==================== fir_line_sequencer
[src/rtl/fir_line_sequencer.sv]
// fir_line_sequencer: per-line control FSM for the U/V chroma FIR upsampler.
// Optional `define FIR_SEQ_LINE_CLEAR_EN: pulse clear_SReg before every line (default: once per frame).
module fir_line_sequencer #(
    parameter int unsigned IMG_WIDTH  = 320,
    parameter int unsigned IMG_HEIGHT = 240,
    parameter logic [17:0] U_BASE     = 18'd38400,
    parameter logic [17:0] V_BASE     = 18'd57600
) (
    input  logic        CLOCK_50_I,
    input  logic        resetn,
    input  logic        start,
    output logic        done,
    output logic        busy,
    output logic [17:0] SRAM_address,
    output logic        SRAM_we_n,
    output logic        line_start,
    output logic        line_end,
    output logic        enable_U,
    output logic        enable_V,
    output logic        load_U_buffer,
    output logic        load_V_buffer,
    output logic        read_U_0,
    output logic        read_V_0,
    output logic        clear_SReg,
    output logic        cycle,
    output logic        pair_valid,
    output logic [7:0]  line_idx
);
    localparam int unsigned WPL = IMG_WIDTH / 4;
    localparam int unsigned SPL = IMG_WIDTH / 2;
    localparam int unsigned SW  = $clog2(SPL);
    localparam logic [17:0]   WPL_W     = 18'(WPL);
    localparam logic [SW-1:0] SLOT_LAST = SW'(SPL - 1);
    localparam logic [SW-1:0] SLOT_TAIL = SW'(SPL - 3);
    localparam logic [7:0]    LINE_LAST = 8'(IMG_HEIGHT - 1);

    typedef enum logic [2:0] {S_IDLE, S_CLEAR, S_LEAD, S_COMMON, S_TAIL, S_DONE} state_t;

    state_t        state, state_n;
    logic [2:0]    cnt, cnt_n;
    logic [SW-1:0] slot, slot_n;
    logic [7:0]    line_n;
    logic [17:0]   line_base, line_base_n;
    logic          trail_n;
    logic [17:0]   word_n, addr_n;
    logic          rd_slot_n;
    logic          busy_n, done_n, ls_n, le_n, en_u_n, en_v_n, ld_u_n, ld_v_n;
    logic          rd_u0_n, rd_v0_n, clr_n, cyc_n, pv_n;

    // Outputs are decoded from the next-state values so every control is a flop.
    always_comb begin
        state_n     = state;
        cnt_n       = cnt;
        slot_n      = slot;
        line_n      = line_idx;
        line_base_n = line_base;
        trail_n     = 1'b0;
        case (state)
            S_IDLE: if (start) begin
                state_n     = S_CLEAR;
                line_n      = '0;
                line_base_n = '0;
            end
            S_CLEAR: begin
                state_n = S_LEAD;
                cnt_n   = '0;
            end
            S_LEAD: if (cnt == 3'd7) begin
                state_n = S_COMMON;
                cnt_n   = '0;
                slot_n  = '0;
            end else begin
                cnt_n = cnt + 3'd1;
            end
            S_COMMON, S_TAIL: if (cnt == 3'd5) begin
                cnt_n = '0;
                if (slot == SLOT_LAST) begin
                    trail_n = 1'b1;
                    if (line_idx == LINE_LAST) begin
                        state_n = S_DONE;
                    end else begin
                        line_n      = line_idx + 8'd1;
                        line_base_n = line_base + WPL_W;
`ifdef FIR_SEQ_LINE_CLEAR_EN
                        state_n     = S_CLEAR;
`else
                        state_n     = S_LEAD;
`endif
                    end
                end else begin
                    slot_n = slot + SW'(1);
                    if (slot_n >= SLOT_TAIL) state_n = S_TAIL;
                end
            end else begin
                cnt_n = cnt + 3'd1;
            end
            // DONE: cnt 0 carries the trailing pair_valid, cnt 1 is the done pulse.
            S_DONE: if (cnt == 3'd0) cnt_n = 3'd1;
                    else             state_n = S_IDLE;
            default: state_n = S_IDLE;
        endcase

        word_n    = '0;
        rd_slot_n = 1'b0;
        addr_n    = '0;
        en_u_n    = 1'b0;
        en_v_n    = 1'b0;
        ld_u_n    = 1'b0;
        ld_v_n    = 1'b0;
        rd_u0_n   = 1'b0;
        rd_v0_n   = 1'b0;
        cyc_n     = 1'b0;
        pv_n      = trail_n;
        done_n    = (state_n == S_DONE) && (cnt_n == 3'd1);
        busy_n    = (state_n != S_IDLE) && !done_n;
        clr_n     = (state_n == S_CLEAR);
        ls_n      = (state_n == S_LEAD);
        le_n      = (state_n == S_TAIL);
        case (state_n)
            S_LEAD: begin
                rd_u0_n = (cnt_n == 3'd2);
                rd_v0_n = (cnt_n == 3'd3);
                en_u_n  = (cnt_n == 3'd4);
                en_v_n  = (cnt_n == 3'd5);
                ld_u_n  = (cnt_n == 3'd6);
                ld_v_n  = (cnt_n == 3'd7);
                if (cnt_n < 3'd6)
                    addr_n = (cnt_n[0] ? V_BASE : U_BASE) + line_base_n + 18'(cnt_n[2:1]);
            end
            S_COMMON, S_TAIL: begin
                word_n    = ((18'(slot_n) + 18'd1) >> 1) + 18'd2;
                rd_slot_n = (state_n == S_COMMON) && slot_n[0] && (word_n < WPL_W);
                en_u_n    = (cnt_n == 3'd2);
                en_v_n    = (cnt_n == 3'd5);
                ld_u_n    = rd_slot_n && (cnt_n == 3'd2);
                ld_v_n    = rd_slot_n && (cnt_n == 3'd5);
                cyc_n     = slot_n[0];
                pv_n      = trail_n || ((cnt_n == 3'd0) && (slot_n != '0));
                if (rd_slot_n && cnt_n == 3'd0)      addr_n = U_BASE + line_base_n + word_n;
                else if (rd_slot_n && cnt_n == 3'd3) addr_n = V_BASE + line_base_n + word_n;
            end
            default: ;
        endcase
    end

    always_ff @(posedge CLOCK_50_I or negedge resetn) begin
        if (!resetn) begin
            state         <= S_IDLE;
            cnt           <= '0;
            slot          <= '0;
            line_idx      <= '0;
            line_base     <= '0;
            busy          <= 1'b0;
            done          <= 1'b0;
            SRAM_address  <= '0;
            line_start    <= 1'b0;
            line_end      <= 1'b0;
            enable_U      <= 1'b0;
            enable_V      <= 1'b0;
            load_U_buffer <= 1'b0;
            load_V_buffer <= 1'b0;
            read_U_0      <= 1'b0;
            read_V_0      <= 1'b0;
            clear_SReg    <= 1'b0;
            cycle         <= 1'b0;
            pair_valid    <= 1'b0;
        end else begin
            state         <= state_n;
            cnt           <= cnt_n;
            slot          <= slot_n;
            line_idx      <= line_n;
            line_base     <= line_base_n;
            busy          <= busy_n;
            done          <= done_n;
            SRAM_address  <= addr_n;
            line_start    <= ls_n;
            line_end      <= le_n;
            enable_U      <= en_u_n;
            enable_V      <= en_v_n;
            load_U_buffer <= ld_u_n;
            load_V_buffer <= ld_v_n;
            read_U_0      <= rd_u0_n;
            read_V_0      <= rd_v0_n;
            clear_SReg    <= clr_n;
            cycle         <= cyc_n;
            pair_valid    <= pv_n;
        end
    end

    assign SRAM_we_n = 1'b1;

endmodule

[config.mk]
export PLATFORM = sky130hd
export DESIGN_NAME = fir_line_sequencer
export DESIGN_NICKNAME = d
export VERILOG_FILES = /design/src/rtl/fir_line_sequencer.sv
export SDC_FILE = /design/constraint.sdc
export NUM_CORES = 1
export LEC_CHECK = 0
export CORE_MARGIN = 4
export CORE_UTILIZATION = 35
export CTS_BUF_LIST = sky130_fd_sc_hd__clkbuf_8 sky130_fd_sc_hd__clkbuf_16
export DETAILED_ROUTE_END_ITERATION = 10
export GPL_ROUTABILITY_DRIVEN = 0
export PLACE_DENSITY = 0.5
export SLEW_MARGIN = 20
export SYNTH_ARGS = -nofsm -noshare
export SYNTH_HDL_FRONTEND = slang
export SYNTH_SLANG_ARGS = --single-unit
[constraint.sdc]
create_clock -name CLOCK_50_I -period 8.1 [get_ports CLOCK_50_I]
set_input_delay 1.62 -clock CLOCK_50_I [delete_from_list [all_inputs] [get_ports CLOCK_50_I]]
set_output_delay 1.62 -clock CLOCK_50_I [all_outputs]
set_load 0.02 [all_outputs]
fir_line_sequencer/placed.png
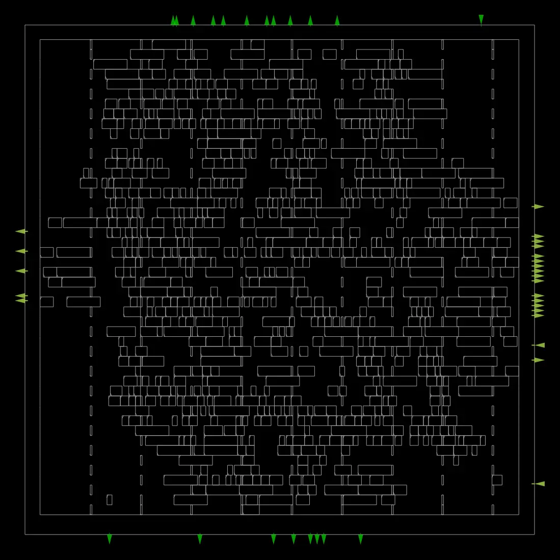
fin util: 40.7%
registers: 71

fir_line_sequencer/m3.png
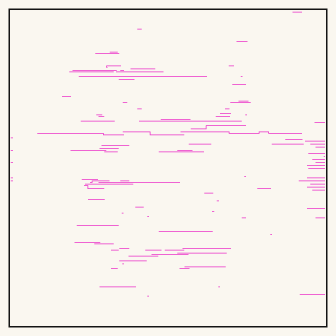
- share of all routed wire: 5.5%
- main direction: horizontal
met3 global-route usage: 2.46%
total routed wirelength: 17,600 microns
via count: 5,449

fir_line_sequencer/util_map.png
The die is cut into 14 by 14 equal tiles; white is low, dark blue is high, 0 to 100% covered.
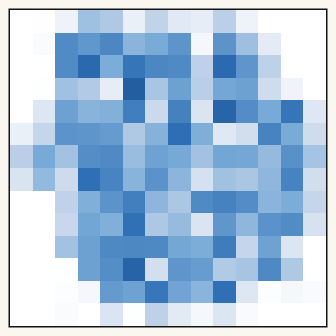
- tiles over 75% full: 2.6%
- nearly empty tiles: 19%
- emptiest ninth of the die: lower left
- mean over tiles: 34%
- fullest tile: 82%

==> run_results.csv <==
group,metric,value,unit
cells_and_area,clk_share,4.42,%
synthesis,top_logic_kind,"AND-OR/OR-AND gates",
clock_network,clk_latency,340,ps
synthesis,post-synth-top-count-cell,"dfrtp_1",
critical_path,critPathSlowestCell,"dfrtp_1",
final_timing,fmax,0.154,GHz
synthesis,postSynthSeqShare,29.1,%
final_timing,maxSlewHeadroom,20.8,%
cells_and_area,layout_top_cells,"71 x dfrtp_1, 57 x nor2_1, 54 x inv_1",
power,powerComb,0.0191,mW
critical_path,regToRegEndpoint,"SRAM_address[17]",
final_timing,drv_slew,0,
floorplanning,die_w,140,microns
power,pg_seq,0.357,mW
cells_and_area,fin_area,0.00700,sq mm
run_status,run_status,"complete, no violations",
==> state kept, by name (all words and copies together) (netlist names), 3 cells and up <==
register,count
cnt,3
slot,8
SRAM_address,18
state,3
line_idx,8
line_base,18
==> per-stage QoR <==
stage	util, %	std cells	total power [mW]	worst slack (ps)
2_1_floorplan	-	718	0.371	2510
3_3_place_gp	38.9	957	0.382	1900
3_5_place_dp	38.9	957	0.383	1730
4_1_cts	40.7	973	0.802	1680
5_1_grt	40.7	973	0.819	1280
6_report	40.7	973	0.790	1600

==================== alu_accum_ctrl
### config.mk
export PLATFORM = sky130hd
export DESIGN_NAME = alu_accum_ctrl
export DESIGN_NICKNAME = d
export VERILOG_FILES = /design/src/rtl/alu_ctrl_pkg.sv /design/src/rtl/cmd_fifo.sv /design/src/rtl/alu_accum_ctrl.sv
export SDC_FILE = /design/constraint.sdc
export NUM_CORES = 1
export LEC_CHECK = 0
export ABC_AREA = 1
export CORE_UTILIZATION = 35
export CTS_BUF_LIST = sky130_fd_sc_hd__clkbuf_4
export CTS_CLUSTER_SIZE = 8
export DETAILED_ROUTE_END_ITERATION = 6
export GPL_ROUTABILITY_DRIVEN = 0
export PLACE_DENSITY = 0.54
export REMOVE_ABC_BUFFERS = 1
export SYNTH_ARGS = -nofsm -noshare
export SYNTH_HDL_FRONTEND = slang
export SYNTH_HIERARCHICAL = 1
export SYNTH_SLANG_ARGS = --single-unit
export TNS_END_PERCENT = 20
### constraint.sdc
create_clock -name clk -period 5 [get_ports clk]
set_clock_uncertainty 0.2 [all_clocks]
set_input_delay 0.5 -clock clk [delete_from_list [all_inputs] [get_ports clk]]
set_output_delay 0.5 -clock clk [all_outputs]
set_load 0.02 [all_outputs]
### src/rtl/alu_ctrl_pkg.sv
// rtl/alu_ctrl_pkg.sv - shared command, ALU opcode and FSM state definitions for alu_accum_ctrl
package alu_ctrl_pkg;

  localparam int CMD_W  = 3;
  localparam int DATA_W = 4;
  localparam int OP_W   = 2;

  localparam logic [CMD_W-1:0] CMD_ADD      = 3'd0;
  localparam logic [CMD_W-1:0] CMD_SUB      = 3'd1;
  localparam logic [CMD_W-1:0] CMD_AND      = 3'd2;
  localparam logic [CMD_W-1:0] CMD_OR       = 3'd3;
  localparam logic [CMD_W-1:0] CMD_LOAD     = 3'd4;
  localparam logic [CMD_W-1:0] CMD_CLEAR    = 3'd5;
  localparam logic [CMD_W-1:0] CMD_PASS     = 3'd6;
  localparam logic [CMD_W-1:0] CMD_PASS_ALT = 3'd7;

  localparam logic [OP_W-1:0] OP_ADD = 2'b00;
  localparam logic [OP_W-1:0] OP_SUB = 2'b01;
  localparam logic [OP_W-1:0] OP_AND = 2'b10;
  localparam logic [OP_W-1:0] OP_OR  = 2'b11;

  typedef enum logic [1:0] {
    ST_IDLE  = 2'd0,
    ST_ISSUE = 2'd1,
    ST_RESP  = 2'd2
  } state_e;

  function automatic logic is_alu_cmd(input logic [CMD_W-1:0] cmd);
    return !cmd[2];
  endfunction

  function automatic logic [OP_W-1:0] alu_op_of(input logic [CMD_W-1:0] cmd);
    case (cmd)
      CMD_ADD: return OP_ADD;
      CMD_SUB: return OP_SUB;
      CMD_AND: return OP_AND;
      CMD_OR:  return OP_OR;
      default: return cmd[1:0];
    endcase
  endfunction

endpackage

### src/rtl/cmd_fifo.sv
// rtl/cmd_fifo.sv - parameterised synchronous FIFO; occupancy counter separates full from empty
module cmd_fifo #(
  parameter int WIDTH = 7,
  parameter int DEPTH = 4
) (
  input  logic             clk,
  input  logic             rst_n,
  input  logic             push_i,
  input  logic [WIDTH-1:0] push_data_i,
  input  logic             pop_i,
  output logic [WIDTH-1:0] pop_data_o,
  output logic             full_o,
  output logic             empty_o
);

  localparam int PTR_W = $clog2(DEPTH);
  localparam int CNT_W = $clog2(DEPTH) + 1;

  logic [WIDTH-1:0] mem_q [DEPTH];
  logic [PTR_W-1:0] wr_ptr_q, wr_ptr_d;
  logic [PTR_W-1:0] rd_ptr_q, rd_ptr_d;
  logic [CNT_W-1:0] count_q, count_d;
  logic             push_ok;
  logic             pop_ok;

  assign full_o     = (count_q == CNT_W'(DEPTH));
  assign empty_o    = (count_q == '0);
  assign push_ok    = push_i && !full_o;
  assign pop_ok     = pop_i && !empty_o;
  assign pop_data_o = mem_q[rd_ptr_q];

  // Power-of-two depth lets the pointers wrap by plain overflow.
  always_comb begin
    wr_ptr_d = push_ok ? wr_ptr_q + PTR_W'(1) : wr_ptr_q;
    rd_ptr_d = pop_ok ? rd_ptr_q + PTR_W'(1) : rd_ptr_q;
    count_d  = count_q;
    case ({push_ok, pop_ok})
      2'b10:   count_d = count_q + CNT_W'(1);
      2'b01:   count_d = count_q - CNT_W'(1);
      default: count_d = count_q;
    endcase
  end

  always_ff @(posedge clk or negedge rst_n) begin
    if (!rst_n) begin
      wr_ptr_q <= '0;
      rd_ptr_q <= '0;
      count_q  <= '0;
    end else begin
      wr_ptr_q <= wr_ptr_d;
      rd_ptr_q <= rd_ptr_d;
      count_q  <= count_d;
    end
  end

  always_ff @(posedge clk) begin
    if (push_ok) mem_q[wr_ptr_q] <= push_data_i;
  end

endmodule

### src/rtl/alu_accum_ctrl.sv
// rtl/alu_accum_ctrl.sv - accumulator issue/writeback stage for a 4-bit ALU; ALU_CTRL_CARRY_EN adds out_carry
module alu_accum_ctrl
  import alu_ctrl_pkg::*;
#(
  parameter int FIFO_DEPTH = 4
) (
  input  logic              clk,
  input  logic              rst_n,
  input  logic              in_valid,
  output logic              in_ready,
  input  logic [CMD_W-1:0]  in_cmd,
  input  logic [DATA_W-1:0] in_imm,
  output logic [DATA_W-1:0] alu_a,
  output logic [DATA_W-1:0] alu_b,
  output logic [OP_W-1:0]   alu_opcode,
  input  logic [DATA_W-1:0] alu_result,
  input  logic              alu_zero,
  output logic              out_valid,
  input  logic              out_ready,
`ifdef ALU_CTRL_CARRY_EN
  output logic              out_carry,
`endif
  output logic [DATA_W-1:0] out_data,
  output logic              out_zero
);

  localparam int ENTRY_W = CMD_W + DATA_W;

  state_e              state_q;
  logic [DATA_W-1:0]   acc_q;
  logic [DATA_W-1:0]   alu_a_q;
  logic [DATA_W-1:0]   alu_b_q;
  logic [OP_W-1:0]     alu_op_q;
  logic [CMD_W-1:0]    cmd_q;
  logic                out_valid_q;
  logic [DATA_W-1:0]   out_data_q;
  logic                out_zero_q;
  logic [DATA_W-1:0]   result_d;
  logic                zero_d;

  logic                fifo_full;
  logic                fifo_empty;
  logic                fifo_pop;
  logic [ENTRY_W-1:0]  fifo_head;
  logic [CMD_W-1:0]    head_cmd;
  logic [DATA_W-1:0]   head_imm;

  assign head_cmd = fifo_head[ENTRY_W-1:DATA_W];
  assign head_imm = fifo_head[DATA_W-1:0];
  assign in_ready = !fifo_full;

  // Pop whenever the FSM is about to issue: from IDLE, or on a RESP handshake.
  assign fifo_pop = !fifo_empty &&
                    ((state_q == ST_IDLE) || (state_q == ST_RESP && out_valid_q && out_ready));

  cmd_fifo #(
    .WIDTH (ENTRY_W),
    .DEPTH (FIFO_DEPTH)
  ) u_cmd_fifo (
    .clk         (clk),
    .rst_n       (rst_n),
    .push_i      (in_valid),
    .push_data_i ({in_cmd, in_imm}),
    .pop_i       (fifo_pop),
    .pop_data_o  (fifo_head),
    .full_o      (fifo_full),
    .empty_o     (fifo_empty)
  );

  // Non-ALU commands resolve locally from the registered operands.
  always_comb begin
    result_d = alu_result;
    zero_d   = alu_zero;
    if (!is_alu_cmd(cmd_q)) begin
      case (cmd_q)
        CMD_LOAD:               result_d = alu_b_q;
        CMD_CLEAR:              result_d = '0;
        CMD_PASS, CMD_PASS_ALT: result_d = alu_a_q;
        default:                result_d = alu_a_q;
      endcase
      zero_d = (result_d == '0);
    end
  end

`ifdef ALU_CTRL_CARRY_EN
  logic              carry_q;
  logic              carry_d;
  logic [DATA_W:0]   sum_ext;

  assign sum_ext = {1'b0, alu_a_q} + {1'b0, alu_b_q};

  always_comb begin
    carry_d = 1'b0;
    if (cmd_q == CMD_ADD)      carry_d = sum_ext[DATA_W];
    else if (cmd_q == CMD_SUB) carry_d = (alu_a_q < alu_b_q);
  end

  always_ff @(posedge clk or negedge rst_n) begin
    if (!rst_n)                  carry_q <= 1'b0;
    else if (state_q == ST_ISSUE) carry_q <= carry_d;
  end

  assign out_carry = carry_q;
`endif

  always_ff @(posedge clk or negedge rst_n) begin
    if (!rst_n) begin
      state_q     <= ST_IDLE;
      acc_q       <= '0;
      alu_a_q     <= '0;
      alu_b_q     <= '0;
      alu_op_q    <= '0;
      cmd_q       <= '0;
      out_valid_q <= 1'b0;
      out_data_q  <= '0;
      out_zero_q  <= 1'b1;
    end else begin
      case (state_q)
        ST_IDLE: begin
          if (!fifo_empty) begin
            alu_a_q  <= acc_q;
            alu_b_q  <= head_imm;
            alu_op_q <= alu_op_of(head_cmd);
            cmd_q    <= head_cmd;
            state_q  <= ST_ISSUE;
          end
        end
        ST_ISSUE: begin
          acc_q       <= result_d;
          out_data_q  <= result_d;
          out_zero_q  <= zero_d;
          out_valid_q <= 1'b1;
          state_q     <= ST_RESP;
        end
        ST_RESP: begin
          if (out_ready) begin
            out_valid_q <= 1'b0;
            if (!fifo_empty) begin
              alu_a_q  <= acc_q;
              alu_b_q  <= head_imm;
              alu_op_q <= alu_op_of(head_cmd);
              cmd_q    <= head_cmd;
              state_q  <= ST_ISSUE;
            end else begin
              state_q  <= ST_IDLE;
            end
          end
        end
        default: state_q <= ST_IDLE;
      endcase
    end
  end

  assign alu_a      = alu_a_q;
  assign alu_b      = alu_b_q;
  assign alu_opcode = alu_op_q;
  assign out_valid  = out_valid_q;
  assign out_data   = out_data_q;
  assign out_zero   = out_zero_q;

endmodule
alu_accum_ctrl/clock_wires.png
Bar = 20 microns.
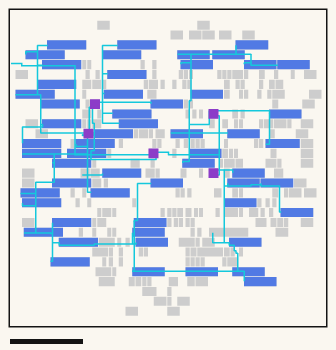
- blue: flip-flops (count 56)
- purple: clock-net drivers (count 5)
- cyan: clock wires (length 648 microns)
- routed clock nets: 6
clk ins delay skew pair: 370 ps
Clock power frac: 13.1%
clk pwr: 0.245 mW

alu_accum_ctrl/util_map.png
The die is cut into 9 by 9 equal tiles; white is low, dark blue is high, 0 to 100% covered.
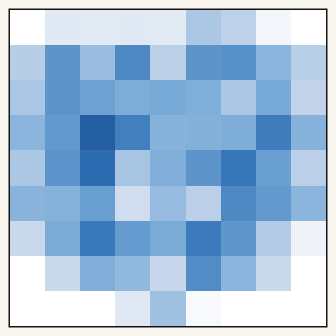
- mean over tiles: 38%
- emptiest ninth of the die: lower right
- nearly empty tiles: 12%
- tiles over 75% full: 2.5%

==> run_results.csv <==
group,metric,value,unit
clock_network,cts-buffers-inserted,5,
floorplanning,fp_util,36.7,%
synthesis,largest_area_cell,"edfxtp_1",
synthesis,synthSimpleGateAreaFrac,17.1,%
cells_and_area,fin_area,0.00299,sq mm
clock_network,cts_resized,0,
cells_and_area,fill_cells,720,
floorplanning,io_pins,33,
synthesis,post-synth-top-count-cell,"nand2_1",
final_timing,whs,289,ps
clock_network,ctsHtreeMaxLevel,2,
global_routing,grt_util_met1,17.7,%
power,pg_seq,0.769,mW
route,routedWlPerCell,11.8,microns
run_status,run_status,"complete, no violations",
clock_network,postCtsSetupBuffers,0,
floorplanning,chip_area,0.00759,sq mm
placed_design,post_dp_cell_area,0.00291,sq mm
cells_and_area,dominant_cells,"sequential cells",
-- flip-flops by register name (all words and copies together), names as in the netlist --
| signal | count |
|---|---|
| alu_b | 4 |
| state_q | 2 |
| out_valid | 1 |
| u_cmd_fifo/wr_ptr_q | 2 |
| u_cmd_fifo/rd_ptr_q | 2 |
| cmd_q | 3 |
| u_cmd_fifo/mem_q | 28 |
| u_cmd_fifo/count_q | 3 |
| out_zero | 1 |
| alu_a | 4 |
| out_data | 4 |
| alu_opcode | 2 |

==================== iterative_divider
### config.mk
export PLATFORM = sky130hd
export DESIGN_NAME = iterative_divider
export DESIGN_NICKNAME = d
export VERILOG_FILES = /design/src/rtl/div_pkg.sv /design/src/rtl/div_step.sv /design/src/rtl/iterative_divider.sv
export SDC_FILE = /design/constraint.sdc
export NUM_CORES = 1
export LEC_CHECK = 0
export ABC_AREA = 1
export CAP_MARGIN = 10
export CORE_MARGIN = 2
export CORE_UTILIZATION = 30
export CTS_BUF_LIST = sky130_fd_sc_hd__clkbuf_4
export DETAILED_ROUTE_END_ITERATION = 7
export SLEW_MARGIN = 40
export SYNTH_ARGS = -nofsm -noshare
export SYNTH_HDL_FRONTEND = slang
export SYNTH_HIERARCHICAL = 1
export SYNTH_SLANG_ARGS = --single-unit
### constraint.sdc
create_clock -name clk -period 11.45 [get_ports clk]
set_input_delay 3.435 -clock clk [delete_from_list [all_inputs] [get_ports clk]]
set_output_delay 3.435 -clock clk [all_outputs]
set_load 0.01 [all_outputs]
### src/rtl/div_pkg.sv
// Shared types and defaults for the iterative divider.
// The signed variant of the divider is selected with DIV_SIGNED_EN.
package div_pkg;

    localparam int DIV_W = 32;

    typedef enum logic [2:0] {
        IDLE  = 3'd0,
        CHECK = 3'd1,
        RUN   = 3'd2,
        FIX   = 3'd3,
        DONE  = 3'd4
    } div_state_e;

endpackage

### src/rtl/div_step.sv
// One radix-2 restoring division step.
// The partial remainder p is kept below the divisor between steps, so it fits
// in W bits; the shifted trial value needs W+1 bits.
module div_step
    import div_pkg::*;
#(
    parameter int W = DIV_W
) (
    input  logic [W-1:0] p,
    input  logic         dbit,
    input  logic [W-1:0] divisor,
    output logic [W-1:0] p_next,
    output logic         q_bit
);

    logic [W:0]   trial;
    logic [W-1:0] diff;

    // Shift in the next dividend bit, subtract when it fits, otherwise restore.
    always_comb begin
        trial  = {p, dbit};
        q_bit  = (trial >= {1'b0, divisor});
        // The result is below the divisor, so the low W bits carry it exactly.
        diff   = trial[W-1:0] - divisor;
        p_next = q_bit ? diff : trial[W-1:0];
    end

endmodule

### src/rtl/iterative_divider.sv
// Radix-2 restoring divider: 2W-bit dividend / W-bit divisor -> W-bit quotient
// and remainder, one quotient bit per cycle, valid/ready on both sides.
// Define DIV_SIGNED_EN for two's-complement operands (truncating division).
module iterative_divider
    import div_pkg::*;
#(
    parameter int W = DIV_W
) (
    input  logic           clk,
    input  logic           rst,
    input  logic           valid_in,
    output logic           ready_in,
    input  logic [2*W-1:0] dividend,
    input  logic [W-1:0]   divisor,
    output logic           valid_out,
    input  logic           ready_out,
    output logic [W-1:0]   quotient,
    output logic [W-1:0]   remainder,
    output logic           div_by_zero,
    output logic           overflow
);

    localparam int CW = $clog2(W);

    div_state_e     state_reg;
    logic [2*W-1:0] dividend_reg;
    logic [W-1:0]   divisor_reg;
    logic [W-1:0]   p_reg;       // partial remainder
    logic [W-1:0]   dq_reg;      // remaining dividend bits, quotient bits shift in from the right
    logic [CW-1:0]  cnt_reg;
    logic [W-1:0]   quotient_reg;
    logic [W-1:0]   remainder_reg;
    logic           dz_reg;
    logic           ovf_reg;

    logic           dd_neg;
    logic           dv_neg;
    logic [2*W-1:0] dd_mag;
    logic [W-1:0]   dv_mag;
    logic [W-1:0]   step_p;
    logic           step_q;
    logic           q_neg;
    logic [W-1:0]   fix_q;
    logic [W-1:0]   fix_r;
    logic           fix_ovf;

    assign ready_in    = (state_reg == IDLE);
    assign valid_out   = (state_reg == DONE);
    assign quotient    = quotient_reg;
    assign remainder   = remainder_reg;
    assign div_by_zero = dz_reg;
    assign overflow    = ovf_reg;

    // Operand signs and magnitudes; the latched operands stay put until the next accept.
    always_comb begin
`ifdef DIV_SIGNED_EN
        dd_neg = dividend_reg[2*W-1];
        dv_neg = divisor_reg[W-1];
`else
        dd_neg = 1'b0;
        dv_neg = 1'b0;
`endif
        dd_mag = dd_neg ? -dividend_reg : dividend_reg;
        dv_mag = dv_neg ? -divisor_reg : divisor_reg;
    end

    div_step #(.W(W)) u_step (
        .p       (p_reg),
        .dbit    (dq_reg[W-1]),
        .divisor (dv_mag),
        .p_next  (step_p),
        .q_bit   (step_q)
    );

    // Sign correction of the magnitude result and signed range check.
    always_comb begin
        q_neg = dd_neg ^ dv_neg;
        fix_q = q_neg ? -dq_reg : dq_reg;
        fix_r = dd_neg ? -p_reg : p_reg;
`ifdef DIV_SIGNED_EN
        // A negative quotient may reach magnitude 2^(W-1); a positive one may not.
        fix_ovf = q_neg ? (dq_reg > {1'b1, {(W-1){1'b0}}}) : dq_reg[W-1];
`else
        fix_ovf = 1'b0;
`endif
    end

    // Control FSM with operand, shift and result registers.
    always_ff @(posedge clk or posedge rst) begin
        if (rst) begin
            state_reg     <= IDLE;
            dividend_reg  <= '0;
            divisor_reg   <= '0;
            p_reg         <= '0;
            dq_reg        <= '0;
            cnt_reg       <= '0;
            quotient_reg  <= '0;
            remainder_reg <= '0;
            dz_reg        <= 1'b0;
            ovf_reg       <= 1'b0;
        end else begin
            case (state_reg)
                IDLE: begin
                    if (valid_in) begin
                        dividend_reg <= dividend;
                        divisor_reg  <= divisor;
                        dz_reg       <= 1'b0;
                        ovf_reg      <= 1'b0;
                        state_reg    <= CHECK;
                    end
                end
                CHECK: begin
                    if (divisor_reg == '0) begin
                        quotient_reg  <= '1;
                        remainder_reg <= dividend_reg[W-1:0];
                        dz_reg        <= 1'b1;
                        state_reg     <= DONE;
                    end else if (dd_mag[2*W-1:W] >= dv_mag) begin
                        // Upper half not below the divisor: quotient needs more than W bits.
                        quotient_reg  <= '1;
                        remainder_reg <= '0;
                        ovf_reg       <= 1'b1;
                        state_reg     <= DONE;
                    end else begin
                        p_reg     <= dd_mag[2*W-1:W];
                        dq_reg    <= dd_mag[W-1:0];
                        cnt_reg   <= CW'(W - 1);
                        state_reg <= RUN;
                    end
                end
                RUN: begin
                    p_reg  <= step_p;
                    dq_reg <= {dq_reg[W-2:0], step_q};
                    if (cnt_reg == '0) begin
                        state_reg <= FIX;
                    end else begin
                        cnt_reg <= cnt_reg - 1'b1;
                    end
                end
                FIX: begin
                    if (fix_ovf) begin
                        quotient_reg  <= '1;
                        remainder_reg <= '0;
                        ovf_reg       <= 1'b1;
                    end else begin
                        quotient_reg  <= fix_q;
                        remainder_reg <= fix_r;
                    end
                    state_reg <= DONE;
                end
                DONE: begin
                    if (ready_out) begin
                        state_reg <= IDLE;
                    end
                end
                default: state_reg <= IDLE;
            endcase
        end
    end

endmodule

==> run_results.csv <==
group,metric,value,unit
synthesis,synth.distinct_cells,39,
global_routing,grt_pass1_wl,72000,microns
placed_design,dp_cells,2784,
cells_and_area,lay_top_count,"nand2_1",
clock_network,cts_buffer_depth,3,
cells_and_area,dominant_cells,"combinational gates",
synthesis,yosysTopAreaCellShare,41.0,%
route,dr_wl_met2,20000,microns
critical_path,r2r_slack,8200,ps
floorplanning,io_pins,168,
worst_hold_path,worstHoldPathCells,2,
critical_path,rr_worst_depth,13,
clock_network,ctsHtreeMaxLevel,3,
cells_and_area,comb_area_share,40.8,%
floorplanning,tapCellCount,607,
synthesis,ys_area,0.0143,sq mm
placed_design,dp_hpwl,33000,microns
critical_path,regToRegEndpoint,"remainder[23]",
floorplanning,die_h,222,microns
synthesis,postSynthSeqShare,41.0,%
run_status,run_status,"complete, no violations",
clock_network,cts-buffers-inserted,68,
final_timing,drv_slew,0,
placed_design,gp_congestion,0.863,
cells_and_area,layout_top_cells,"894 x nand2_1, 242 x inv_1, 234 x dfrtp_1",
global_routing,grt_use_total,18.4,%
final_timing,finClkSkew,60.6,ps
synthesis,post-synth-top-count-cell,"nand2_1",
worst max-delay path: cells and delay by family:
family                 cells  cell delay (ps)
buffers and inverters      4             2380
and+or+nand+nor            2              220
AOI/OAI and AO/OA          1               90
kinds of logic after synthesis:
group,share of synthesized area [%]
and+or+nand+nor,37.0
buffers and inverters,9.62
DFF,41.0
AOI/OAI and AO/OA,5.62
adders and majority gates,5.92
xor gates and xnor gates,0.858
where the power goes:
part	internal, mW	switching [mW]
clock	0.466	0.376
sequential	1.18	0.298
combinational	1.07	1.96
total	2.72	2.64
iterative_divider/m3.png
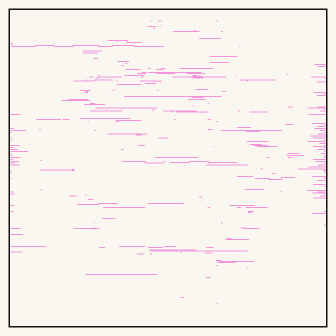
- share of all routed wire: 5.0%
- wire length on this layer: 2,230 microns
- nets with wire on the layer: 163
- longest straight run: 68.5 microns
via count: 13,500
met3 global-route usage: 3.32%
total routed wirelength: 44,500 microns

iterative_divider/util_map.png
The die is cut into 22 by 22 equal tiles; white is low, dark blue is high, 0 to 100% covered.
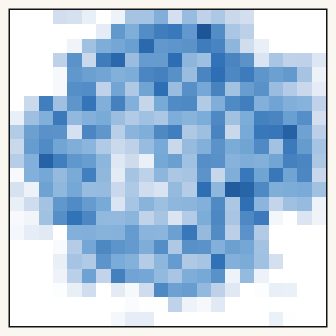
- nearly empty tiles: 22%
- fullest tile: 85%
- tiles over 75% full: 2.1%
- emptiest ninth of the die: lower right
fin util: 37.1%
CORE AREA: 0.0468 sq mm


==================== mem_arbiter_flat
===== config.mk =====
export PLATFORM = sky130hd
export DESIGN_NAME = mem_arbiter_flat
export DESIGN_NICKNAME = d
export VERILOG_FILES = /design/src/rtl/mem_pkg.sv /design/src/rtl/mem_arbiter_if.sv /design/src/rtl/rr_arb2.sv /design/src/rtl/mem_arbiter.sv /design/src/flat_wrapper.sv
export SDC_FILE = /design/constraint.sdc
export NUM_CORES = 1
export LEC_CHECK = 0
export ABC_AREA = 0
export ABC_CLOCK_PERIOD_IN_PS = 2700
export CORE_MARGIN = 2
export CORE_UTILIZATION = 38
export CTS_CLUSTER_DIAMETER = 200
export DETAILED_ROUTE_END_ITERATION = 8
export MAX_ROUTING_LAYER = met4
export PLACE_DENSITY = 0.83
export SLEW_MARGIN = 20
export SYNTH_ARGS = -nofsm -noshare
export SYNTH_HDL_FRONTEND = slang
export SYNTH_HIERARCHICAL = 1
export SYNTH_SLANG_ARGS = --single-unit
export TNS_END_PERCENT = 20

===== constraint.sdc =====
create_clock -name clk -period 2.7 [get_ports clk]
set_input_delay 0.405 -clock clk [delete_from_list [all_inputs] [get_ports clk]]
set_output_delay 0.405 -clock clk [all_outputs]
set_load 0.03 [all_outputs]

===== src/rtl/mem_pkg.sv =====
// mem_pkg: shared widths, requester IDs and command type for the memory arbiter
package mem_pkg;
  localparam int MEM_AW = 16;
  localparam int MEM_DW = 8;
  typedef enum logic {REQ_CPU = 1'b0, REQ_DBG = 1'b1} req_id_t;
  typedef struct packed {
    logic we;
    logic [MEM_AW-1:0] addr;
    logic [MEM_DW-1:0] wdata;
  } cmd_t;
endpackage


===== src/rtl/mem_arbiter_if.sv =====
// mem_arbiter_if: two-requester command/grant/read-return bundle
interface mem_arbiter_if import mem_pkg::*; #(
  parameter int AW = MEM_AW,
  parameter int DW = MEM_DW
);
  logic          req0, req1;
  logic          we0, we1;
  logic [AW-1:0] addr0, addr1;
  logic [DW-1:0] wdata0, wdata1;
  logic          lock0, lock1;
  logic          gnt0, gnt1;
  logic          rvalid0, rvalid1;
  logic [DW-1:0] rdata0, rdata1;
  modport master (
    output req0, req1, we0, we1, addr0, addr1, wdata0, wdata1, lock0, lock1,
    input  gnt0, gnt1, rvalid0, rvalid1, rdata0, rdata1
  );
  modport slave (
    input  req0, req1, we0, we1, addr0, addr1, wdata0, wdata1, lock0, lock1,
    output gnt0, gnt1, rvalid0, rvalid1, rdata0, rdata1
  );
endinterface


===== src/rtl/rr_arb2.sv =====
// rr_arb2: two-input round-robin arbiter with bounded lock (hold) support
module rr_arb2 import mem_pkg::*; #(
  parameter int MAX_HOLD = 4
) (
  input  logic       clk,
  input  logic       rst,
  input  logic [1:0] i_req,
  input  logic [1:0] i_lock,
  output logic [1:0] o_gnt
);
  localparam int HW = $clog2(MAX_HOLD + 1);
  localparam logic [HW-1:0] HOLD_MAX = HW'(MAX_HOLD);
  req_id_t       r_last;
  logic [HW-1:0] r_hold_cnt;
  req_id_t       w_win;
  logic          w_any;
  logic          w_keep;
  // only the most recent winner's lock counts, and only while under the hold limit
  always_comb begin
    w_any  = (|i_req) && !rst;
    w_keep = i_req[r_last] && i_lock[r_last] && (r_hold_cnt < HOLD_MAX);
    w_win  = (i_req == 2'b11) ? (w_keep ? r_last : req_id_t'(~r_last)) : req_id_t'(i_req[1]);
    o_gnt  = !w_any ? 2'b00 : (w_win == REQ_DBG) ? 2'b10 : 2'b01;
  end
  always_ff @(posedge clk) begin
    if (rst) begin
      r_last     <= REQ_DBG;
      r_hold_cnt <= '0;
    end else if (!w_any) begin
      r_hold_cnt <= '0;
    end else begin
      r_hold_cnt <= (w_win != r_last) ? HW'(1) : (r_hold_cnt == HOLD_MAX) ? r_hold_cnt : r_hold_cnt + 1'b1;
      r_last     <= w_win;
    end
  end
endmodule


===== src/rtl/mem_arbiter.sv =====
// mem_arbiter: shares one synchronous RAM port between a CPU and a loader/debug requester
module mem_arbiter import mem_pkg::*; #(
  parameter int AW       = MEM_AW,
  parameter int DW       = MEM_DW,
  parameter int MAX_HOLD = 4
) (
  input  logic          clk,
  input  logic          rst,
  mem_arbiter_if.slave  bus,
  output logic [AW-1:0] ram_addr,
  output logic          ram_we,
  output logic [DW-1:0] ram_di,
  input  logic [DW-1:0] ram_do
);
  logic [1:0]    w_gnt;
  logic          w_sel;
  logic          w_xfer;
  logic          w_we;
  logic [AW-1:0] w_addr;
  logic [DW-1:0] w_wdata;
  logic [AW-1:0] r_ram_addr;
  logic          r_ram_we;
  logic [DW-1:0] r_ram_di;
  logic          r_rd_v1, r_rd_v2;
  req_id_t       r_rd_id1, r_rd_id2;
  rr_arb2 #(.MAX_HOLD(MAX_HOLD)) u_arb (
    .clk    (clk),
    .rst    (rst),
    .i_req  ({bus.req1, bus.req0}),
    .i_lock ({bus.lock1, bus.lock0}),
    .o_gnt  (w_gnt)
  );
  always_comb begin
    w_sel       = w_gnt[1];
    w_xfer      = |w_gnt;
    w_we        = w_sel ? bus.we1 : bus.we0;
    w_addr      = w_sel ? bus.addr1 : bus.addr0;
    w_wdata     = w_sel ? bus.wdata1 : bus.wdata0;
    bus.gnt0    = w_gnt[0];
    bus.gnt1    = w_gnt[1];
    bus.rvalid0 = r_rd_v2 && (r_rd_id2 == REQ_CPU) && !rst;
    bus.rvalid1 = r_rd_v2 && (r_rd_id2 == REQ_DBG) && !rst;
    bus.rdata0  = ram_do;
    bus.rdata1  = ram_do;
  end
  // stage 1 tags the cycle the RAM sees the address, stage 2 the cycle ram_do is valid
  always_ff @(posedge clk) begin
    if (rst) begin
      r_ram_addr <= '0;
      r_ram_we   <= 1'b0;
      r_ram_di   <= '0;
      r_rd_v1    <= 1'b0;
      r_rd_v2    <= 1'b0;
      r_rd_id1   <= REQ_CPU;
      r_rd_id2   <= REQ_CPU;
    end else begin
      r_ram_we <= w_xfer && w_we;
      if (w_xfer) begin
        r_ram_addr <= w_addr;
        r_ram_di   <= w_wdata;
      end
      r_rd_v1  <= w_xfer && !w_we;
      r_rd_id1 <= req_id_t'(w_sel);
      r_rd_v2  <= r_rd_v1;
      r_rd_id2 <= r_rd_id1;
    end
  end
  assign ram_addr = r_ram_addr;
  assign ram_we   = r_ram_we;
  assign ram_di   = r_ram_di;
endmodule


===== src/flat_wrapper.sv =====
// flat-port wrapper written by rule: the top's interface ports become plain ports
module mem_arbiter_flat import mem_pkg::*;
#(
  parameter int AW       = MEM_AW,
  parameter int DW       = MEM_DW,
  parameter int MAX_HOLD = 4
)
  (clk, rst, ram_addr, ram_we, ram_di, ram_do, bus_req0, bus_req1, bus_we0, bus_we1, bus_addr0, bus_addr1, bus_wdata0, bus_wdata1, bus_lock0, bus_lock1, bus_gnt0, bus_gnt1, bus_rvalid0, bus_rvalid1, bus_rdata0, bus_rdata1);
  mem_arbiter_if #(.AW(AW), .DW(DW)) bus_i ();
  input  logic clk;
  input  logic rst;
  output logic [AW-1:0] ram_addr;
  output logic ram_we;
  output logic [DW-1:0] ram_di;
  input  logic [DW-1:0] ram_do;
  input wire logic [$bits(bus_i.req0)-1:0] bus_req0;
  input wire logic [$bits(bus_i.req1)-1:0] bus_req1;
  input wire logic [$bits(bus_i.we0)-1:0] bus_we0;
  input wire logic [$bits(bus_i.we1)-1:0] bus_we1;
  input wire logic [$bits(bus_i.addr0)-1:0] bus_addr0;
  input wire logic [$bits(bus_i.addr1)-1:0] bus_addr1;
  input wire logic [$bits(bus_i.wdata0)-1:0] bus_wdata0;
  input wire logic [$bits(bus_i.wdata1)-1:0] bus_wdata1;
  input wire logic [$bits(bus_i.lock0)-1:0] bus_lock0;
  input wire logic [$bits(bus_i.lock1)-1:0] bus_lock1;
  output wire logic [$bits(bus_i.gnt0)-1:0] bus_gnt0;
  output wire logic [$bits(bus_i.gnt1)-1:0] bus_gnt1;
  output wire logic [$bits(bus_i.rvalid0)-1:0] bus_rvalid0;
  output wire logic [$bits(bus_i.rvalid1)-1:0] bus_rvalid1;
  output wire logic [$bits(bus_i.rdata0)-1:0] bus_rdata0;
  output wire logic [$bits(bus_i.rdata1)-1:0] bus_rdata1;
  assign bus_i.req0 = bus_req0;
  assign bus_i.req1 = bus_req1;
  assign bus_i.we0 = bus_we0;
  assign bus_i.we1 = bus_we1;
  assign bus_i.addr0 = bus_addr0;
  assign bus_i.addr1 = bus_addr1;
  assign bus_i.wdata0 = bus_wdata0;
  assign bus_i.wdata1 = bus_wdata1;
  assign bus_i.lock0 = bus_lock0;
  assign bus_i.lock1 = bus_lock1;
  assign bus_gnt0 = bus_i.gnt0;
  assign bus_gnt1 = bus_i.gnt1;
  assign bus_rvalid0 = bus_i.rvalid0;
  assign bus_rvalid1 = bus_i.rvalid1;
  assign bus_rdata0 = bus_i.rdata0;
  assign bus_rdata1 = bus_i.rdata1;
  mem_arbiter #(.AW(AW), .DW(DW), .MAX_HOLD(MAX_HOLD)) u_core (.clk(clk), .rst(rst), .bus(bus_i), .ram_addr(ram_addr), .ram_we(ram_we), .ram_di(ram_di), .ram_do(ram_do));
endmodule

mem_arbiter_flat/util_map.png
The die is cut into 7 by 7 equal tiles; white is low, dark blue is high, 0 to 100% covered.
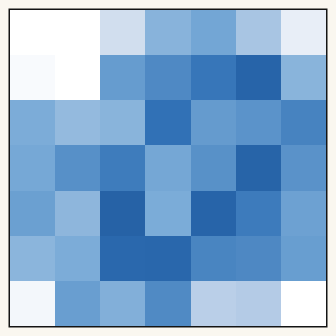
- mean over tiles: 49%
- fullest tile: 80%
- emptiest ninth of the die: upper left
- tiles over 75% full: 12%

==> run_results.csv <==
group,metric,value,unit
floorplanning,die_h,71.1,microns
global_routing,busiest_layer,"met2",
route,wl_met1,1750,microns
clock_network,cts.hold.buffers_added,0,
placed_design,dp_hpwl,3110,microns
power,total_power,1.25,mW
final_timing,min_period_over_period,87.2,%
floorplanning,chip_area,0.00506,sq mm
floorplanning,io_pins,109,
critical_path,crit_chain,"clkdlybuf4s50_1, nand2b_1, a22o_2, a21boi_1, nor2b_2, buf_4",
synthesis,syn_avg_cell_area,9.90,sq um
clock_network,cts_buffer_depth,2,
power,netSwitchingPower,0.352,mW
synthesis,area_leaders,"dfxtp_1 39%, mux2i_1 14%, a211oi_1 10%",
critical_path,path_buffers,2,
power,seqPwrFrac,43.8,%
global_routing,met2_usage,29.0,%
power,clkPwrFrac,27.4,%
cells_and_area,nNonClkBuffers,90,
cells_and_area,fin_area,0.00254,sq mm
route,firstDrtPassIters,4,
route,ant_nets,0,
critical_path,cp_max_fo,4,
power,power_leakage,0.942,nW
final_timing,finalHoldViolations,0,
synthesis,synthAoiAreaFrac,13.3,%
run_status,run_status,"complete, no violations",
==> sequential cells by signal, summed over array words and instances (netlist names) <==
| signal | count |
|---|---|
| u_core/r_rd_v1 | 1 |
| u_core/u_arb/r_hold_cnt | 3 |
| u_core/ram_di | 8 |
| u_core/u_arb/r_last | 1 |
| u_core/r_rd_id2 | 1 |
| u_core/ram_addr | 16 |
| u_core/r_rd_v2 | 1 |
| u_core/ram_we | 1 |
| u_core/r_rd_id1 | 1 |

==================== piso_rr_ctrl
piso_rr_ctrl/pinout.png
Pins as bars across the die edge, other pins in gray.
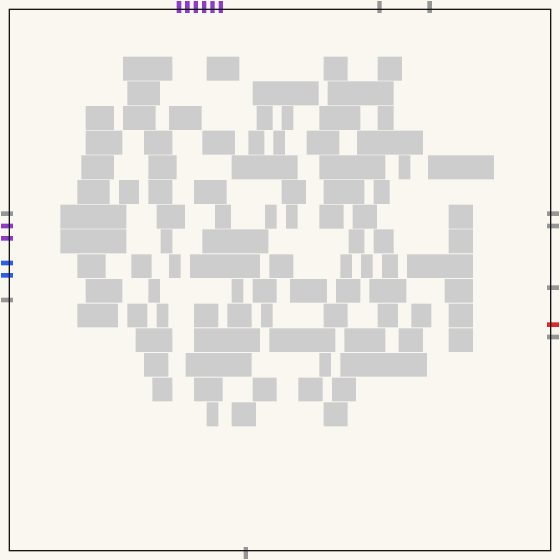
piso_rr_ctrl/util_map.png
The die is cut into 12 by 12 equal tiles; white is low, dark blue is high, 0 to 100% covered.
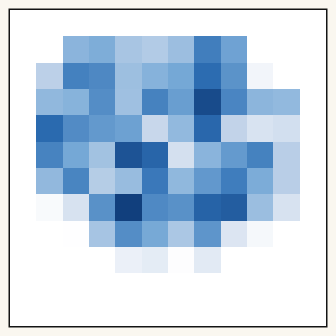
`src/rtl/piso_rr_ctrl.sv`:
```
// rtl/piso_rr_ctrl.sv - round-robin shared PISO serialiser, framed LSB-first output
// Optional build macro: PISO_RR_B2B_EN (back-to-back frames, accept window reopens on the last bit)
module piso_rr_ctrl #(
  parameter int WIDTH = 4,
  parameter int NREQ  = 2,
  localparam int GW   = (NREQ > 1) ? $clog2(NREQ) : 1,
  localparam int CW   = $clog2(WIDTH)
) (
  input  logic                    clock,
  input  logic                    reset,
  input  logic [NREQ-1:0]         req_valid,
  input  logic [NREQ*WIDTH-1:0]   req_data,
  output logic [NREQ-1:0]         req_ready,
  output logic                    serial_out,
  output logic                    serial_valid,
  output logic                    frame_start,
  output logic                    frame_end,
  output logic [GW-1:0]           grant_id,
  output logic                    busy
);

`ifdef PISO_RR_B2B_EN
  localparam bit B2B = 1'b1;
`else
  localparam bit B2B = 1'b0;
`endif

  localparam logic [CW-1:0] LAST = CW'(WIDTH - 1);

  typedef enum logic {IDLE, SHIFT} state_t;

  state_t           state, state_nx;
  logic [CW-1:0]    bit_cnt, bit_cnt_nx;
  logic [WIDTH-1:0] shift_reg, shift_nx;
  logic [GW-1:0]    rr_ptr;
  logic [GW-1:0]    win_id;
  logic [WIDTH-1:0] win_data;
  logic             win_found;
  logic             accept_open;
  logic             handshake;

  // Window is open in IDLE, and on the last bit of a frame when back-to-back is built in
  assign accept_open = !reset &&
                       ((state == IDLE) || (B2B && (state == SHIFT) && (bit_cnt == LAST)));
  assign handshake   = accept_open && win_found;

  // Round-robin search: first valid requester starting at rr_ptr, wrapping
  always_comb begin
    int idx;
    idx       = 0;
    win_found = 1'b0;
    win_id    = '0;
    win_data  = '0;
    for (int k = 0; k < NREQ; k++) begin
      idx = int'(rr_ptr) + k;
      if (idx >= NREQ) idx = idx - NREQ;
      if (!win_found && req_valid[idx]) begin
        win_found = 1'b1;
        win_id    = GW'(idx);
        win_data  = req_data[idx*WIDTH +: WIDTH];
      end
    end
  end

  // FSM state register
  always_ff @(posedge clock) begin
    if (reset) state <= IDLE;
    else       state <= state_nx;
  end

  // FSM next state, bit counter and shift register load
  always_comb begin
    state_nx   = state;
    bit_cnt_nx = bit_cnt;
    shift_nx   = shift_reg;
    case (state)
      IDLE: begin
        if (handshake) begin
          state_nx   = SHIFT;
          bit_cnt_nx = '0;
          shift_nx   = win_data;
        end
      end
      SHIFT: begin
        if (bit_cnt == LAST) begin
          bit_cnt_nx = '0;
          if (handshake) begin
            state_nx = SHIFT;
            shift_nx = win_data;
          end else begin
            state_nx = IDLE;
          end
        end else begin
          bit_cnt_nx = bit_cnt + CW'(1);
        end
      end
      default: state_nx = IDLE;
    endcase
  end

  // FSM outputs: one-hot grant only while the window is open and someone is valid
  always_comb begin
    req_ready = '0;
    if (handshake) req_ready = NREQ'(1) << win_id;
  end

  // Datapath state: counter, word, pointer and grant advance on handshake
  always_ff @(posedge clock) begin
    if (reset) begin
      bit_cnt   <= '0;
      shift_reg <= '0;
      rr_ptr    <= '0;
      grant_id  <= '0;
    end else begin
      bit_cnt   <= bit_cnt_nx;
      shift_reg <= shift_nx;
      if (handshake) begin
        grant_id <= win_id;
        rr_ptr   <= (win_id == GW'(NREQ - 1)) ? '0 : win_id + GW'(1);
      end
    end
  end

  // Line outputs are registered from next-cycle values so all strobes describe one bit slot
  always_ff @(posedge clock) begin
    if (reset) begin
      serial_out   <= 1'b0;
      serial_valid <= 1'b0;
      frame_start  <= 1'b0;
      frame_end    <= 1'b0;
      busy         <= 1'b0;
    end else if (state_nx == SHIFT) begin
      serial_out   <= shift_nx[bit_cnt_nx];
      serial_valid <= 1'b1;
      frame_start  <= (bit_cnt_nx == '0);
      frame_end    <= (bit_cnt_nx == LAST);
      busy         <= 1'b1;
    end else begin
      serial_out   <= 1'b0;
      serial_valid <= 1'b0;
      frame_start  <= 1'b0;
      frame_end    <= 1'b0;
      busy         <= 1'b0;
    end
  end

endmodule
```
`config.mk`:
```
export PLATFORM = sky130hd
export DESIGN_NAME = piso_rr_ctrl
export DESIGN_NICKNAME = d
export VERILOG_FILES = /design/src/rtl/piso_rr_ctrl.sv
export SDC_FILE = /design/constraint.sdc
export NUM_CORES = 1
export LEC_CHECK = 0
export CAP_MARGIN = 25
export CELL_PAD_IN_SITES_DETAIL_PLACEMENT = 1
export CELL_PAD_IN_SITES_GLOBAL_PLACEMENT = 2
export CORE_MARGIN = 5
export CORE_UTILIZATION = 24
export DETAILED_ROUTE_END_ITERATION = 8
export PLACE_DENSITY = 0.84
export SYNTH_ARGS = -nofsm -noshare
export SYNTH_HDL_FRONTEND = slang
export SYNTH_SLANG_ARGS = --single-unit
```
`constraint.sdc`:
```
create_clock -name clock -period 1.8 [get_ports clock]
set_clock_uncertainty 0.2 [all_clocks]
set_input_delay 0.18 -clock clock [delete_from_list [all_inputs] [get_ports clock]]
set_output_delay 0.18 -clock clock [all_outputs]
set_load 0.05 [all_outputs]
```
==> run_results.csv <==
group,metric,value,unit
clock_network,clock_sinks,12,
power,irDropWorstVdd,0.315,mV
route,ant_nets,0,
final_timing,fmax,0.584,GHz
synthesis,synth.distinct_cells,26,
synthesis,postSynthSeqShare,40.9,%
route,vias_per_cell,4.83,
route,firstDrtPassIters,3,
synthesis,syn_avg_cell_area,9.05,sq um
route,drt_iter0_drc,7,
power,pg_clk,0.164,mW
critical_path,arrival,1720,ps
route,route.vias.total,594,
critical_path,cp.depth,5,
power,netSwitchingFraction,35.8,%
final_timing,final.setup.worst_slack,87.6,ps
critical_path,regToRegEndpoint,"frame_start",
global_routing,overflow,0,
run_status,run_status,"complete, no violations",
critical_path,r2r_slack,90,ps
## Picture notes: piso_rr_ctrl/pinout.png
- purple: req_data (pins 8; direction input; edge 6 top, 2 left)
- red: busy (pins 1; direction output; edge right)
- blue: req_valid (pins 2; direction input; edge left)

## Picture notes: piso_rr_ctrl/util_map.png
- emptiest ninth of the die: lower right
- densest ninth of the die: center
- nearly empty tiles: 47%
- tiles over 75% full: 6.2%
- mean over tiles: 25%
- fullest tile: 94%

==> metal layers <==
layer  up-vias  wire length [microns]
met4         0                     37
met1       282                    748
li1        291                      -
met5         -                      0
met3         5                     94
met2        16                    898
==> area by class of cell <==
cell class,count,area (sq um)
Fill cell,295,1480
Tap cell,30,37.5
Inverter,1,3.75
Clock buffer,3,22.5
Timing Repair Buffer,29,270
Sequential cell,12,241
Multi-Input combinational cell,48,350
==> tightest hold or removal path, cell delays in order <==
cell,delay [ps]
dlymetal6s2s_1,160
buf_4,150
nand2b_1,90
a211oi_1,80

==================== alu_issue_ctrl
===== src/rtl/alu_issue_ctrl.sv =====
// ============================================================================
// Module      : alu_issue_ctrl
// Description : Issues one IITB-RISC arithmetic instruction to the ALU, owns
//               the C/Z flags and produces a single register-file write.
// Revision    : 1.0 - initial release
// ============================================================================
`default_nettype none

module alu_issue_ctrl #(
    parameter int DATA_W = 16,
    parameter int REG_AW = 3
) (
    input  logic              clk,
    input  logic              rst_n,
    input  logic              instr_valid,
    output logic              instr_ready,
    input  logic [15:0]       instr,
    output logic [REG_AW-1:0] rf_raddr1,
    output logic [REG_AW-1:0] rf_raddr2,
    input  logic [DATA_W-1:0] rf_rdata1,
    input  logic [DATA_W-1:0] rf_rdata2,
    output logic [1:0]        alu_sel,
    output logic [DATA_W-1:0] alu_arg1,
    output logic [DATA_W-1:0] alu_arg2,
    input  logic [DATA_W-1:0] alu_result,
    input  logic              alu_carry,
    input  logic              alu_zero,
    output logic              rf_we,
    output logic [REG_AW-1:0] rf_waddr,
    output logic [DATA_W-1:0] rf_wdata,
    output logic              c_flag,
    output logic              z_flag,
    output logic              done,
    output logic              illegal
);

    typedef enum logic [1:0] {
        S_IDLE = 2'd0,
        S_READ = 2'd1,
        S_EXEC = 2'd2,
        S_WB   = 2'd3
    } state_t;

    localparam logic [3:0] c_OP_ADD  = 4'b0000;
    localparam logic [3:0] c_OP_ADI  = 4'b0001;
    localparam logic [3:0] c_OP_NAND = 4'b0010;

    state_t            r_state;
    state_t            w_next;
    logic [15:0]       r_instr;
    logic              r_exec;
    logic              r_illegal;
    logic [REG_AW-1:0] r_dest;
    logic [1:0]        r_alu_sel;
    logic [DATA_W-1:0] r_arg1;
    logic [DATA_W-1:0] r_arg2;
    logic [REG_AW-1:0] r_waddr;
    logic [DATA_W-1:0] r_wdata;
    logic              r_c;
    logic              r_z;

    logic [3:0]        w_op;
    logic [2:0]        w_ra;
    logic [2:0]        w_rb;
    logic [2:0]        w_rc;
    logic [1:0]        w_cz;
    logic [5:0]        w_imm6;
    logic              w_legal;
    logic              w_cond;
    logic [DATA_W-1:0] w_imm_sext;

    assign w_op       = r_instr[15:12];
    assign w_ra       = r_instr[11:9];
    assign w_rb       = r_instr[8:6];
    assign w_rc       = r_instr[5:3];
    assign w_cz       = r_instr[1:0];
    assign w_imm6     = r_instr[5:0];
    assign w_imm_sext = {{(DATA_W-6){w_imm6[5]}}, w_imm6};

    // ADI ignores CZ entirely; the register-register families treat CZ=11 as illegal
    assign w_legal = (w_op == c_OP_ADI) ||
                     (((w_op == c_OP_ADD) || (w_op == c_OP_NAND)) && (w_cz != 2'b11));
    assign w_cond  = (w_op == c_OP_ADI) || (w_cz == 2'b00) ||
                     ((w_cz == 2'b10) && r_c) || ((w_cz == 2'b01) && r_z);

    always_ff @(posedge clk or negedge rst_n) begin
        if (!rst_n) begin
            r_state <= S_IDLE;
        end else begin
            r_state <= w_next;
        end
    end

    always_comb begin
        w_next = r_state;
        case (r_state)
            S_IDLE:  if (instr_valid) w_next = S_READ;
            S_READ:  w_next = S_EXEC;
            S_EXEC:  w_next = S_WB;
            S_WB:    w_next = S_IDLE;
            default: w_next = S_IDLE;
        endcase
    end

    always_ff @(posedge clk or negedge rst_n) begin
        if (!rst_n) begin
            r_instr   <= '0;
            r_exec    <= 1'b0;
            r_illegal <= 1'b0;
            r_dest    <= '0;
            r_alu_sel <= 2'b00;
            r_arg1    <= '0;
            r_arg2    <= '0;
            r_waddr   <= '0;
            r_wdata   <= '0;
            r_c       <= 1'b0;
            r_z       <= 1'b0;
        end else begin
            case (r_state)
                S_IDLE: begin
                    if (instr_valid) r_instr <= instr;
                end
                S_READ: begin
                    // Operands are captured straight into the ALU drive registers so
                    // they stay stable for the whole EXEC cycle.
                    r_exec    <= w_legal && w_cond;
                    r_illegal <= !w_legal;
                    r_alu_sel <= (w_op == c_OP_NAND) ? 2'b01 : 2'b00;
                    r_arg1    <= rf_rdata1;
                    r_arg2    <= (w_op == c_OP_ADI) ? w_imm_sext : rf_rdata2;
                    r_dest    <= (w_op == c_OP_ADI) ? w_rb : w_rc;
                end
                S_EXEC: begin
                    if (r_exec) begin
                        r_waddr <= r_dest;
                        r_wdata <= alu_result;
                        r_z     <= alu_zero;
                        if (w_op != c_OP_NAND) r_c <= alu_carry;
                    end
                end
                default: ;
            endcase
        end
    end

    assign instr_ready = (r_state == S_IDLE);
    assign rf_raddr1   = w_ra[REG_AW-1:0];
    assign rf_raddr2   = w_rb[REG_AW-1:0];
    assign alu_sel     = r_alu_sel;
    assign alu_arg1    = r_arg1;
    assign alu_arg2    = r_arg2;
    assign done        = (r_state == S_WB);
    assign rf_we       = done && r_exec;
    assign illegal     = done && r_illegal;
    assign rf_waddr    = r_waddr;
    assign rf_wdata    = r_wdata;
    assign c_flag      = r_c;
    assign z_flag      = r_z;

endmodule

`default_nettype wire


===== config.mk =====
export PLATFORM = sky130hd
export DESIGN_NAME = alu_issue_ctrl
export DESIGN_NICKNAME = d
export VERILOG_FILES = /design/src/rtl/alu_issue_ctrl.sv
export SDC_FILE = /design/constraint.sdc
export NUM_CORES = 1
export LEC_CHECK = 0
export ABC_CLOCK_PERIOD_IN_PS = 1800
export CORE_MARGIN = 2
export CORE_UTILIZATION = 43
export DETAILED_ROUTE_END_ITERATION = 7
export MAX_ROUTING_LAYER = met4
export PLACE_DENSITY_LB_ADDON = 0.3
export RECOVER_POWER = 100
export SYNTH_ARGS = -nofsm -noshare
export SYNTH_HDL_FRONTEND = slang
export SYNTH_SLANG_ARGS = --single-unit

===== constraint.sdc =====
create_clock -name clk -period 1.8 [get_ports clk]
set_input_delay 0.27 -clock clk [delete_from_list [all_inputs] [get_ports clk]]
set_output_delay 0.27 -clock clk [all_outputs]
set_load 0.005 [all_outputs]

alu_issue_ctrl/clock_wires.png
Bar = 20 microns.
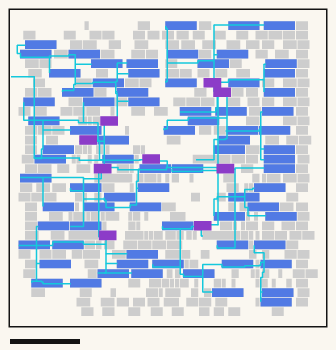
- blue: flip-flops (count 77)
- cyan: clock wires (length 885 microns)
- purple: clock-net drivers (count 9)
- routed clock nets: 10

alu_issue_ctrl/pinout.png
Pins as bars across the die edge, other pins in gray.
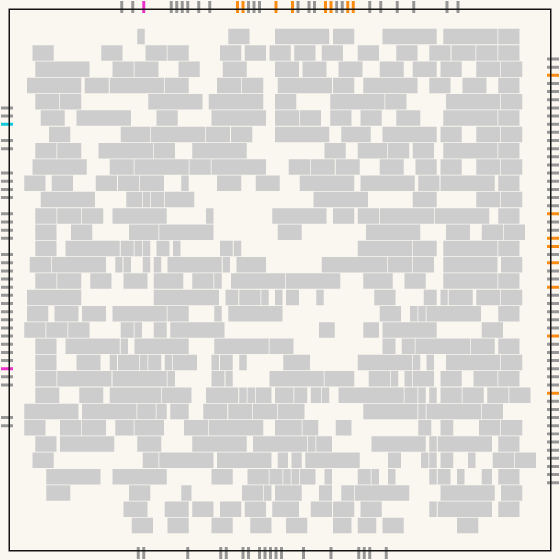
- cyan: clk (pins 1; direction input; edge left)
- magenta: alu_sel (pins 2; direction output; edge 1 left, 1 top)
- orange: alu_result (pins 16; direction input; edge 8 top, 8 right)

alu_issue_ctrl/util_map.png
The die is cut into 9 by 9 equal tiles; white is low, dark blue is high, 0 to 100% covered.
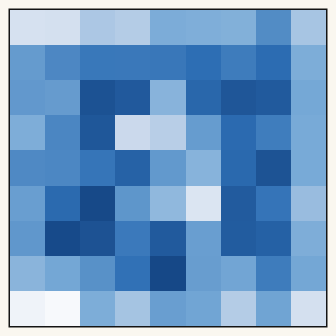
- tiles over 75% full: 25%
- mean over tiles: 58%
- fullest tile: 91%

sequential cells by signal, summed over array words and instances (netlist names), 2 cells and up:
name      flops
alu_arg1     16
alu_arg2     16
r_instr      16
rf_wdata     16
r_dest        3
rf_waddr      3
r_state       2
through the flow:
| step | total power [mW] | hold WS, ps |
|---|---|---|
| detailed placement | 6.86 | 245 |
| finish | 8.01 | 493 |
| global route | 8.57 | 482 |
| CTS | 8.54 | 431 |
| global placement | 6.75 | 245 |
| floorplan | 4.86 | -25.6 |
==> run_results.csv <==
group,metric,value,unit
run_status,run_status,"complete, no violations",
clock_network,clk_pin_slew,80,ps
route,vias_per_cell,4.80,
synthesis,syn_area,0.00319,sq mm
synthesis,common_cells,"77 x dfrtp_1, 55 x mux2_2, 29 x nand2_1",
floorplanning,die_h,90.1,microns
global_routing,overflow,0,
critical_path,rr_startpoint,"r_state[1]",
job,drv_cap,0,
cells_and_area,postLayoutCoreUtil,67.2,%
placed_design,dpl_worst_slack,272,ps
synthesis,synthFlopType,"dfrtp_1",
synthesis,syn_nets,319,
synthesis,ys_warn_count,0,
power,seqPwrFrac,39.0,%
final_timing,min_period_over_period,93.7,%
cells_and_area,fin_area,0.00485,sq mm
global_routing,grt_util_met1,25.5,%
cells_and_area,final-seq-area,0.00193,sq mm
critical_path,worstSetupPathType,"flip-flop to flip-flop",
synthesis,edf_count,0,
cells_and_area,comb_area_share,23.4,%
cells_and_area,final-comb-area,0.00113,sq mm
synthesis,top_logic_kind,"multiplexers",
clock_network,cts_resized,7,

==================== calc_cmd_driver
==> src/rtl/calc_cmd_pkg.sv <==
// Shared constants, state type and opcode decode for the calculator command driver.
package calc_cmd_pkg;

  localparam logic [7:0] CMD_PUSH     = 8'h50;
  localparam logic [7:0] CMD_APPEND   = 8'h41;
  localparam logic [7:0] CMD_OP       = 8'h4F;
  localparam logic [7:0] CMD_RESET    = 8'h52;
  localparam logic [7:0] CMD_QUERY    = 8'h3F;

  localparam logic [7:0] RESP_UNKNOWN = 8'hEE;

  localparam int unsigned RESP_LEN = 6;
  localparam int unsigned LEN_W    = $clog2(RESP_LEN + 1);

  // Calculator button encodings
  localparam logic [3:0] BTN_NONE    = 4'b0000;
  localparam logic [3:0] BTN_READ_HI = 4'b0001;
  localparam logic [3:0] BTN_PUSH    = 4'b0010;
  localparam logic [3:0] BTN_APPEND  = 4'b0100;
  localparam logic [3:0] BTN_OP      = 4'b1000;
  localparam logic [3:0] BTN_RESET   = 4'b1001;

  typedef enum logic [2:0] {
    ST_IDLE,
    ST_GET_ARG,
    ST_PULSE,
    ST_SETTLE,
    ST_READ_HI,
    ST_READ_LO,
    ST_SEND,
    ST_SEND_ERR
  } state_t;

  // Button pattern for the commands that carry an argument byte
  function automatic logic [3:0] cmd_btn(input logic [7:0] op);
    logic [3:0] b;
    b = BTN_NONE;
    case (op)
      CMD_PUSH:   b = BTN_PUSH;
      CMD_APPEND: b = BTN_APPEND;
      CMD_OP:     b = BTN_OP;
      default:    b = BTN_NONE;
    endcase
    return b;
  endfunction

endpackage

==> src/rtl/calc_resp_serializer.sv <==
// Loads up to RESP_LEN bytes in parallel (first byte in the MSBs) and emits
// them one per handshake over valid/ready; o_done marks the final handshake.
module calc_resp_serializer
  import calc_cmd_pkg::*;
(
  input  logic                  clk,
  input  logic                  rst_n,
  input  logic                  i_load,
  input  logic [RESP_LEN*8-1:0] i_bytes,
  input  logic [LEN_W-1:0]      i_len,
  output logic [7:0]            o_tx_data,
  output logic                  o_tx_valid,
  input  logic                  i_tx_ready,
  output logic                  o_done
);

  logic [RESP_LEN*8-1:0] r_shift;
  logic [LEN_W-1:0]      r_left;
  logic                  r_valid;
  logic [7:0]            r_data;
  logic                  w_hs;
  logic                  w_last;

  assign w_hs       = r_valid & i_tx_ready;
  assign w_last     = (r_left == LEN_W'(1));
  assign o_done     = w_hs & w_last;
  assign o_tx_data  = r_data;
  assign o_tx_valid = r_valid;

  // Present one byte at a time; advance only on a handshake so data holds under backpressure
  always_ff @(posedge clk) begin
    if (!rst_n) begin
      r_shift <= '0;
      r_left  <= '0;
      r_valid <= 1'b0;
      r_data  <= '0;
    end else if (i_load) begin
      r_data  <= i_bytes[RESP_LEN*8-1 -: 8];
      r_shift <= {i_bytes[RESP_LEN*8-9:0], 8'h00};
      r_left  <= i_len;
      r_valid <= 1'b1;
    end else if (w_hs) begin
      if (w_last) begin
        r_valid <= 1'b0;
        r_data  <= '0;
        r_left  <= '0;
      end else begin
        r_data  <= r_shift[RESP_LEN*8-1 -: 8];
        r_shift <= {r_shift[RESP_LEN*8-9:0], 8'h00};
        r_left  <= r_left - LEN_W'(1);
      end
    end
  end

endmodule

==> src/rtl/calc_cmd_driver.sv <==
// Byte-stream front end for the RPN calculator: turns opcode/arg bytes into a
// single button pulse, waits for the calculator to settle, reads back the top
// of stack and status, and returns a 6-byte response (0xEE for unknown bytes).
module calc_cmd_driver
  import calc_cmd_pkg::*;
#(
  parameter int unsigned SETTLE_CYCLES = 40
) (
  input  logic       clk,
  input  logic       rst_n,
  input  logic [7:0] rx_data,
  input  logic       rx_valid,
  output logic       rx_ready,
  output logic [7:0] tx_data,
  output logic       tx_valid,
  input  logic       tx_ready,
  output logic [7:0] calc_sw,
  output logic [3:0] calc_btn,
  input  logic [15:0] calc_top,
  input  logic       calc_error,
  input  logic       calc_empty,
  input  logic [6:0] calc_stack_size
);

  localparam int unsigned    CW          = $clog2(SETTLE_CYCLES + 1);
  localparam logic [CW-1:0]  SETTLE_LOAD = CW'(SETTLE_CYCLES);

  state_t                r_state;
  logic                  r_rx_ready;
  logic [7:0]            r_sw;
  logic [3:0]            r_btn;
  logic [3:0]            r_btn_code;
  logic [CW-1:0]         r_cnt;
  logic                  r_phase;
  logic [15:0]           r_top_hi;

  logic                  w_rx_hs;
  logic                  w_unknown;
  logic                  w_load;
  logic [RESP_LEN*8-1:0] w_bytes;
  logic [LEN_W-1:0]      w_len;
  logic                  w_done;

  assign rx_ready = r_rx_ready;
  assign calc_sw  = r_sw;
  assign calc_btn = r_btn;
  assign w_rx_hs  = rx_valid & r_rx_ready;

  // Classify the incoming opcode and build the serializer load for either response kind
  always_comb begin
    w_unknown = 1'b1;
    case (rx_data)
      CMD_PUSH, CMD_APPEND, CMD_OP, CMD_RESET, CMD_QUERY: w_unknown = 1'b0;
      default:                                            w_unknown = 1'b1;
    endcase
    w_load  = ((r_state == ST_READ_LO) && r_phase) ||
              ((r_state == ST_IDLE) && w_rx_hs && w_unknown);
    w_len   = (r_state == ST_READ_LO) ? LEN_W'(RESP_LEN) : LEN_W'(1);
    w_bytes = (r_state == ST_READ_LO) ?
              {calc_error, calc_empty, 6'b0, 1'b0, calc_stack_size, r_top_hi, calc_top} :
              {RESP_UNKNOWN, {(RESP_LEN-1)*8{1'b0}}};
  end

  // Command sequencer: accept, pulse, settle, two-phase readback, then wait for the response to drain
  always_ff @(posedge clk) begin
    if (!rst_n) begin
      r_state    <= ST_IDLE;
      r_rx_ready <= 1'b0;
      r_sw       <= '0;
      r_btn      <= '0;
      r_btn_code <= '0;
      r_cnt      <= '0;
      r_phase    <= 1'b0;
      r_top_hi   <= '0;
    end else begin
      case (r_state)
        ST_IDLE: begin
          r_rx_ready <= 1'b1;
          if (w_rx_hs) begin
            case (rx_data)
              CMD_PUSH, CMD_APPEND, CMD_OP: begin
                r_btn_code <= cmd_btn(rx_data);
                r_state    <= ST_GET_ARG;
              end
              CMD_RESET: begin
                r_btn      <= BTN_RESET;
                r_sw       <= '0;
                r_rx_ready <= 1'b0;
                r_state    <= ST_PULSE;
              end
              CMD_QUERY: begin
                r_btn      <= BTN_READ_HI;
                r_sw       <= '0;
                r_phase    <= 1'b0;
                r_rx_ready <= 1'b0;
                r_state    <= ST_READ_HI;
              end
              default: begin
                r_rx_ready <= 1'b0;
                r_state    <= ST_SEND_ERR;
              end
            endcase
          end
        end
        ST_GET_ARG: begin
          if (w_rx_hs) begin
            r_sw       <= rx_data;
            r_btn      <= r_btn_code;
            r_rx_ready <= 1'b0;
            r_state    <= ST_PULSE;
          end
        end
        ST_PULSE: begin
          r_btn   <= BTN_NONE;
          r_cnt   <= SETTLE_LOAD;
          r_state <= ST_SETTLE;
        end
        ST_SETTLE: begin
          // Leave on the last settle cycle so the high-half select is registered for READ_HI
          if (r_cnt <= CW'(1)) begin
            r_cnt   <= '0;
            r_btn   <= BTN_READ_HI;
            r_sw    <= '0;
            r_phase <= 1'b0;
            r_state <= ST_READ_HI;
          end else begin
            r_cnt <= r_cnt - CW'(1);
          end
        end
        ST_READ_HI: begin
          if (!r_phase) begin
            r_phase <= 1'b1;
          end else begin
            r_top_hi <= calc_top;
            r_btn    <= BTN_NONE;
            r_phase  <= 1'b0;
            r_state  <= ST_READ_LO;
          end
        end
        ST_READ_LO: begin
          if (!r_phase) begin
            r_phase <= 1'b1;
          end else begin
            r_phase <= 1'b0;
            r_state <= ST_SEND;
          end
        end
        ST_SEND, ST_SEND_ERR: begin
          if (w_done) begin
            r_rx_ready <= 1'b1;
            r_state    <= ST_IDLE;
          end
        end
        default: r_state <= ST_IDLE;
      endcase
    end
  end

  calc_resp_serializer u_ser (
    .clk        (clk),
    .rst_n      (rst_n),
    .i_load     (w_load),
    .i_bytes    (w_bytes),
    .i_len      (w_len),
    .o_tx_data  (tx_data),
    .o_tx_valid (tx_valid),
    .i_tx_ready (tx_ready),
    .o_done     (w_done)
  );

endmodule

==> config.mk <==
export PLATFORM = sky130hd
export DESIGN_NAME = calc_cmd_driver
export DESIGN_NICKNAME = d
export VERILOG_FILES = /design/src/rtl/calc_cmd_pkg.sv /design/src/rtl/calc_resp_serializer.sv /design/src/rtl/calc_cmd_driver.sv
export SDC_FILE = /design/constraint.sdc
export NUM_CORES = 1
export LEC_CHECK = 0
export CAP_MARGIN = 0
export CORE_ASPECT_RATIO = 1.4
export CORE_MARGIN = 10
export CORE_UTILIZATION = 28
export CTS_CLUSTER_DIAMETER = 60
export DETAILED_ROUTE_END_ITERATION = 16
export GPL_ROUTABILITY_DRIVEN = 0
export PLACE_DENSITY = 0.42
export SLEW_MARGIN = 20
export SYNTH_ARGS = -nofsm -noshare
export SYNTH_HDL_FRONTEND = slang
export SYNTH_SLANG_ARGS = --single-unit
==> constraint.sdc <==
create_clock -name clk -period 3.3 [get_ports clk]
set_input_delay 0.825 -clock clk [delete_from_list [all_inputs] [get_ports clk]]
set_output_delay 0.825 -clock clk [all_outputs]
set_load 0.02 [all_outputs]
calc_cmd_driver/pinout.png
Pins as bars across the die edge, other pins in gray.
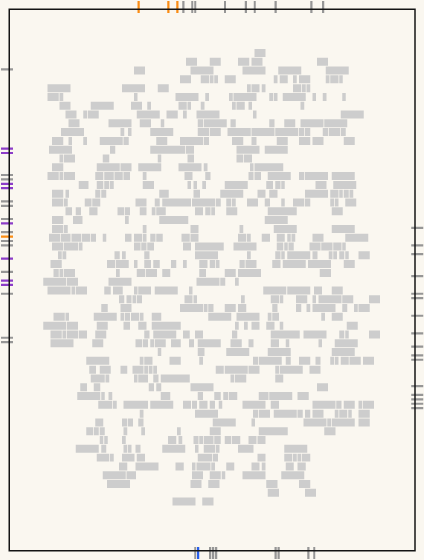
- orange: calc_btn (pins 4; direction output; edge 3 top, 1 left)
- blue: tx_valid (pins 1; direction output; edge bottom)
- purple: calc_sw (pins 8; direction output; edge left)

==> run_results.csv <==
group,metric,value,unit
run_status,run_status,"complete, no violations",
floorplanning,core,0.0151,sq mm
placed_design,dpl_worst_slack,403,ps
cells_and_area,drive_gt1_share,7.42,%
synthesis,xor_area_share,0.203,%
critical_path,crit_family,"simple AND/OR/NAND/NOR gates",
critical_path,cp_max_fo,36,
power,p_per_area,631,mW/mm^2
final_timing,finClkSkew,7.04,ps
route,wl,12400,microns
route,ant_nets,0,
clock_network,cts.hold.buffers_added,0,
job,tool_warnings,28,
global_routing,met2_usage,21.1,%
clock_network,clock_sinks,94,
synthesis,postSynth.asyncResetShare,0,%
critical_path,regToRegEndpoint,"calc_btn[3]",
worst_hold_path,worstHoldPathCells,2,
global_routing,busiest_layer,"met2",
final_timing,whs,453,ps
critical_path,crit_chain,"clkdlybuf4s50_1, and3_1, nand4b_1, and3_1, a21o_1, buf_4, o21ai_0",
cells_and_area,n_clock_buffer,9,
floorplanning,io_pins,59,
cells_and_area,seq_cells,94,
clock_network,cts_tree,"built",
cells_and_area,logic_gates,380,
synthesis,ys_area,0.00432,sq mm
cells_and_area,fin_area,0.00542,sq mm
synthesis,syn_nets,553,
final_timing,final.setup.worst_slack,728,ps
## registers in the layout (all words and copies together), names as in the netlist
register / count
u_ser.o_tx_valid: 1
u_ser.r_shift: 40
calc_btn: 4
r_btn_code: 3
r_top_hi: 16
r_state: 3
r_phase: 1
u_ser.r_left: 3
rx_ready: 1
u_ser.o_tx_data: 8
calc_sw: 8
r_cnt: 6
## cell usage in the layout, fill, tap and decap left out, drive strengths merged, types with 18 or more instances in the layout
master and instances:
a21boi 19, a21oi 19, clkdlybuf4s50 57, dfxtp 94
mux2i 47, nand2 119, nor2 22, o21a 18
o21ai 48

==================== csr_file_mirq_flat
**config.mk**
```make
export PLATFORM = sky130hd
export DESIGN_NAME = csr_file_mirq_flat
export DESIGN_NICKNAME = d
export VERILOG_FILES = /design/src/rtl/csr_file_mirq_if.sv /design/src/rtl/csr_file_mirq.sv /design/src/flat_wrapper.sv
export SDC_FILE = /design/constraint.sdc
export NUM_CORES = 1
export LEC_CHECK = 0
export CAP_MARGIN = 5
export CORE_MARGIN = 2
export CORE_UTILIZATION = 52
export DETAILED_ROUTE_END_ITERATION = 8
export PLACE_DENSITY = 0.87
export SKIP_CTS_REPAIR_TIMING = 1
export SLEW_MARGIN = 0
export SYNTH_ARGS = -nofsm -noshare
export SYNTH_HDL_FRONTEND = slang
export SYNTH_SLANG_ARGS = --single-unit
```
**constraint.sdc**
```tcl
create_clock -name clk -period 3.6 [get_ports clk]
set_input_delay 0.54 -clock clk [delete_from_list [all_inputs] [get_ports clk]]
set_output_delay 0.54 -clock clk [all_outputs]
set_load 0.005 [all_outputs]
```
**src/rtl/csr_file_mirq_if.sv**
```systemverilog
// CSR access bus between the execute stage and the machine-mode CSR file.
// The core drives address/operand/op/enables; the CSR file returns read data and the illegal flag.
interface csr_file_mirq_if;
   logic [11:0] addr;
   logic [31:0] wdata;
   logic [1:0]  csr_op;
   logic        wr_en;
   logic        rd_en;
   logic [31:0] rdata;
   logic        illegal;

   modport master (
      output addr, wdata, csr_op, wr_en, rd_en,
      input  rdata, illegal
   );

   modport slave (
      input  addr, wdata, csr_op, wr_en, rd_en,
      output rdata, illegal
   );
endinterface

```
**src/rtl/csr_file_mirq.sv**
```systemverilog
// Machine-mode CSR file with NUM_IRQ prioritised external interrupts, trap entry/mret and PC redirect.
// Optional 64-bit mcycle/minstret counters are built when CSR_COUNTERS_EN is defined.
module csr_file_mirq #(
   parameter int unsigned NUM_IRQ     = 4,
   parameter logic [31:0] MTVEC_RESET = 32'h0,
   parameter logic [31:0] HART_ID     = 32'h0
) (
   input  logic               clk,
   input  logic               reset,
   csr_file_mirq_if.slave     bus,
   input  logic [31:0]        pc,
   input  logic [NUM_IRQ-1:0] irq,
   input  logic               is_mret,
   input  logic               instr_ret,
   output logic [31:0]        epc,
   output logic               epctaken
);

   typedef enum logic [1:0] {
      OP_WRITE = 2'b00,
      OP_SET   = 2'b01,
      OP_CLEAR = 2'b10,
      OP_NONE  = 2'b11
   } csr_op_e;

   localparam logic [11:0] ADDR_MSTATUS  = 12'h300;
   localparam logic [11:0] ADDR_MIE      = 12'h304;
   localparam logic [11:0] ADDR_MTVEC    = 12'h305;
   localparam logic [11:0] ADDR_MEPC     = 12'h341;
   localparam logic [11:0] ADDR_MCAUSE   = 12'h342;
   localparam logic [11:0] ADDR_MIP      = 12'h344;
   localparam logic [11:0] ADDR_MHARTID  = 12'hF14;
   localparam logic [11:0] ADDR_MCYCLE   = 12'hB00;
   localparam logic [11:0] ADDR_MCYCLEH  = 12'hB80;
   localparam logic [11:0] ADDR_MINSTRET = 12'hB02;
   localparam logic [11:0] ADDR_MINSTRETH= 12'hB82;

   // Interrupt line i lives at mie/mip bit 16+i; every other bit is hard-wired to zero.
   localparam logic [31:0] IRQ_MASK = ((32'h1 << NUM_IRQ) - 32'h1) << 16;

   logic        mstatus_mie;
   logic        mstatus_mpie;
   logic [31:0] mie_q;
   logic [31:0] mip_q;
   logic [29:0] mtvec_base;
   logic        mtvec_mode;
   logic [29:0] mepc_q;
   logic [31:0] mcause_q;

`ifdef CSR_COUNTERS_EN
   logic [63:0] mcycle_q;
   logic [63:0] minstret_q;
`else
   logic        unused_instr_ret;
   assign unused_instr_ret = instr_ret;
`endif

   logic [31:0] irq_vec;
   logic [31:0] pend;
   logic [31:0] csr_cur;
   logic [31:0] new_val;
   logic [4:0]  cause;
   logic        hit;
   logic        wr_active;
   logic        trap_req;
   logic        take_trap;
   logic [31:0] trap_target;

   assign irq_vec   = 32'(irq) << 16;
   assign pend      = mip_q & mie_q;
   assign trap_req  = mstatus_mie & (|pend);
   assign take_trap = trap_req & ~is_mret;
   assign wr_active = bus.wr_en & (csr_op_e'(bus.csr_op) != OP_NONE);

   // Lowest-numbered pending line wins; scanning downward lets the last hit be the lowest.
   always_comb begin
      cause = 5'd0;
      for (int i = int'(NUM_IRQ) - 1; i >= 0; i--) begin
         if (pend[16+i]) cause = 5'(16 + i);
      end
   end

   assign trap_target = {mtvec_base, 2'b00} + (mtvec_mode ? {25'b0, cause, 2'b00} : 32'h0);

   always_comb begin
      // NOTE: every always_comb output gets a default first so no path infers a latch.
      csr_cur = '0;
      hit     = 1'b1;
      case (bus.addr)
         ADDR_MSTATUS:   csr_cur = {24'b0, mstatus_mpie, 3'b0, mstatus_mie, 3'b0};
         ADDR_MIE:       csr_cur = mie_q;
         ADDR_MTVEC:     csr_cur = {mtvec_base, 1'b0, mtvec_mode};
         ADDR_MEPC:      csr_cur = {mepc_q, 2'b00};
         ADDR_MCAUSE:    csr_cur = mcause_q;
         ADDR_MIP:       csr_cur = mip_q;
         ADDR_MHARTID:   csr_cur = HART_ID;
`ifdef CSR_COUNTERS_EN
         ADDR_MCYCLE:    csr_cur = mcycle_q[31:0];
         ADDR_MCYCLEH:   csr_cur = mcycle_q[63:32];
         ADDR_MINSTRET:  csr_cur = minstret_q[31:0];
         ADDR_MINSTRETH: csr_cur = minstret_q[63:32];
`endif
         default:        hit     = 1'b0;
      endcase
   end

   always_comb begin
      case (csr_op_e'(bus.csr_op))
         OP_WRITE: new_val = bus.wdata;
         OP_SET:   new_val = csr_cur | bus.wdata;
         OP_CLEAR: new_val = csr_cur & ~bus.wdata;
         default:  new_val = csr_cur;
      endcase
   end

   assign bus.rdata   = (reset && bus.rd_en) ? csr_cur : 32'h0;
   assign bus.illegal = reset & (bus.rd_en | bus.wr_en)
                        & (~hit | (bus.wr_en & (bus.addr == ADDR_MHARTID)));

   always_comb begin
      epctaken = 1'b0;
      epc      = pc;
      if (!reset) begin
         epc = 32'h0;
      end else if (is_mret) begin
         epctaken = 1'b1;
         epc      = {mepc_q, 2'b00};
      end else if (trap_req) begin
         epctaken = 1'b1;
         epc      = trap_target;
      end
   end

   logic we_mstatus, we_mie, we_mtvec, we_mepc, we_mcause, we_mip;
   assign we_mstatus = wr_active & (bus.addr == ADDR_MSTATUS);
   assign we_mie     = wr_active & (bus.addr == ADDR_MIE);
   assign we_mtvec   = wr_active & (bus.addr == ADDR_MTVEC);
   assign we_mepc    = wr_active & (bus.addr == ADDR_MEPC);
   assign we_mcause  = wr_active & (bus.addr == ADDR_MCAUSE);
   assign we_mip     = wr_active & (bus.addr == ADDR_MIP);

   always_ff @(posedge clk or negedge reset) begin
      if (!reset) begin
         mstatus_mie  <= 1'b0;
         mstatus_mpie <= 1'b0;
         mie_q        <= '0;
         mip_q        <= '0;
         mtvec_base   <= MTVEC_RESET[31:2];
         mtvec_mode   <= MTVEC_RESET[0];
         mepc_q       <= '0;
         mcause_q     <= '0;
      end else begin
         if (we_mstatus) begin
            mstatus_mie  <= new_val[3];
            mstatus_mpie <= new_val[7];
         end
         if (we_mie) mie_q <= new_val & IRQ_MASK;
         if (we_mtvec) begin
            mtvec_base <= new_val[31:2];
            mtvec_mode <= new_val[0];
         end
         if (we_mepc)   mepc_q   <= new_val[31:2];
         if (we_mcause) mcause_q <= new_val;
         // Incoming request bits are ORed after the software value, so set beats clear.
         mip_q <= ((we_mip ? new_val : mip_q) | irq_vec) & IRQ_MASK;

         // NOTE: non-blocking assignments; the later one in this block wins, so the
         // hardware trap/mret update below overrides a same-cycle software write.
         if (take_trap) begin
            mepc_q       <= pc[31:2];
            mcause_q     <= {1'b1, 26'b0, cause};
            mstatus_mpie <= mstatus_mie;
            mstatus_mie  <= 1'b0;
         end else if (is_mret) begin
            mstatus_mie  <= mstatus_mpie;
            mstatus_mpie <= 1'b1;
         end
      end
   end

`ifdef CSR_COUNTERS_EN
   // A software write to either half replaces that half and skips the increment.
   always_ff @(posedge clk or negedge reset) begin
      if (!reset) begin
         mcycle_q   <= '0;
         minstret_q <= '0;
      end else begin
         if (wr_active && bus.addr == ADDR_MCYCLE)        mcycle_q[31:0]  <= new_val;
         else if (wr_active && bus.addr == ADDR_MCYCLEH)  mcycle_q[63:32] <= new_val;
         else                                             mcycle_q        <= mcycle_q + 64'd1;

         if (wr_active && bus.addr == ADDR_MINSTRET)       minstret_q[31:0]  <= new_val;
         else if (wr_active && bus.addr == ADDR_MINSTRETH) minstret_q[63:32] <= new_val;
         else if (instr_ret)                               minstret_q        <= minstret_q + 64'd1;
      end
   end
`endif

endmodule
```
**src/flat_wrapper.sv**
```systemverilog
// flat-port wrapper written by rule: the top's interface ports become plain ports
module csr_file_mirq_flat 
#(
   parameter int unsigned NUM_IRQ     = 4,
   parameter logic [31:0] MTVEC_RESET = 32'h0,
   parameter logic [31:0] HART_ID     = 32'h0
)
  (clk, reset, pc, irq, is_mret, instr_ret, epc, epctaken, bus_addr, bus_wdata, bus_csr_op, bus_wr_en, bus_rd_en, bus_rdata, bus_illegal);
  csr_file_mirq_if bus_i ();
  input  logic clk;
  input  logic reset;
  input  logic [31:0] pc;
  input  logic [NUM_IRQ-1:0] irq;
  input  logic is_mret;
  input  logic instr_ret;
  output logic [31:0] epc;
  output logic epctaken;
  input wire logic [$bits(bus_i.addr)-1:0] bus_addr;
  input wire logic [$bits(bus_i.wdata)-1:0] bus_wdata;
  input wire logic [$bits(bus_i.csr_op)-1:0] bus_csr_op;
  input wire logic [$bits(bus_i.wr_en)-1:0] bus_wr_en;
  input wire logic [$bits(bus_i.rd_en)-1:0] bus_rd_en;
  output wire logic [$bits(bus_i.rdata)-1:0] bus_rdata;
  output wire logic [$bits(bus_i.illegal)-1:0] bus_illegal;
  assign bus_i.addr = bus_addr;
  assign bus_i.wdata = bus_wdata;
  assign bus_i.csr_op = bus_csr_op;
  assign bus_i.wr_en = bus_wr_en;
  assign bus_i.rd_en = bus_rd_en;
  assign bus_rdata = bus_i.rdata;
  assign bus_illegal = bus_i.illegal;
  csr_file_mirq #(.NUM_IRQ(NUM_IRQ), .MTVEC_RESET(MTVEC_RESET), .HART_ID(HART_ID)) u_core (.clk(clk), .reset(reset), .bus(bus_i), .pc(pc), .irq(irq), .is_mret(is_mret), .instr_ret(instr_ret), .epc(epc), .epctaken(epctaken));
endmodule
```
csr_file_mirq_flat/util_map.png
The die is cut into 12 by 12 equal tiles; white is low, dark blue is high, 0 to 100% covered.
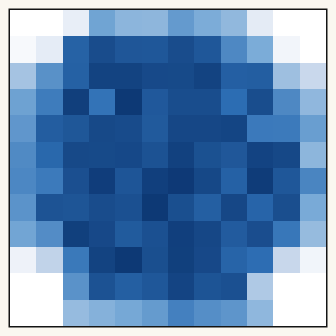
- nearly empty tiles: 9.0%
- fullest tile: 97%
- tiles over 75% full: 55%
- mean over tiles: 65%

csr_file_mirq_flat/placed.png
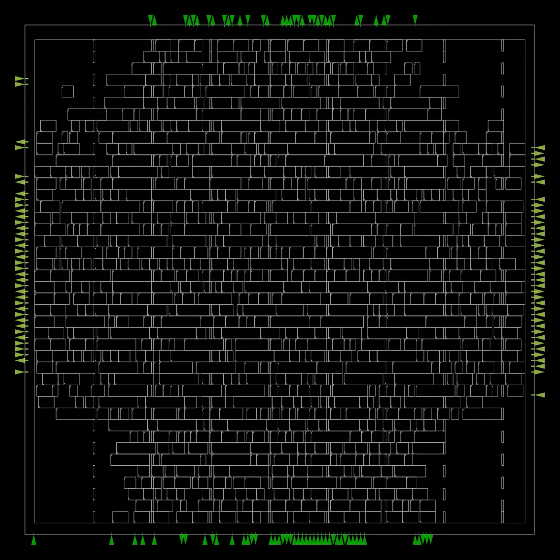
registers: 103
CORE AREA: 0.0132 sq mm
fin util: 73.0%
Filler Cell Count: 947

==> run_results.csv <==
group,metric,value,unit
run_status,run_status,"finished, violations left",
run_status,failed_checks,"negative setup slack",
cells_and_area,nNonClkBuffers,218,
global_routing,grt_pass1_vias,7255,
cells_and_area,logic_gates,631,
critical_path,critPathSlowestCell,"clkdlybuf4s50_1",
final_timing,final.setup.worst_slack,-347,ps
route,vias_per_cell,6.83,
final_timing,tns,-1220,ps
critical_path,rr_startpoint,"u_core.mip_q[18]",
final_timing,maxSlewHeadroom,34.2,%
final_timing,setup_viol_count_final,10,
final_timing,grt_setup_unrepaired,"true",
final_timing,worstMarginPinSlew,984,ps
clock_network,clk_pin_slew,80,ps
route,drt_iter0_drc,1362,
csr_file_mirq_flat/pinout.png
Pins as bars across the die edge, other pins in gray.
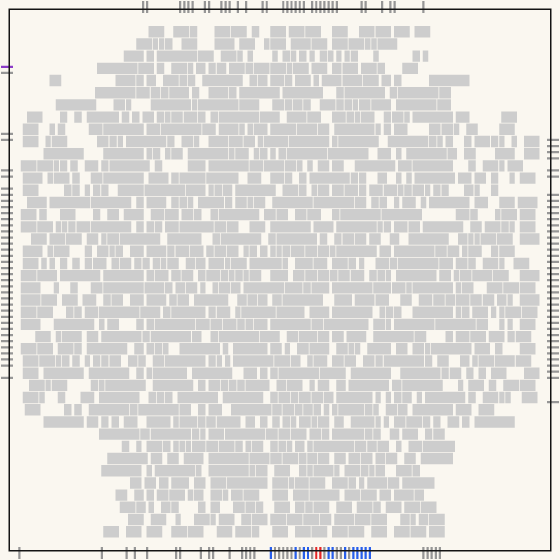
- purple: clk (pins 1; direction input; edge left)
- blue: bus_addr (pins 12; direction input; edge bottom)
- red: bus_csr_op (pins 2; direction input; edge bottom)
PortBufs: 152
DIE WIDTH: 120 microns
die height: 120 microns

==> logic make-up after synthesis <==
kind of cell,count (synthesis),synth area share [%]
AND-OR/OR-AND,361,35.1
XOR/XNOR,26,3.23
adder cells (fa/ha/maj),5,0.958
buffers and inverters,111,6.60
flip-flops,103,36.6
multiplexers,9,1.33
AND/OR/NAND/NOR,230,16.3
==> worst max-delay path: cells and delay by family, from the launching register on <==
kind / cells / cell delay [ps]
AOI/OAI and AO/OA: 4 / 990
xor gates and xnor gates: 1 / 180
adders and majority gates: 1 / 230
buffers and inverters: 4 / 970
DFF: 1 / 420
and+or+nand+nor: 2 / 260

==================== seq_word_serializer_flat
seq_word_serializer_flat/util_map.png
The die is cut into 9 by 18 equal tiles; white is low, dark blue is high, 0 to 100% covered.
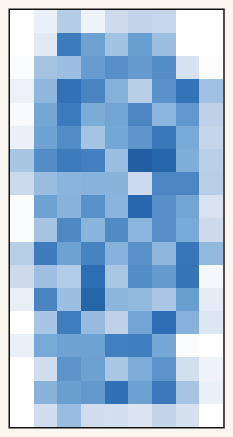
seq_word_serializer_flat/placed.png
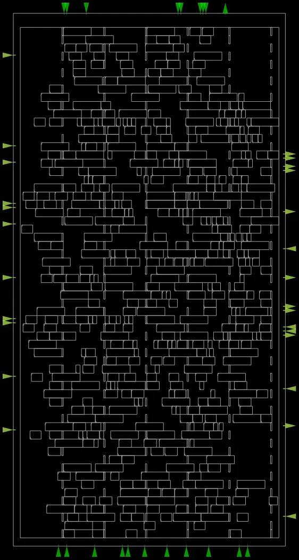
seq_word_serializer_flat/pinout.png
Pins as bars across the die edge, other pins in gray.
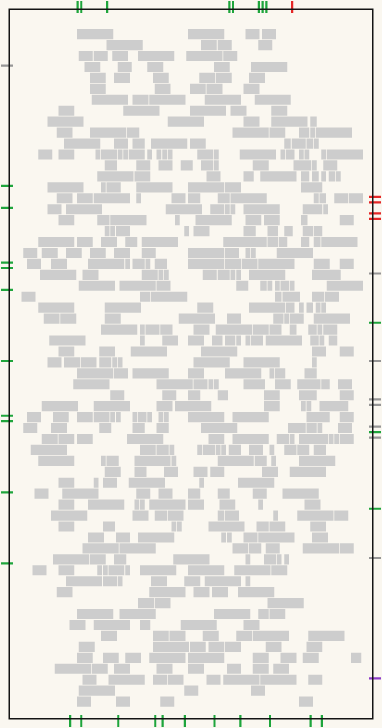
[config.mk]
export PLATFORM = sky130hd
export DESIGN_NAME = seq_word_serializer_flat
export DESIGN_NICKNAME = d
export VERILOG_FILES = /design/src/rtl/seq_word_serializer_pkg.sv /design/src/rtl/seq_word_serializer_if.sv /design/src/rtl/seq_word_serializer_word_fifo2.sv /design/src/rtl/seq_word_serializer.sv /design/src/flat_wrapper.sv
export SDC_FILE = /design/constraint.sdc
export NUM_CORES = 1
export LEC_CHECK = 0
export ABC_CLOCK_PERIOD_IN_PS = 3400
export CAP_MARGIN = 20
export CORE_AREA = 2 2 88 174
export CTS_CLUSTER_DIAMETER = 200
export DETAILED_ROUTE_END_ITERATION = 6
export DIE_AREA = 0 0 90 176
export PLACE_DENSITY_LB_ADDON = 0.15
export SETUP_SLACK_MARGIN = 0.2
export SLEW_MARGIN = 5
export SYNTH_ARGS = -nofsm -noshare
export SYNTH_HDL_FRONTEND = slang
export SYNTH_HIERARCHICAL = 1
export SYNTH_SLANG_ARGS = --single-unit
[constraint.sdc]
create_clock -name clk -period 3.4 [get_ports clk]
set_clock_uncertainty 0.05 [all_clocks]
set_input_delay 1.02 -clock clk [delete_from_list [all_inputs] [get_ports clk]]
set_output_delay 1.02 -clock clk [all_outputs]
set_load 0.005 [all_outputs]
[src/rtl/seq_word_serializer_pkg.sv]
`default_nettype none
// seq_ser_pkg: state encoding, defaults and sizing constants for seq_word_serializer.
package seq_ser_pkg;

  typedef enum logic [1:0] {
    IDLE  = 2'b00,
    GAP   = 2'b01,
    SHIFT = 2'b10
  } ser_state_e;

  localparam int DEF_WIDTH      = 32;
  localparam int DEF_GAP_CYCLES = 1;
  localparam int GAP_CYCLES_MIN = 1;
  localparam int GAP_CYCLES_MAX = 15;
  localparam int FIFO_DEPTH     = 2;
  localparam int GAP_CNT_W      = 4;

endpackage
`default_nettype wire

[src/rtl/seq_word_serializer_if.sv]
`default_nettype none
// seq_word_serializer_if: word handshake in, serial bit stream and stage control out.
interface seq_word_serializer_if #(
  parameter int WIDTH = 32
) ();
  localparam int IDX_W = $clog2(WIDTH);

  logic             in_valid;
  logic [WIDTH-1:0] in_data;
  logic             in_ready;
  logic             x;
  logic             x_valid;
  logic             stage_clr;
  logic             busy;
  logic             done;
  logic [IDX_W-1:0] bit_idx;

  modport master (
    output in_valid, in_data,
    input  in_ready, x, x_valid, stage_clr, busy, done, bit_idx
  );

  modport slave (
    input  in_valid, in_data,
    output in_ready, x, x_valid, stage_clr, busy, done, bit_idx
  );
endinterface
`default_nettype wire

[src/rtl/seq_word_serializer_word_fifo2.sv]
`default_nettype none
// word_fifo2: two-entry word FIFO; head is always a register (no fall-through).
module word_fifo2
  import seq_ser_pkg::*;
#(
  parameter int WIDTH = DEF_WIDTH
) (
  input  logic             clk,
  input  logic             rst,
  input  logic             push_i,
  input  logic [WIDTH-1:0] wdata_i,
  input  logic             pop_i,
  output logic [WIDTH-1:0] rdata_o,
  output logic             full_o,
  output logic             empty_o
);

  logic [WIDTH-1:0] mem0_q;
  logic [WIDTH-1:0] mem1_q;
  logic [1:0]       count_q;
  logic             push_ok;
  logic             pop_ok;

  assign full_o  = (count_q == 2'(FIFO_DEPTH));
  assign empty_o = (count_q == 2'd0);
  assign push_ok = push_i && !full_o;
  assign pop_ok  = pop_i && !empty_o;
  assign rdata_o = mem0_q;

  // mem0_q is the head; a pop shifts mem1_q forward so ordering is kept.
  always_ff @(posedge clk or negedge rst) begin
    if (!rst) begin
      mem0_q  <= '0;
      mem1_q  <= '0;
      count_q <= 2'd0;
    end else begin
      unique case ({push_ok, pop_ok})
        2'b10: begin
          if (count_q == 2'd0) mem0_q <= wdata_i;
          else                 mem1_q <= wdata_i;
          count_q <= count_q + 2'd1;
        end
        2'b01: begin
          mem0_q  <= mem1_q;
          count_q <= count_q - 2'd1;
        end
        // Both only possible with exactly one entry held.
        2'b11:   mem0_q <= wdata_i;
        default: ;
      endcase
    end
  end

endmodule
`default_nettype wire

[src/rtl/seq_word_serializer.sv]
`default_nettype none
// seq_word_serializer: buffers words and shifts them out MSB-first,
// holding the downstream stage cleared for GAP_CYCLES before every word.
module seq_word_serializer
  import seq_ser_pkg::*;
#(
  parameter int WIDTH      = DEF_WIDTH,
  parameter int GAP_CYCLES = DEF_GAP_CYCLES
) (
  input  logic                 clk,
  input  logic                 rst,
  seq_word_serializer_if.slave bus
);

  localparam int                   IDX_W    = $clog2(WIDTH);
  localparam logic [IDX_W-1:0]     LAST_IDX = IDX_W'(WIDTH - 1);
  localparam logic [GAP_CNT_W-1:0] GAP_LOAD = GAP_CNT_W'(GAP_CYCLES - 1);

  ser_state_e           state_q, state_d;
  logic [WIDTH-1:0]     shreg_q, shreg_d;
  logic [GAP_CNT_W-1:0] gap_q, gap_d;
  logic [IDX_W-1:0]     idx_q, idx_d;
  logic                 done_q, done_d;

  logic                 fifo_pop;
  logic                 fifo_full;
  logic                 fifo_empty;
  logic [WIDTH-1:0]     fifo_rdata;

  word_fifo2 #(.WIDTH(WIDTH)) u_fifo (
    .clk     (clk),
    .rst     (rst),
    .push_i  (bus.in_valid),
    .wdata_i (bus.in_data),
    .pop_i   (fifo_pop),
    .rdata_o (fifo_rdata),
    .full_o  (fifo_full),
    .empty_o (fifo_empty)
  );

  always_ff @(posedge clk or negedge rst) begin
    if (!rst) begin
      state_q <= IDLE;
      shreg_q <= '0;
      gap_q   <= '0;
      idx_q   <= '0;
      done_q  <= 1'b0;
    end else begin
      state_q <= state_d;
      shreg_q <= shreg_d;
      gap_q   <= gap_d;
      idx_q   <= idx_d;
      done_q  <= done_d;
    end
  end

  always_comb begin
    state_d  = state_q;
    shreg_d  = shreg_q;
    gap_d    = gap_q;
    idx_d    = idx_q;
    fifo_pop = 1'b0;
    done_d   = (state_q == SHIFT) && (idx_q == '0);

    unique case (state_q)
      IDLE: begin
        if (!fifo_empty) begin
          fifo_pop = 1'b1;
          shreg_d  = fifo_rdata;
          gap_d    = GAP_LOAD;
          state_d  = GAP;
        end
      end
      GAP: begin
        if (gap_q == '0) begin
          state_d = SHIFT;
          idx_d   = LAST_IDX;
        end else begin
          gap_d = gap_q - GAP_CNT_W'(1);
        end
      end
      SHIFT: begin
        shreg_d = {shreg_q[WIDTH-2:0], 1'b0};
        idx_d   = idx_q - IDX_W'(1);
        if (idx_q == '0) begin
          idx_d = '0;
          // Chain straight into the next word's gap when one is waiting.
          if (!fifo_empty) begin
            fifo_pop = 1'b1;
            shreg_d  = fifo_rdata;
            gap_d    = GAP_LOAD;
            state_d  = GAP;
          end else begin
            state_d = IDLE;
          end
        end
      end
      default: state_d = IDLE;
    endcase
  end

  assign bus.in_ready  = !fifo_full;
  assign bus.x         = (state_q == SHIFT) && shreg_q[WIDTH-1];
  assign bus.x_valid   = (state_q == SHIFT);
  assign bus.stage_clr = (state_q != SHIFT);
  assign bus.busy      = (state_q != IDLE);
  assign bus.done      = done_q;
  assign bus.bit_idx   = idx_q;

endmodule
`default_nettype wire
[src/flat_wrapper.sv]
// flat-port wrapper written by rule: the top's interface ports become plain ports
module seq_word_serializer_flat import seq_ser_pkg::*;
#(
  parameter int WIDTH      = DEF_WIDTH,
  parameter int GAP_CYCLES = DEF_GAP_CYCLES
)
  (clk, rst, bus_in_valid, bus_in_data, bus_in_ready, bus_x, bus_x_valid, bus_stage_clr, bus_busy, bus_done, bus_bit_idx);
  seq_word_serializer_if #(.WIDTH(WIDTH)) bus_i ();
  input  logic clk;
  input  logic rst;
  input wire logic [$bits(bus_i.in_valid)-1:0] bus_in_valid;
  input wire logic [$bits(bus_i.in_data)-1:0] bus_in_data;
  output wire logic [$bits(bus_i.in_ready)-1:0] bus_in_ready;
  output wire logic [$bits(bus_i.x)-1:0] bus_x;
  output wire logic [$bits(bus_i.x_valid)-1:0] bus_x_valid;
  output wire logic [$bits(bus_i.stage_clr)-1:0] bus_stage_clr;
  output wire logic [$bits(bus_i.busy)-1:0] bus_busy;
  output wire logic [$bits(bus_i.done)-1:0] bus_done;
  output wire logic [$bits(bus_i.bit_idx)-1:0] bus_bit_idx;
  assign bus_i.in_valid = bus_in_valid;
  assign bus_i.in_data = bus_in_data;
  assign bus_in_ready = bus_i.in_ready;
  assign bus_x = bus_i.x;
  assign bus_x_valid = bus_i.x_valid;
  assign bus_stage_clr = bus_i.stage_clr;
  assign bus_busy = bus_i.busy;
  assign bus_done = bus_i.done;
  assign bus_bit_idx = bus_i.bit_idx;
  seq_word_serializer #(.WIDTH(WIDTH), .GAP_CYCLES(GAP_CYCLES)) u_core (.clk(clk), .rst(rst), .bus(bus_i));
endmodule
==> run_results.csv <==
group,metric,value,unit
clock_network,root_buffer,"clkbuf_16",
run_status,run_status,"complete, no violations",
critical_path,crit_family,"buffers and inverters",
cells_and_area,fill_cells,1369,
final_timing,maxSlewHeadroom,47.8,%
global_routing,antenna_found_initial,0,
worst_hold_path,min_to,"u_core/u_fifo/mem1_q[16]",
synthesis,ys_area,0.00567,sq mm
final_timing,drv_slew,0,
global_routing,met2_usage,29.3,%
power,p_per_area,982,mW/mm^2
final_timing,min_period_over_period,89.9,%
synthesis,postSynthSeqShare,48.6,%
global_routing,grt_max_degree,66,
job,tool_warnings,27,
floorplanning,die_h,176,microns
cells_and_area,num-nets-final,548,
critical_path,regToRegEndpoint,"u_core/u_fifo/rdata_o[31]",
global_routing,busiest_layer,"met2",
power,pg_seq,2.45,mW
route,drt_iter0_drc,218,
power,netSwitchingPower,2.27,mW
power,pg_clk,1.08,mW
placed_design,post_dp_cell_area,0.00633,sq mm
critical_path,cp-endpoint,"bus_x",
Notes on seq_word_serializer_flat/util_map.png above:
- densest ninth of the die: center
- tiles over 75% full: 3.7%
- mean over tiles: 40%
- fullest tile: 81%
- nearly empty tiles: 8.6%
fin util: 46.0%
fp util: 39.3%

Notes on seq_word_serializer_flat/placed.png above:
CORE AREA: 0.0144 sq mm
register share of the cell area: 41.5%
Tap Count: 192

Notes on seq_word_serializer_flat/pinout.png above:
- purple: rst (pins 1; direction input; edge right)
- red: bus_bit_idx (pins 5; direction output; edge 4 right, 1 top)
- green: bus_in_data (pins 32; direction input; edge 11 bottom, 10 left, 8 top, 3 right)
- all pins by edge: 15 right, 11 left, 11 bottom, 9 top

-- cells by family after synthesis --
family                     after synthesis  synth area share [%]
and+or+nand+nor                         99                  7.70
DFF                                    110                  48.6
muxes                                  130                  25.8
buffers and inverters                   47                  4.06
xor gates and xnor gates                 3                 0.464
adders and majority gates                4                 0.883
AOI/OAI and AO/OA                       80                  12.5
-- area by class of cell --
type                            instances  area, sq um  area share [%]
Tap cell                              192          240            3.62
Clock buffer                           10          229            3.45
Inverter                               12         45.0           0.679
Timing Repair Buffer                   60          586            8.83
Multi-Input combinational cell        316         2710            40.9
Sequential cell                       110         2750            41.5
Clock inverter                          6         70.1            1.06

==================== freelist_alloc_ctrl_flat
$ cat config.mk
export PLATFORM = sky130hd
export DESIGN_NAME = freelist_alloc_ctrl_flat
export DESIGN_NICKNAME = d
export VERILOG_FILES = /design/src/rtl/freelist_alloc_ctrl_pkg.sv /design/src/rtl/freelist_alloc_ctrl_if.sv /design/src/rtl/freelist_alloc_ctrl_prefix_grant.sv /design/src/rtl/freelist_alloc_ctrl.sv /design/src/flat_wrapper.sv
export SDC_FILE = /design/constraint.sdc
export NUM_CORES = 1
export LEC_CHECK = 0
export ABC_AREA = 1
export ABC_CLOCK_PERIOD_IN_PS = 3900
export CORE_MARGIN = 2
export CORE_UTILIZATION = 48
export DETAILED_ROUTE_END_ITERATION = 8
export PLACE_DENSITY_LB_ADDON = 0.08
export SLEW_MARGIN = 20
export SYNTH_ARGS = -nofsm -noshare
export SYNTH_HDL_FRONTEND = slang
export SYNTH_SLANG_ARGS = --single-unit
$ cat constraint.sdc
create_clock -name clock -period 3.9 [get_ports clock]
set_input_delay 0.975 -clock clock [delete_from_list [all_inputs] [get_ports clock]]
set_output_delay 0.975 -clock clock [all_outputs]
set_load 0.05 [all_outputs]
$ cat src/rtl/freelist_alloc_ctrl_pkg.sv
// Shared types and sizing for the free-list allocation controller.
// Optional FL_ALLOC_PERF_EN adds performance counters to the controller.
package freelist_alloc_ctrl_pkg;

    typedef enum logic [1:0] {
        NORMAL = 2'd0,
        FLUSH  = 2'd1,
        DRAIN  = 2'd2
    } FL_CTRL_STATE;

    localparam int FL_N_PHYS_REG   = 64;
    localparam int FL_N_ARCH_REG   = 32;
    localparam int FL_CNT_W        = $clog2(FL_N_PHYS_REG + 1);
    localparam int FL_RESET_COUNT  = FL_N_PHYS_REG - FL_N_ARCH_REG;

endpackage

$ cat src/rtl/freelist_alloc_ctrl_if.sv
// Dispatch/retire/recovery signal bundle between decode and the allocation controller.
// Perf outputs exist only when FL_ALLOC_PERF_EN is defined.
interface freelist_alloc_ctrl_if #(
    parameter int W     = 3,
    parameter int CNT_W = freelist_alloc_ctrl_pkg::FL_CNT_W
);
    import freelist_alloc_ctrl_pkg::*;

    logic [W-1:0]     dispatch_valid_in;
    logic [W-1:0]     dispatch_req_in;
    logic [W-1:0]     retire_valid_in;
    logic             br_mispredict_in;
    logic [W-1:0]     dispatch_grant_out;
    logic             dispatch_stall_out;
    logic [W-1:0]     freelist_pr_en_out;
    logic             freelist_recover_out;
    logic             recovering_out;
    logic [CNT_W-1:0] free_count_out;
`ifdef FL_ALLOC_PERF_EN
    logic [31:0]      perf_stall_cycles_out;
    logic [15:0]      perf_recoveries_out;
    logic [CNT_W-1:0] perf_min_free_out;
`endif

    modport master (
        output dispatch_valid_in, dispatch_req_in, retire_valid_in, br_mispredict_in,
        input  dispatch_grant_out, dispatch_stall_out, freelist_pr_en_out,
        input  freelist_recover_out, recovering_out, free_count_out
`ifdef FL_ALLOC_PERF_EN
        , input perf_stall_cycles_out, perf_recoveries_out, perf_min_free_out
`endif
    );

    modport slave (
        input  dispatch_valid_in, dispatch_req_in, retire_valid_in, br_mispredict_in,
        output dispatch_grant_out, dispatch_stall_out, freelist_pr_en_out,
        output freelist_recover_out, recovering_out, free_count_out
`ifdef FL_ALLOC_PERF_EN
        , output perf_stall_cycles_out, perf_recoveries_out, perf_min_free_out
`endif
    );

endinterface

$ cat src/rtl/freelist_alloc_ctrl_prefix_grant.sv
// In-order prefix grant: a way dispatches only if every valid way below it did and
// the running count of requesting ways still fits in the budget.
module alloc_prefix_grant
    import freelist_alloc_ctrl_pkg::*;
#(
    parameter int W     = 3,
    parameter int CNT_W = FL_CNT_W
) (
    input  logic [W-1:0]     i_valid,
    input  logic [W-1:0]     i_req,
    input  logic [CNT_W-1:0] i_budget,
    output logic [W-1:0]     o_grant
);

    logic [W-1:0]     w_need;
    logic [CNT_W-1:0] w_cum;
    logic             w_chain;

    generate
        for (genvar gi = 0; gi < W; gi++) begin : g_need
            assign w_need[gi] = i_valid[gi] & i_req[gi];
        end
    endgenerate

    // w_chain drops at the first valid way that misses, so no later way can slip through.
    always_comb begin
        w_cum   = '0;
        w_chain = 1'b1;
        o_grant = '0;
        for (int k = 0; k < W; k++) begin
            w_cum      = w_cum + CNT_W'(w_need[k]);
            o_grant[k] = i_valid[k] & w_chain & (w_cum <= i_budget);
            w_chain    = w_chain & (~i_valid[k] | o_grant[k]);
        end
    end

endmodule

$ cat src/rtl/freelist_alloc_ctrl.sv
// Free-list allocation controller: grants dispatch ways against the free count and
// sequences branch recovery (FLUSH pulse, then DRAIN stall). FL_ALLOC_PERF_EN adds perf counters.
module freelist_alloc_ctrl
    import freelist_alloc_ctrl_pkg::*;
#(
    parameter int SUPERSCALAR_WAYS = 3,
    parameter int N_PHYS_REG       = FL_N_PHYS_REG,
    parameter int N_ARCH_REG       = FL_N_ARCH_REG,
    parameter int RECOVER_STALL    = 2
) (
    input  logic                 clock,
    input  logic                 reset,
    freelist_alloc_ctrl_if.slave bus
);

    localparam int W       = SUPERSCALAR_WAYS;
    localparam int CNT_W   = $clog2(N_PHYS_REG + 1);
    localparam int DRAIN_W = (RECOVER_STALL > 1) ? $clog2(RECOVER_STALL) : 1;
    localparam logic [CNT_W-1:0]   RESET_COUNT = CNT_W'(N_PHYS_REG - N_ARCH_REG);
    localparam logic [DRAIN_W-1:0] DRAIN_LOAD  =
        (RECOVER_STALL > 0) ? DRAIN_W'(RECOVER_STALL - 1) : '0;

    FL_CTRL_STATE       r_state, w_state_next;
    logic [CNT_W-1:0]   r_count, w_count_next;
    logic [DRAIN_W-1:0] r_drain, w_drain_next;
    logic [W-1:0]       w_prefix, w_grant, w_pr_en;
    logic [CNT_W-1:0]   w_alloc_cnt, w_retire_cnt;
    logic               w_dispatch_ok, w_recover, w_recovering, w_stall;

    alloc_prefix_grant #(.W(W), .CNT_W(CNT_W)) u_prefix_grant (
        .i_valid  (bus.dispatch_valid_in),
        .i_req    (bus.dispatch_req_in),
        .i_budget (r_count),
        .o_grant  (w_prefix)
    );

    // Reset gates the combinational outputs too, so nothing dispatches while it is held.
    assign w_grant      = w_prefix & {W{w_dispatch_ok & reset}};
    assign w_pr_en      = w_grant & bus.dispatch_req_in;
    assign w_recovering = (r_state != NORMAL);
    assign w_stall      = ~reset | w_recovering | bus.br_mispredict_in |
                          (|(bus.dispatch_valid_in & ~w_grant));

    always_comb begin
        w_alloc_cnt  = '0;
        w_retire_cnt = '0;
        for (int k = 0; k < W; k++) begin
            w_alloc_cnt  = w_alloc_cnt  + CNT_W'(w_pr_en[k]);
            w_retire_cnt = w_retire_cnt + CNT_W'(bus.retire_valid_in[k]);
        end
    end

    always_ff @(posedge clock or negedge reset) begin
        if (!reset) begin
            r_state <= NORMAL;
            r_count <= RESET_COUNT;
            r_drain <= '0;
        end else begin
            r_state <= w_state_next;
            r_count <= w_count_next;
            r_drain <= w_drain_next;
        end
    end

    always_comb begin
        w_state_next  = r_state;
        w_drain_next  = r_drain;
        w_count_next  = r_count - w_alloc_cnt + w_retire_cnt;
        w_dispatch_ok = 1'b0;
        w_recover     = 1'b0;
        case (r_state)
            NORMAL: begin
                w_dispatch_ok = ~bus.br_mispredict_in;
                if (bus.br_mispredict_in) w_state_next = FLUSH;
            end
            FLUSH: begin
                // Retires are dropped here: the free list rebuilds its own state on recovery.
                w_recover    = 1'b1;
                w_count_next = RESET_COUNT;
                if (bus.br_mispredict_in) begin
                    w_state_next = FLUSH;
                end else if (RECOVER_STALL == 0) begin
                    w_state_next = NORMAL;
                end else begin
                    w_state_next = DRAIN;
                    w_drain_next = DRAIN_LOAD;
                end
            end
            DRAIN: begin
                if (bus.br_mispredict_in) begin
                    w_state_next = FLUSH;
                end else if (r_drain == '0) begin
                    w_state_next = NORMAL;
                end else begin
                    w_drain_next = r_drain - 1'b1;
                end
            end
            default: w_state_next = NORMAL;
        endcase
    end

    assign bus.dispatch_grant_out   = w_grant;
    assign bus.freelist_pr_en_out   = w_pr_en;
    assign bus.dispatch_stall_out   = w_stall;
    assign bus.freelist_recover_out = w_recover;
    assign bus.recovering_out       = w_recovering;
    assign bus.free_count_out       = r_count;

`ifdef FL_ALLOC_PERF_EN
    logic [31:0]      r_perf_stall;
    logic [15:0]      r_perf_recoveries;
    logic [CNT_W-1:0] r_perf_min;

    always_ff @(posedge clock or negedge reset) begin
        if (!reset) begin
            r_perf_stall      <= '0;
            r_perf_recoveries <= '0;
            r_perf_min        <= RESET_COUNT;
        end else begin
            if (w_stall && (|bus.dispatch_valid_in)) r_perf_stall <= r_perf_stall + 32'd1;
            if (w_state_next == FLUSH) r_perf_recoveries <= r_perf_recoveries + 16'd1;
            if (w_count_next < r_perf_min) r_perf_min <= w_count_next;
        end
    end

    assign bus.perf_stall_cycles_out = r_perf_stall;
    assign bus.perf_recoveries_out   = r_perf_recoveries;
    assign bus.perf_min_free_out     = r_perf_min;
`endif

endmodule
$ cat src/flat_wrapper.sv
// flat-port wrapper written by rule: the top's interface ports become plain ports
module freelist_alloc_ctrl_flat import freelist_alloc_ctrl_pkg::*;
#(
    parameter int SUPERSCALAR_WAYS = 3,
    parameter int N_PHYS_REG       = FL_N_PHYS_REG,
    parameter int N_ARCH_REG       = FL_N_ARCH_REG,
    parameter int RECOVER_STALL    = 2
)
  (clock, reset, bus_dispatch_valid_in, bus_dispatch_req_in, bus_retire_valid_in, bus_br_mispredict_in, bus_dispatch_grant_out, bus_dispatch_stall_out, bus_freelist_pr_en_out, bus_freelist_recover_out, bus_recovering_out, bus_free_count_out);
  freelist_alloc_ctrl_if bus_i ();
  input  logic clock;
  input  logic reset;
  input wire logic [$bits(bus_i.dispatch_valid_in)-1:0] bus_dispatch_valid_in;
  input wire logic [$bits(bus_i.dispatch_req_in)-1:0] bus_dispatch_req_in;
  input wire logic [$bits(bus_i.retire_valid_in)-1:0] bus_retire_valid_in;
  input wire logic [$bits(bus_i.br_mispredict_in)-1:0] bus_br_mispredict_in;
  output wire logic [$bits(bus_i.dispatch_grant_out)-1:0] bus_dispatch_grant_out;
  output wire logic [$bits(bus_i.dispatch_stall_out)-1:0] bus_dispatch_stall_out;
  output wire logic [$bits(bus_i.freelist_pr_en_out)-1:0] bus_freelist_pr_en_out;
  output wire logic [$bits(bus_i.freelist_recover_out)-1:0] bus_freelist_recover_out;
  output wire logic [$bits(bus_i.recovering_out)-1:0] bus_recovering_out;
  output wire logic [$bits(bus_i.free_count_out)-1:0] bus_free_count_out;
  assign bus_i.dispatch_valid_in = bus_dispatch_valid_in;
  assign bus_i.dispatch_req_in = bus_dispatch_req_in;
  assign bus_i.retire_valid_in = bus_retire_valid_in;
  assign bus_i.br_mispredict_in = bus_br_mispredict_in;
  assign bus_dispatch_grant_out = bus_i.dispatch_grant_out;
  assign bus_dispatch_stall_out = bus_i.dispatch_stall_out;
  assign bus_freelist_pr_en_out = bus_i.freelist_pr_en_out;
  assign bus_freelist_recover_out = bus_i.freelist_recover_out;
  assign bus_recovering_out = bus_i.recovering_out;
  assign bus_free_count_out = bus_i.free_count_out;
  freelist_alloc_ctrl #(.SUPERSCALAR_WAYS(SUPERSCALAR_WAYS), .N_PHYS_REG(N_PHYS_REG), .N_ARCH_REG(N_ARCH_REG), .RECOVER_STALL(RECOVER_STALL)) u_core (.clock(clock), .reset(reset), .bus(bus_i));
endmodule
freelist_alloc_ctrl_flat/clock_wires.png
Bar = 20 microns.
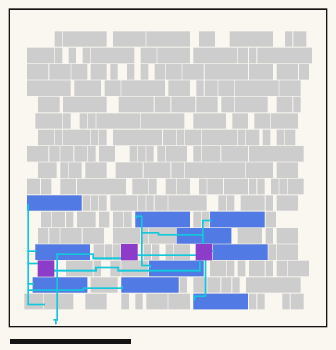
- purple: clock-net drivers (count 3)
- blue: flip-flops (count 10)
- cyan: clock wires (length 146 microns)
- routed clock nets: 4

freelist_alloc_ctrl_flat/pinout.png
Pins as bars across the die edge, other pins in gray.
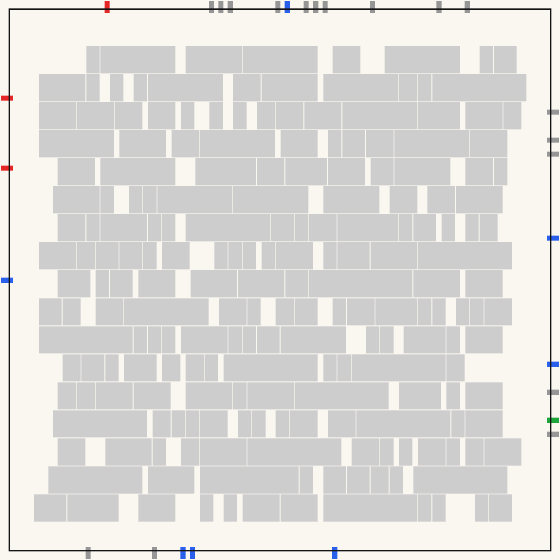
- green: bus_br_mispredict_in (pins 1; direction input; edge right)
- blue: bus_free_count_out (pins 7; direction output; edge 3 bottom, 2 right, 1 top, 1 left)
- red: bus_retire_valid_in (pins 3; direction input; edge 2 left, 1 top)

==> run_results.csv <==
group,metric,value,unit
run_status,run_status,"finished, violations left",
run_status,failed_checks,"negative setup slack",
synthesis,syn_area,0.00112,sq mm
power,netSwitchingPower,0.650,mW
cells_and_area,comb_area_share,48.0,%
final_timing,tns,-3300,ps
final_timing,setup_viol_count_final,9,
route,routedWlPerCell,14.8,microns
route,ant_nets,0,
cells_and_area,n_clock_buffer,4,
synthesis,synthMuxAreaShare,0,%
cells_and_area,final-seq-area,251,sq um
synthesis,syn_nets,186,
cells_and_area,buf_share,27.7,%
floorplanning,fp_util,50.8,%
final_timing,final.setup.worst_slack,-630,ps
critical_path,path_buffers,2,
power,netSwitchingFraction,53.5,%
critical_path,rr_startpoint,"u_core.bus.free_count_out[4]",
synthesis,fa_ha_area_share,30.0,%
clock_network,cts_resized,33,
clock_network,cts.hold.buffers_added,0,
cells_and_area,seq_cells,10,
route,route.vias.total,1198,
cells_and_area,area_growth,68.6,%
synthesis,postSynth.asyncResetShare,100,%
[routing by layer]
layer	share of wire (%)	wire length [microns]	global-route usage [%]	vias up
met1	38	1290	28.6	563
met2	55	1870	44.0	39
met5	0	0	0	-
met3	4.3	146	5.14	14
li1	-	-	-	582
met4	3.5	121	7.69	0

==================== ps2_cmd_scheduler
--- src/rtl/ps2_cmd_scheduler.sv ---
// ps2_cmd_scheduler: PS/2 scancode parser with held-key tracking, DAS auto-repeat and a command FIFO.
module ps2_cmd_scheduler #(
  parameter int DAS_DELAY  = 12_500_000,
  parameter int DAS_PERIOD = 2_500_000,
  parameter int CNT_W      = 24,
  parameter int FIFO_DEPTH = 4
) (
  input  logic       CLOCK_50,
  input  logic       reset,
  input  logic [7:0] ps2_byte,
  input  logic       ps2_byte_valid,
  input  logic       cmd_ready,
  output logic       cmd_valid,
  output logic [7:0] cmd_code,
  output logic [3:0] keys_held,
  output logic       overflow
);
  localparam int AW = $clog2(FIFO_DEPTH);
  localparam int CW = AW + 1;
  typedef enum logic [1:0] {IDLE, EXT, BRK, EXT_BRK} state_t;
  state_t st_q, st_d;
  logic n_hit, e_hit, hit, ext, make_ev, brk_ev, make_new, rep_req, push, pop, push_ok;
  logic [1:0] n_idx, e_idx, ev_idx;
  logic [7:0] push_code;
  logic [3:0] keys_q;
  logic rep_act_q, ovf_q;
  logic [1:0] rep_key_q;
  logic [CNT_W-1:0] tmr_q;
  logic [7:0] mem_q [FIFO_DEPTH];
  logic [AW-1:0] wr_q, rd_q;
  logic [CW-1:0] cnt_q;
  function automatic logic [7:0] code_of(input logic [1:0] k);
    return k == 2'd0 ? 8'd65 : k == 2'd1 ? 8'd68 : k == 2'd2 ? 8'd83 : 8'd32;
  endfunction
  assign n_hit = ps2_byte inside {8'h1C, 8'h23, 8'h1B, 8'h29};
  assign e_hit = ps2_byte inside {8'h6B, 8'h74, 8'h72, 8'h75};
  assign n_idx = ps2_byte == 8'h23 ? 2'd1 : ps2_byte == 8'h1B ? 2'd2 : ps2_byte == 8'h29 ? 2'd3 : 2'd0;
  assign e_idx = ps2_byte == 8'h74 ? 2'd1 : ps2_byte == 8'h72 ? 2'd2 : ps2_byte == 8'h75 ? 2'd3 : 2'd0;
  assign ext = st_q == EXT || st_q == EXT_BRK;
  assign hit = ext ? e_hit : n_hit;
  assign ev_idx = ext ? e_idx : n_idx;
  assign make_ev = ps2_byte_valid && hit && (st_q == IDLE || st_q == EXT);
  assign brk_ev = ps2_byte_valid && hit && (st_q == BRK || st_q == EXT_BRK);
  assign make_new = make_ev && !keys_q[ev_idx];
  always_comb begin
    st_d = !ps2_byte_valid ? st_q :
           st_q == IDLE ? (ps2_byte == 8'hE0 ? EXT : ps2_byte == 8'hF0 ? BRK : IDLE) :
           st_q == EXT  ? (ps2_byte == 8'hF0 ? EXT_BRK : IDLE) :
           st_q == BRK  ? (ps2_byte == 8'hF0 ? BRK : IDLE) : IDLE;
  end
  // Timer is loaded one short so the first repeat lands DAS_DELAY cycles after the make strobe.
  assign rep_req = rep_act_q && tmr_q == CNT_W'(1);
  assign push = make_new || rep_req;
  assign push_code = make_new ? code_of(ev_idx) : code_of(rep_key_q);
  assign cmd_valid = cnt_q != '0;
  assign pop = cmd_valid && cmd_ready;
  assign push_ok = cnt_q != CW'(FIFO_DEPTH) || pop;
  assign cmd_code = cmd_valid ? mem_q[rd_q] : 8'd0;
  assign keys_held = keys_q;
  assign overflow = ovf_q;
  always_ff @(posedge CLOCK_50) begin
    if (reset) begin
      st_q <= IDLE;
      keys_q <= '0;
      rep_act_q <= 1'b0;
      rep_key_q <= 2'd0;
      tmr_q <= '0;
      wr_q <= '0;
      rd_q <= '0;
      cnt_q <= '0;
      ovf_q <= 1'b0;
      for (int i = 0; i < FIFO_DEPTH; i++) mem_q[i] <= 8'd0;
    end else begin
      st_q <= st_d;
      if (make_new) keys_q[ev_idx] <= 1'b1;
      else if (brk_ev) keys_q[ev_idx] <= 1'b0;
      // A repeat that loses to a make command keeps the timer parked at 1 and fires next cycle.
      if (make_new && ev_idx != 2'd3) begin
        rep_act_q <= 1'b1;
        rep_key_q <= ev_idx;
        tmr_q <= CNT_W'(DAS_DELAY - 1);
      end else if (brk_ev && rep_act_q && ev_idx == rep_key_q) begin
        rep_act_q <= 1'b0;
        tmr_q <= '0;
      end else if (rep_act_q && !(rep_req && make_new)) begin
        tmr_q <= rep_req ? CNT_W'(DAS_PERIOD) : tmr_q - CNT_W'(1);
      end
      if (push && push_ok) begin
        mem_q[wr_q] <= push_code;
        wr_q <= wr_q + 1'b1;
      end
      if (pop) rd_q <= rd_q + 1'b1;
      cnt_q <= cnt_q + CW'(push && push_ok) - CW'(pop);
      if (push && !push_ok) ovf_q <= 1'b1;
    end
  end
endmodule
--- config.mk ---
export PLATFORM = sky130hd
export DESIGN_NAME = ps2_cmd_scheduler
export DESIGN_NICKNAME = d
export VERILOG_FILES = /design/src/rtl/ps2_cmd_scheduler.sv
export SDC_FILE = /design/constraint.sdc
export NUM_CORES = 1
export LEC_CHECK = 0
export CORE_AREA = 2 2 108 110
export CTS_CLUSTER_SIZE = 30
export DETAILED_ROUTE_END_ITERATION = 16
export DIE_AREA = 0 0 110 112
export MAX_ROUTING_LAYER = met4
export PLACE_DENSITY = 0.58
export SYNTH_ARGS = -nofsm -noshare
export SYNTH_HDL_FRONTEND = slang
export SYNTH_SLANG_ARGS = --single-unit
--- constraint.sdc ---
create_clock -name CLOCK_50 -period 10.3 [get_ports CLOCK_50]
set_input_delay 2.575 -clock CLOCK_50 [delete_from_list [all_inputs] [get_ports CLOCK_50]]
set_output_delay 2.575 -clock CLOCK_50 [all_outputs]
set_load 0.05 [all_outputs]
ps2_cmd_scheduler/clock_wires.png
Bar = 20 microns.
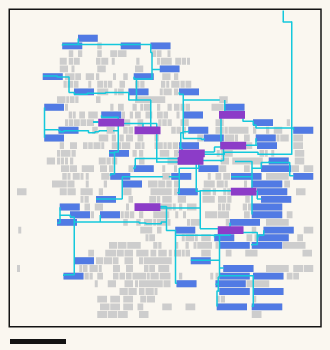
- cyan: clock wires (length 913 microns)
- blue: flip-flops (count 63)
- purple: clock-net drivers (count 9)
- flops lie: all over the die
clk pwr: 0.333 mW
Clock power frac: 41.5%
clk_skew: 10.7 ps
clk ins delay skew pair: 330 ps

==> run_results.csv <==
group,metric,value,unit
run_status,run_status,"complete, no violations",
job,tool_warnings,27,
worst_hold_path,holdCritPathClass,"flip-flop to flip-flop",
global_routing,antenna_found_initial,0,
synthesis,postSynth.asyncResetShare,0,%
floorplanning,die_w,110,microns
clock_network,cts-buffers-inserted,9,
synthesis,common_cells,"47 x nor2_1, 43 x dfxtp_1, 33 x nand2_1",
critical_path,cp_max_fo,11,
power,p_per_area,181,mW/mm^2
cells_and_area,n_antenna_cell,0,
synthesis,yosysTopAreaCellShare,22.5,%
cells_and_area,nNonClkInverters,17,
cells_and_area,lay_top_count,"nor2_1",
global_routing,grt_pass1_vias,3100,
placed_design,post_dp_cell_area,0.00411,sq mm
synthesis,ys_area,0.00383,sq mm
worst_hold_path,worstHoldPathCells,2,
clock_network,clock_sinks,63,
final_timing,drv_slew,0,
floorplanning,tapCellCount,143,
route,wl_met1,4210,microns
route,routedWlPerCell,15.5,microns
cells_and_area,nNonClkBuffers,24,
cells_and_area,seq_share,32.9,%
synthesis,syn_area,0.00383,sq mm
cells_and_area,fill_cells,1084,
route,drc,0,
worst_hold_path,min_to,"overflow",
cells_and_area,n_clock_buffer,9,
ps2_cmd_scheduler/m3.png
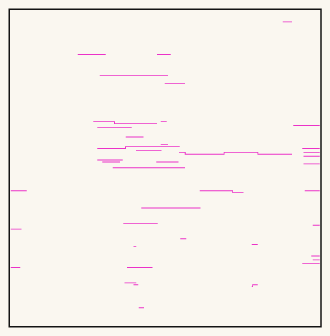
- wire length on this layer: 353 microns
- share of all routed wire: 3.9%
- main direction: horizontal
via count: 3,218
total routed wirelength: 8970 microns

[report_power, final]
group	switching, mW	internal (mW)	leakage [nW]
clock network	0.118	0.215	0.161
registers	0.0157	0.271	0.554
logic	0.108	0.0751	0.808
[through the flow]
step                      utilization, %  setup slack [ps]  instances  total power [mW]  hold slack [ps]
after floorplan                        -              4680        420             0.430              473
after detailed placement            36.8              3610        563             0.475              443
final                               39.7              3920        579             0.802              451
after CTS                           39.7              3890        579             0.811              450
after global placement              36.8              3700        563             0.473              446
after global routing                39.7              3560        579             0.842              503


==> layout pictures side by side <==
Local utilization.
(a)
The die is cut into 11 by 11 equal tiles; white is low, dark blue is high, 0 to 100% covered.
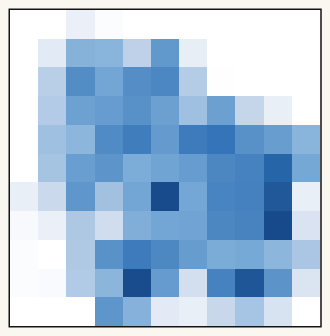
(b)
The die is cut into 12 by 17 equal tiles; white is low, dark blue is high, 0 to 100% covered.
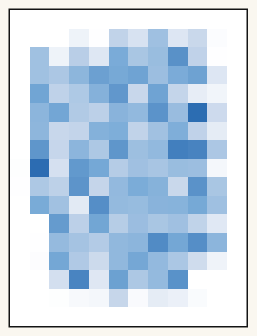
(c)
The die is cut into 10 by 10 equal tiles; white is low, dark blue is high, 0 to 100% covered.
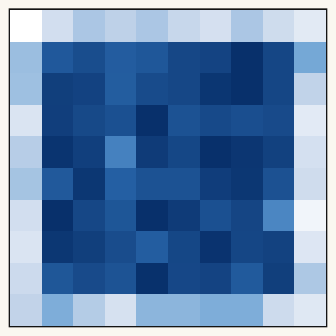
| from | picture |
|---|---|
| ps2_cmd_scheduler | (a) |
| freelist_alloc_ctrl_flat | (c) |
| calc_cmd_driver | (b) |

Key to (a):
- nearly empty tiles: 26%
- fullest tile: 90%
- emptiest ninth of the die: upper right


==> screenshots <==
Cell outlines without signal wires.
panel A
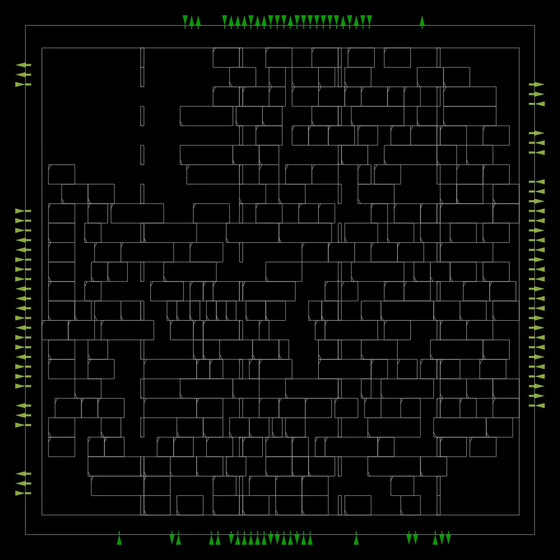
panel B
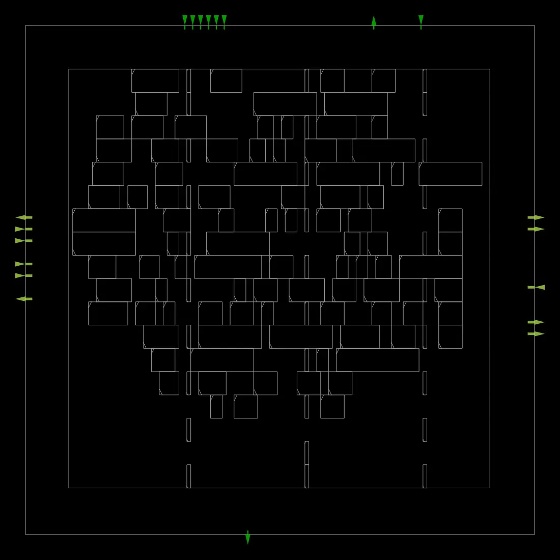
panel C
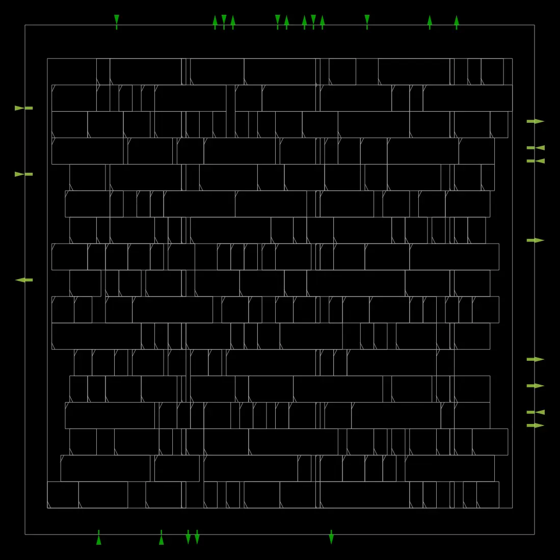
panel D
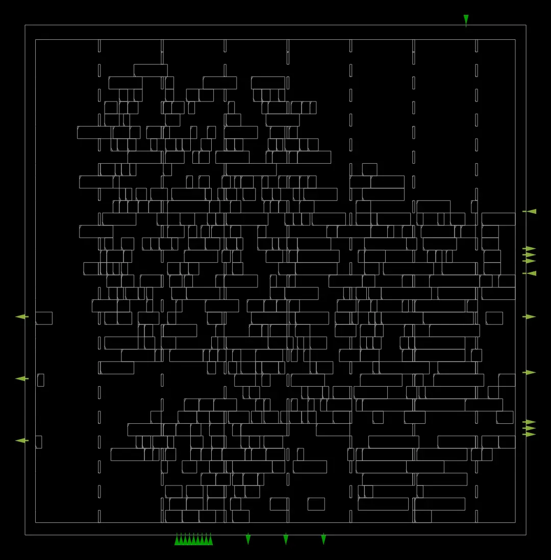
panel E
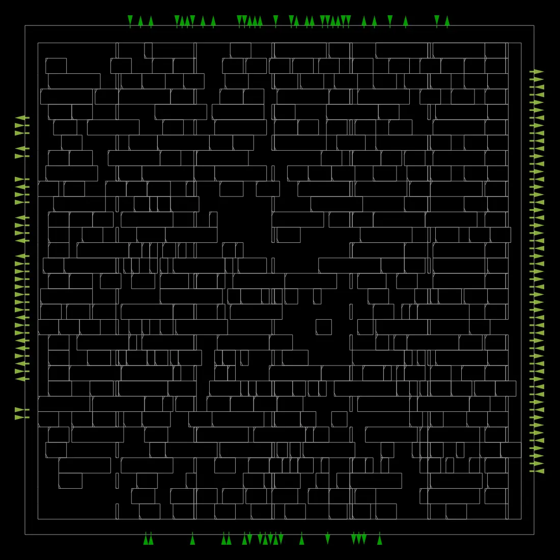
panel F
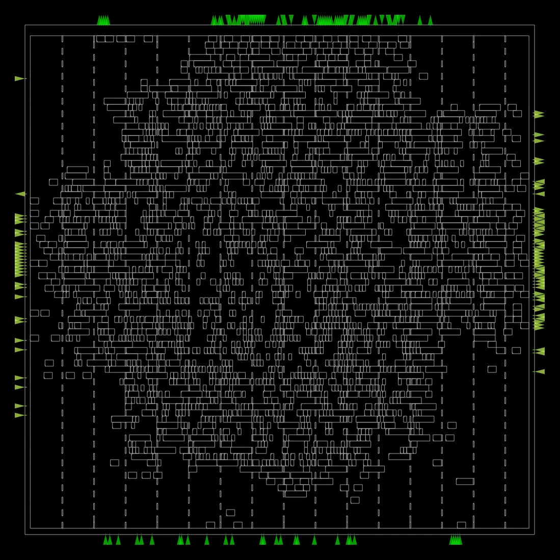
- piso_rr_ctrl = panel B
- alu_issue_ctrl = panel E
- ps2_cmd_scheduler = panel D
- mem_arbiter_flat = panel A
- iterative_divider = panel F
- freelist_alloc_ctrl_flat = panel C
- highest utilization: panel C
- most sequential cells: panel F

Power figures rest on the tool's default switching activity, not on a simulated workload.
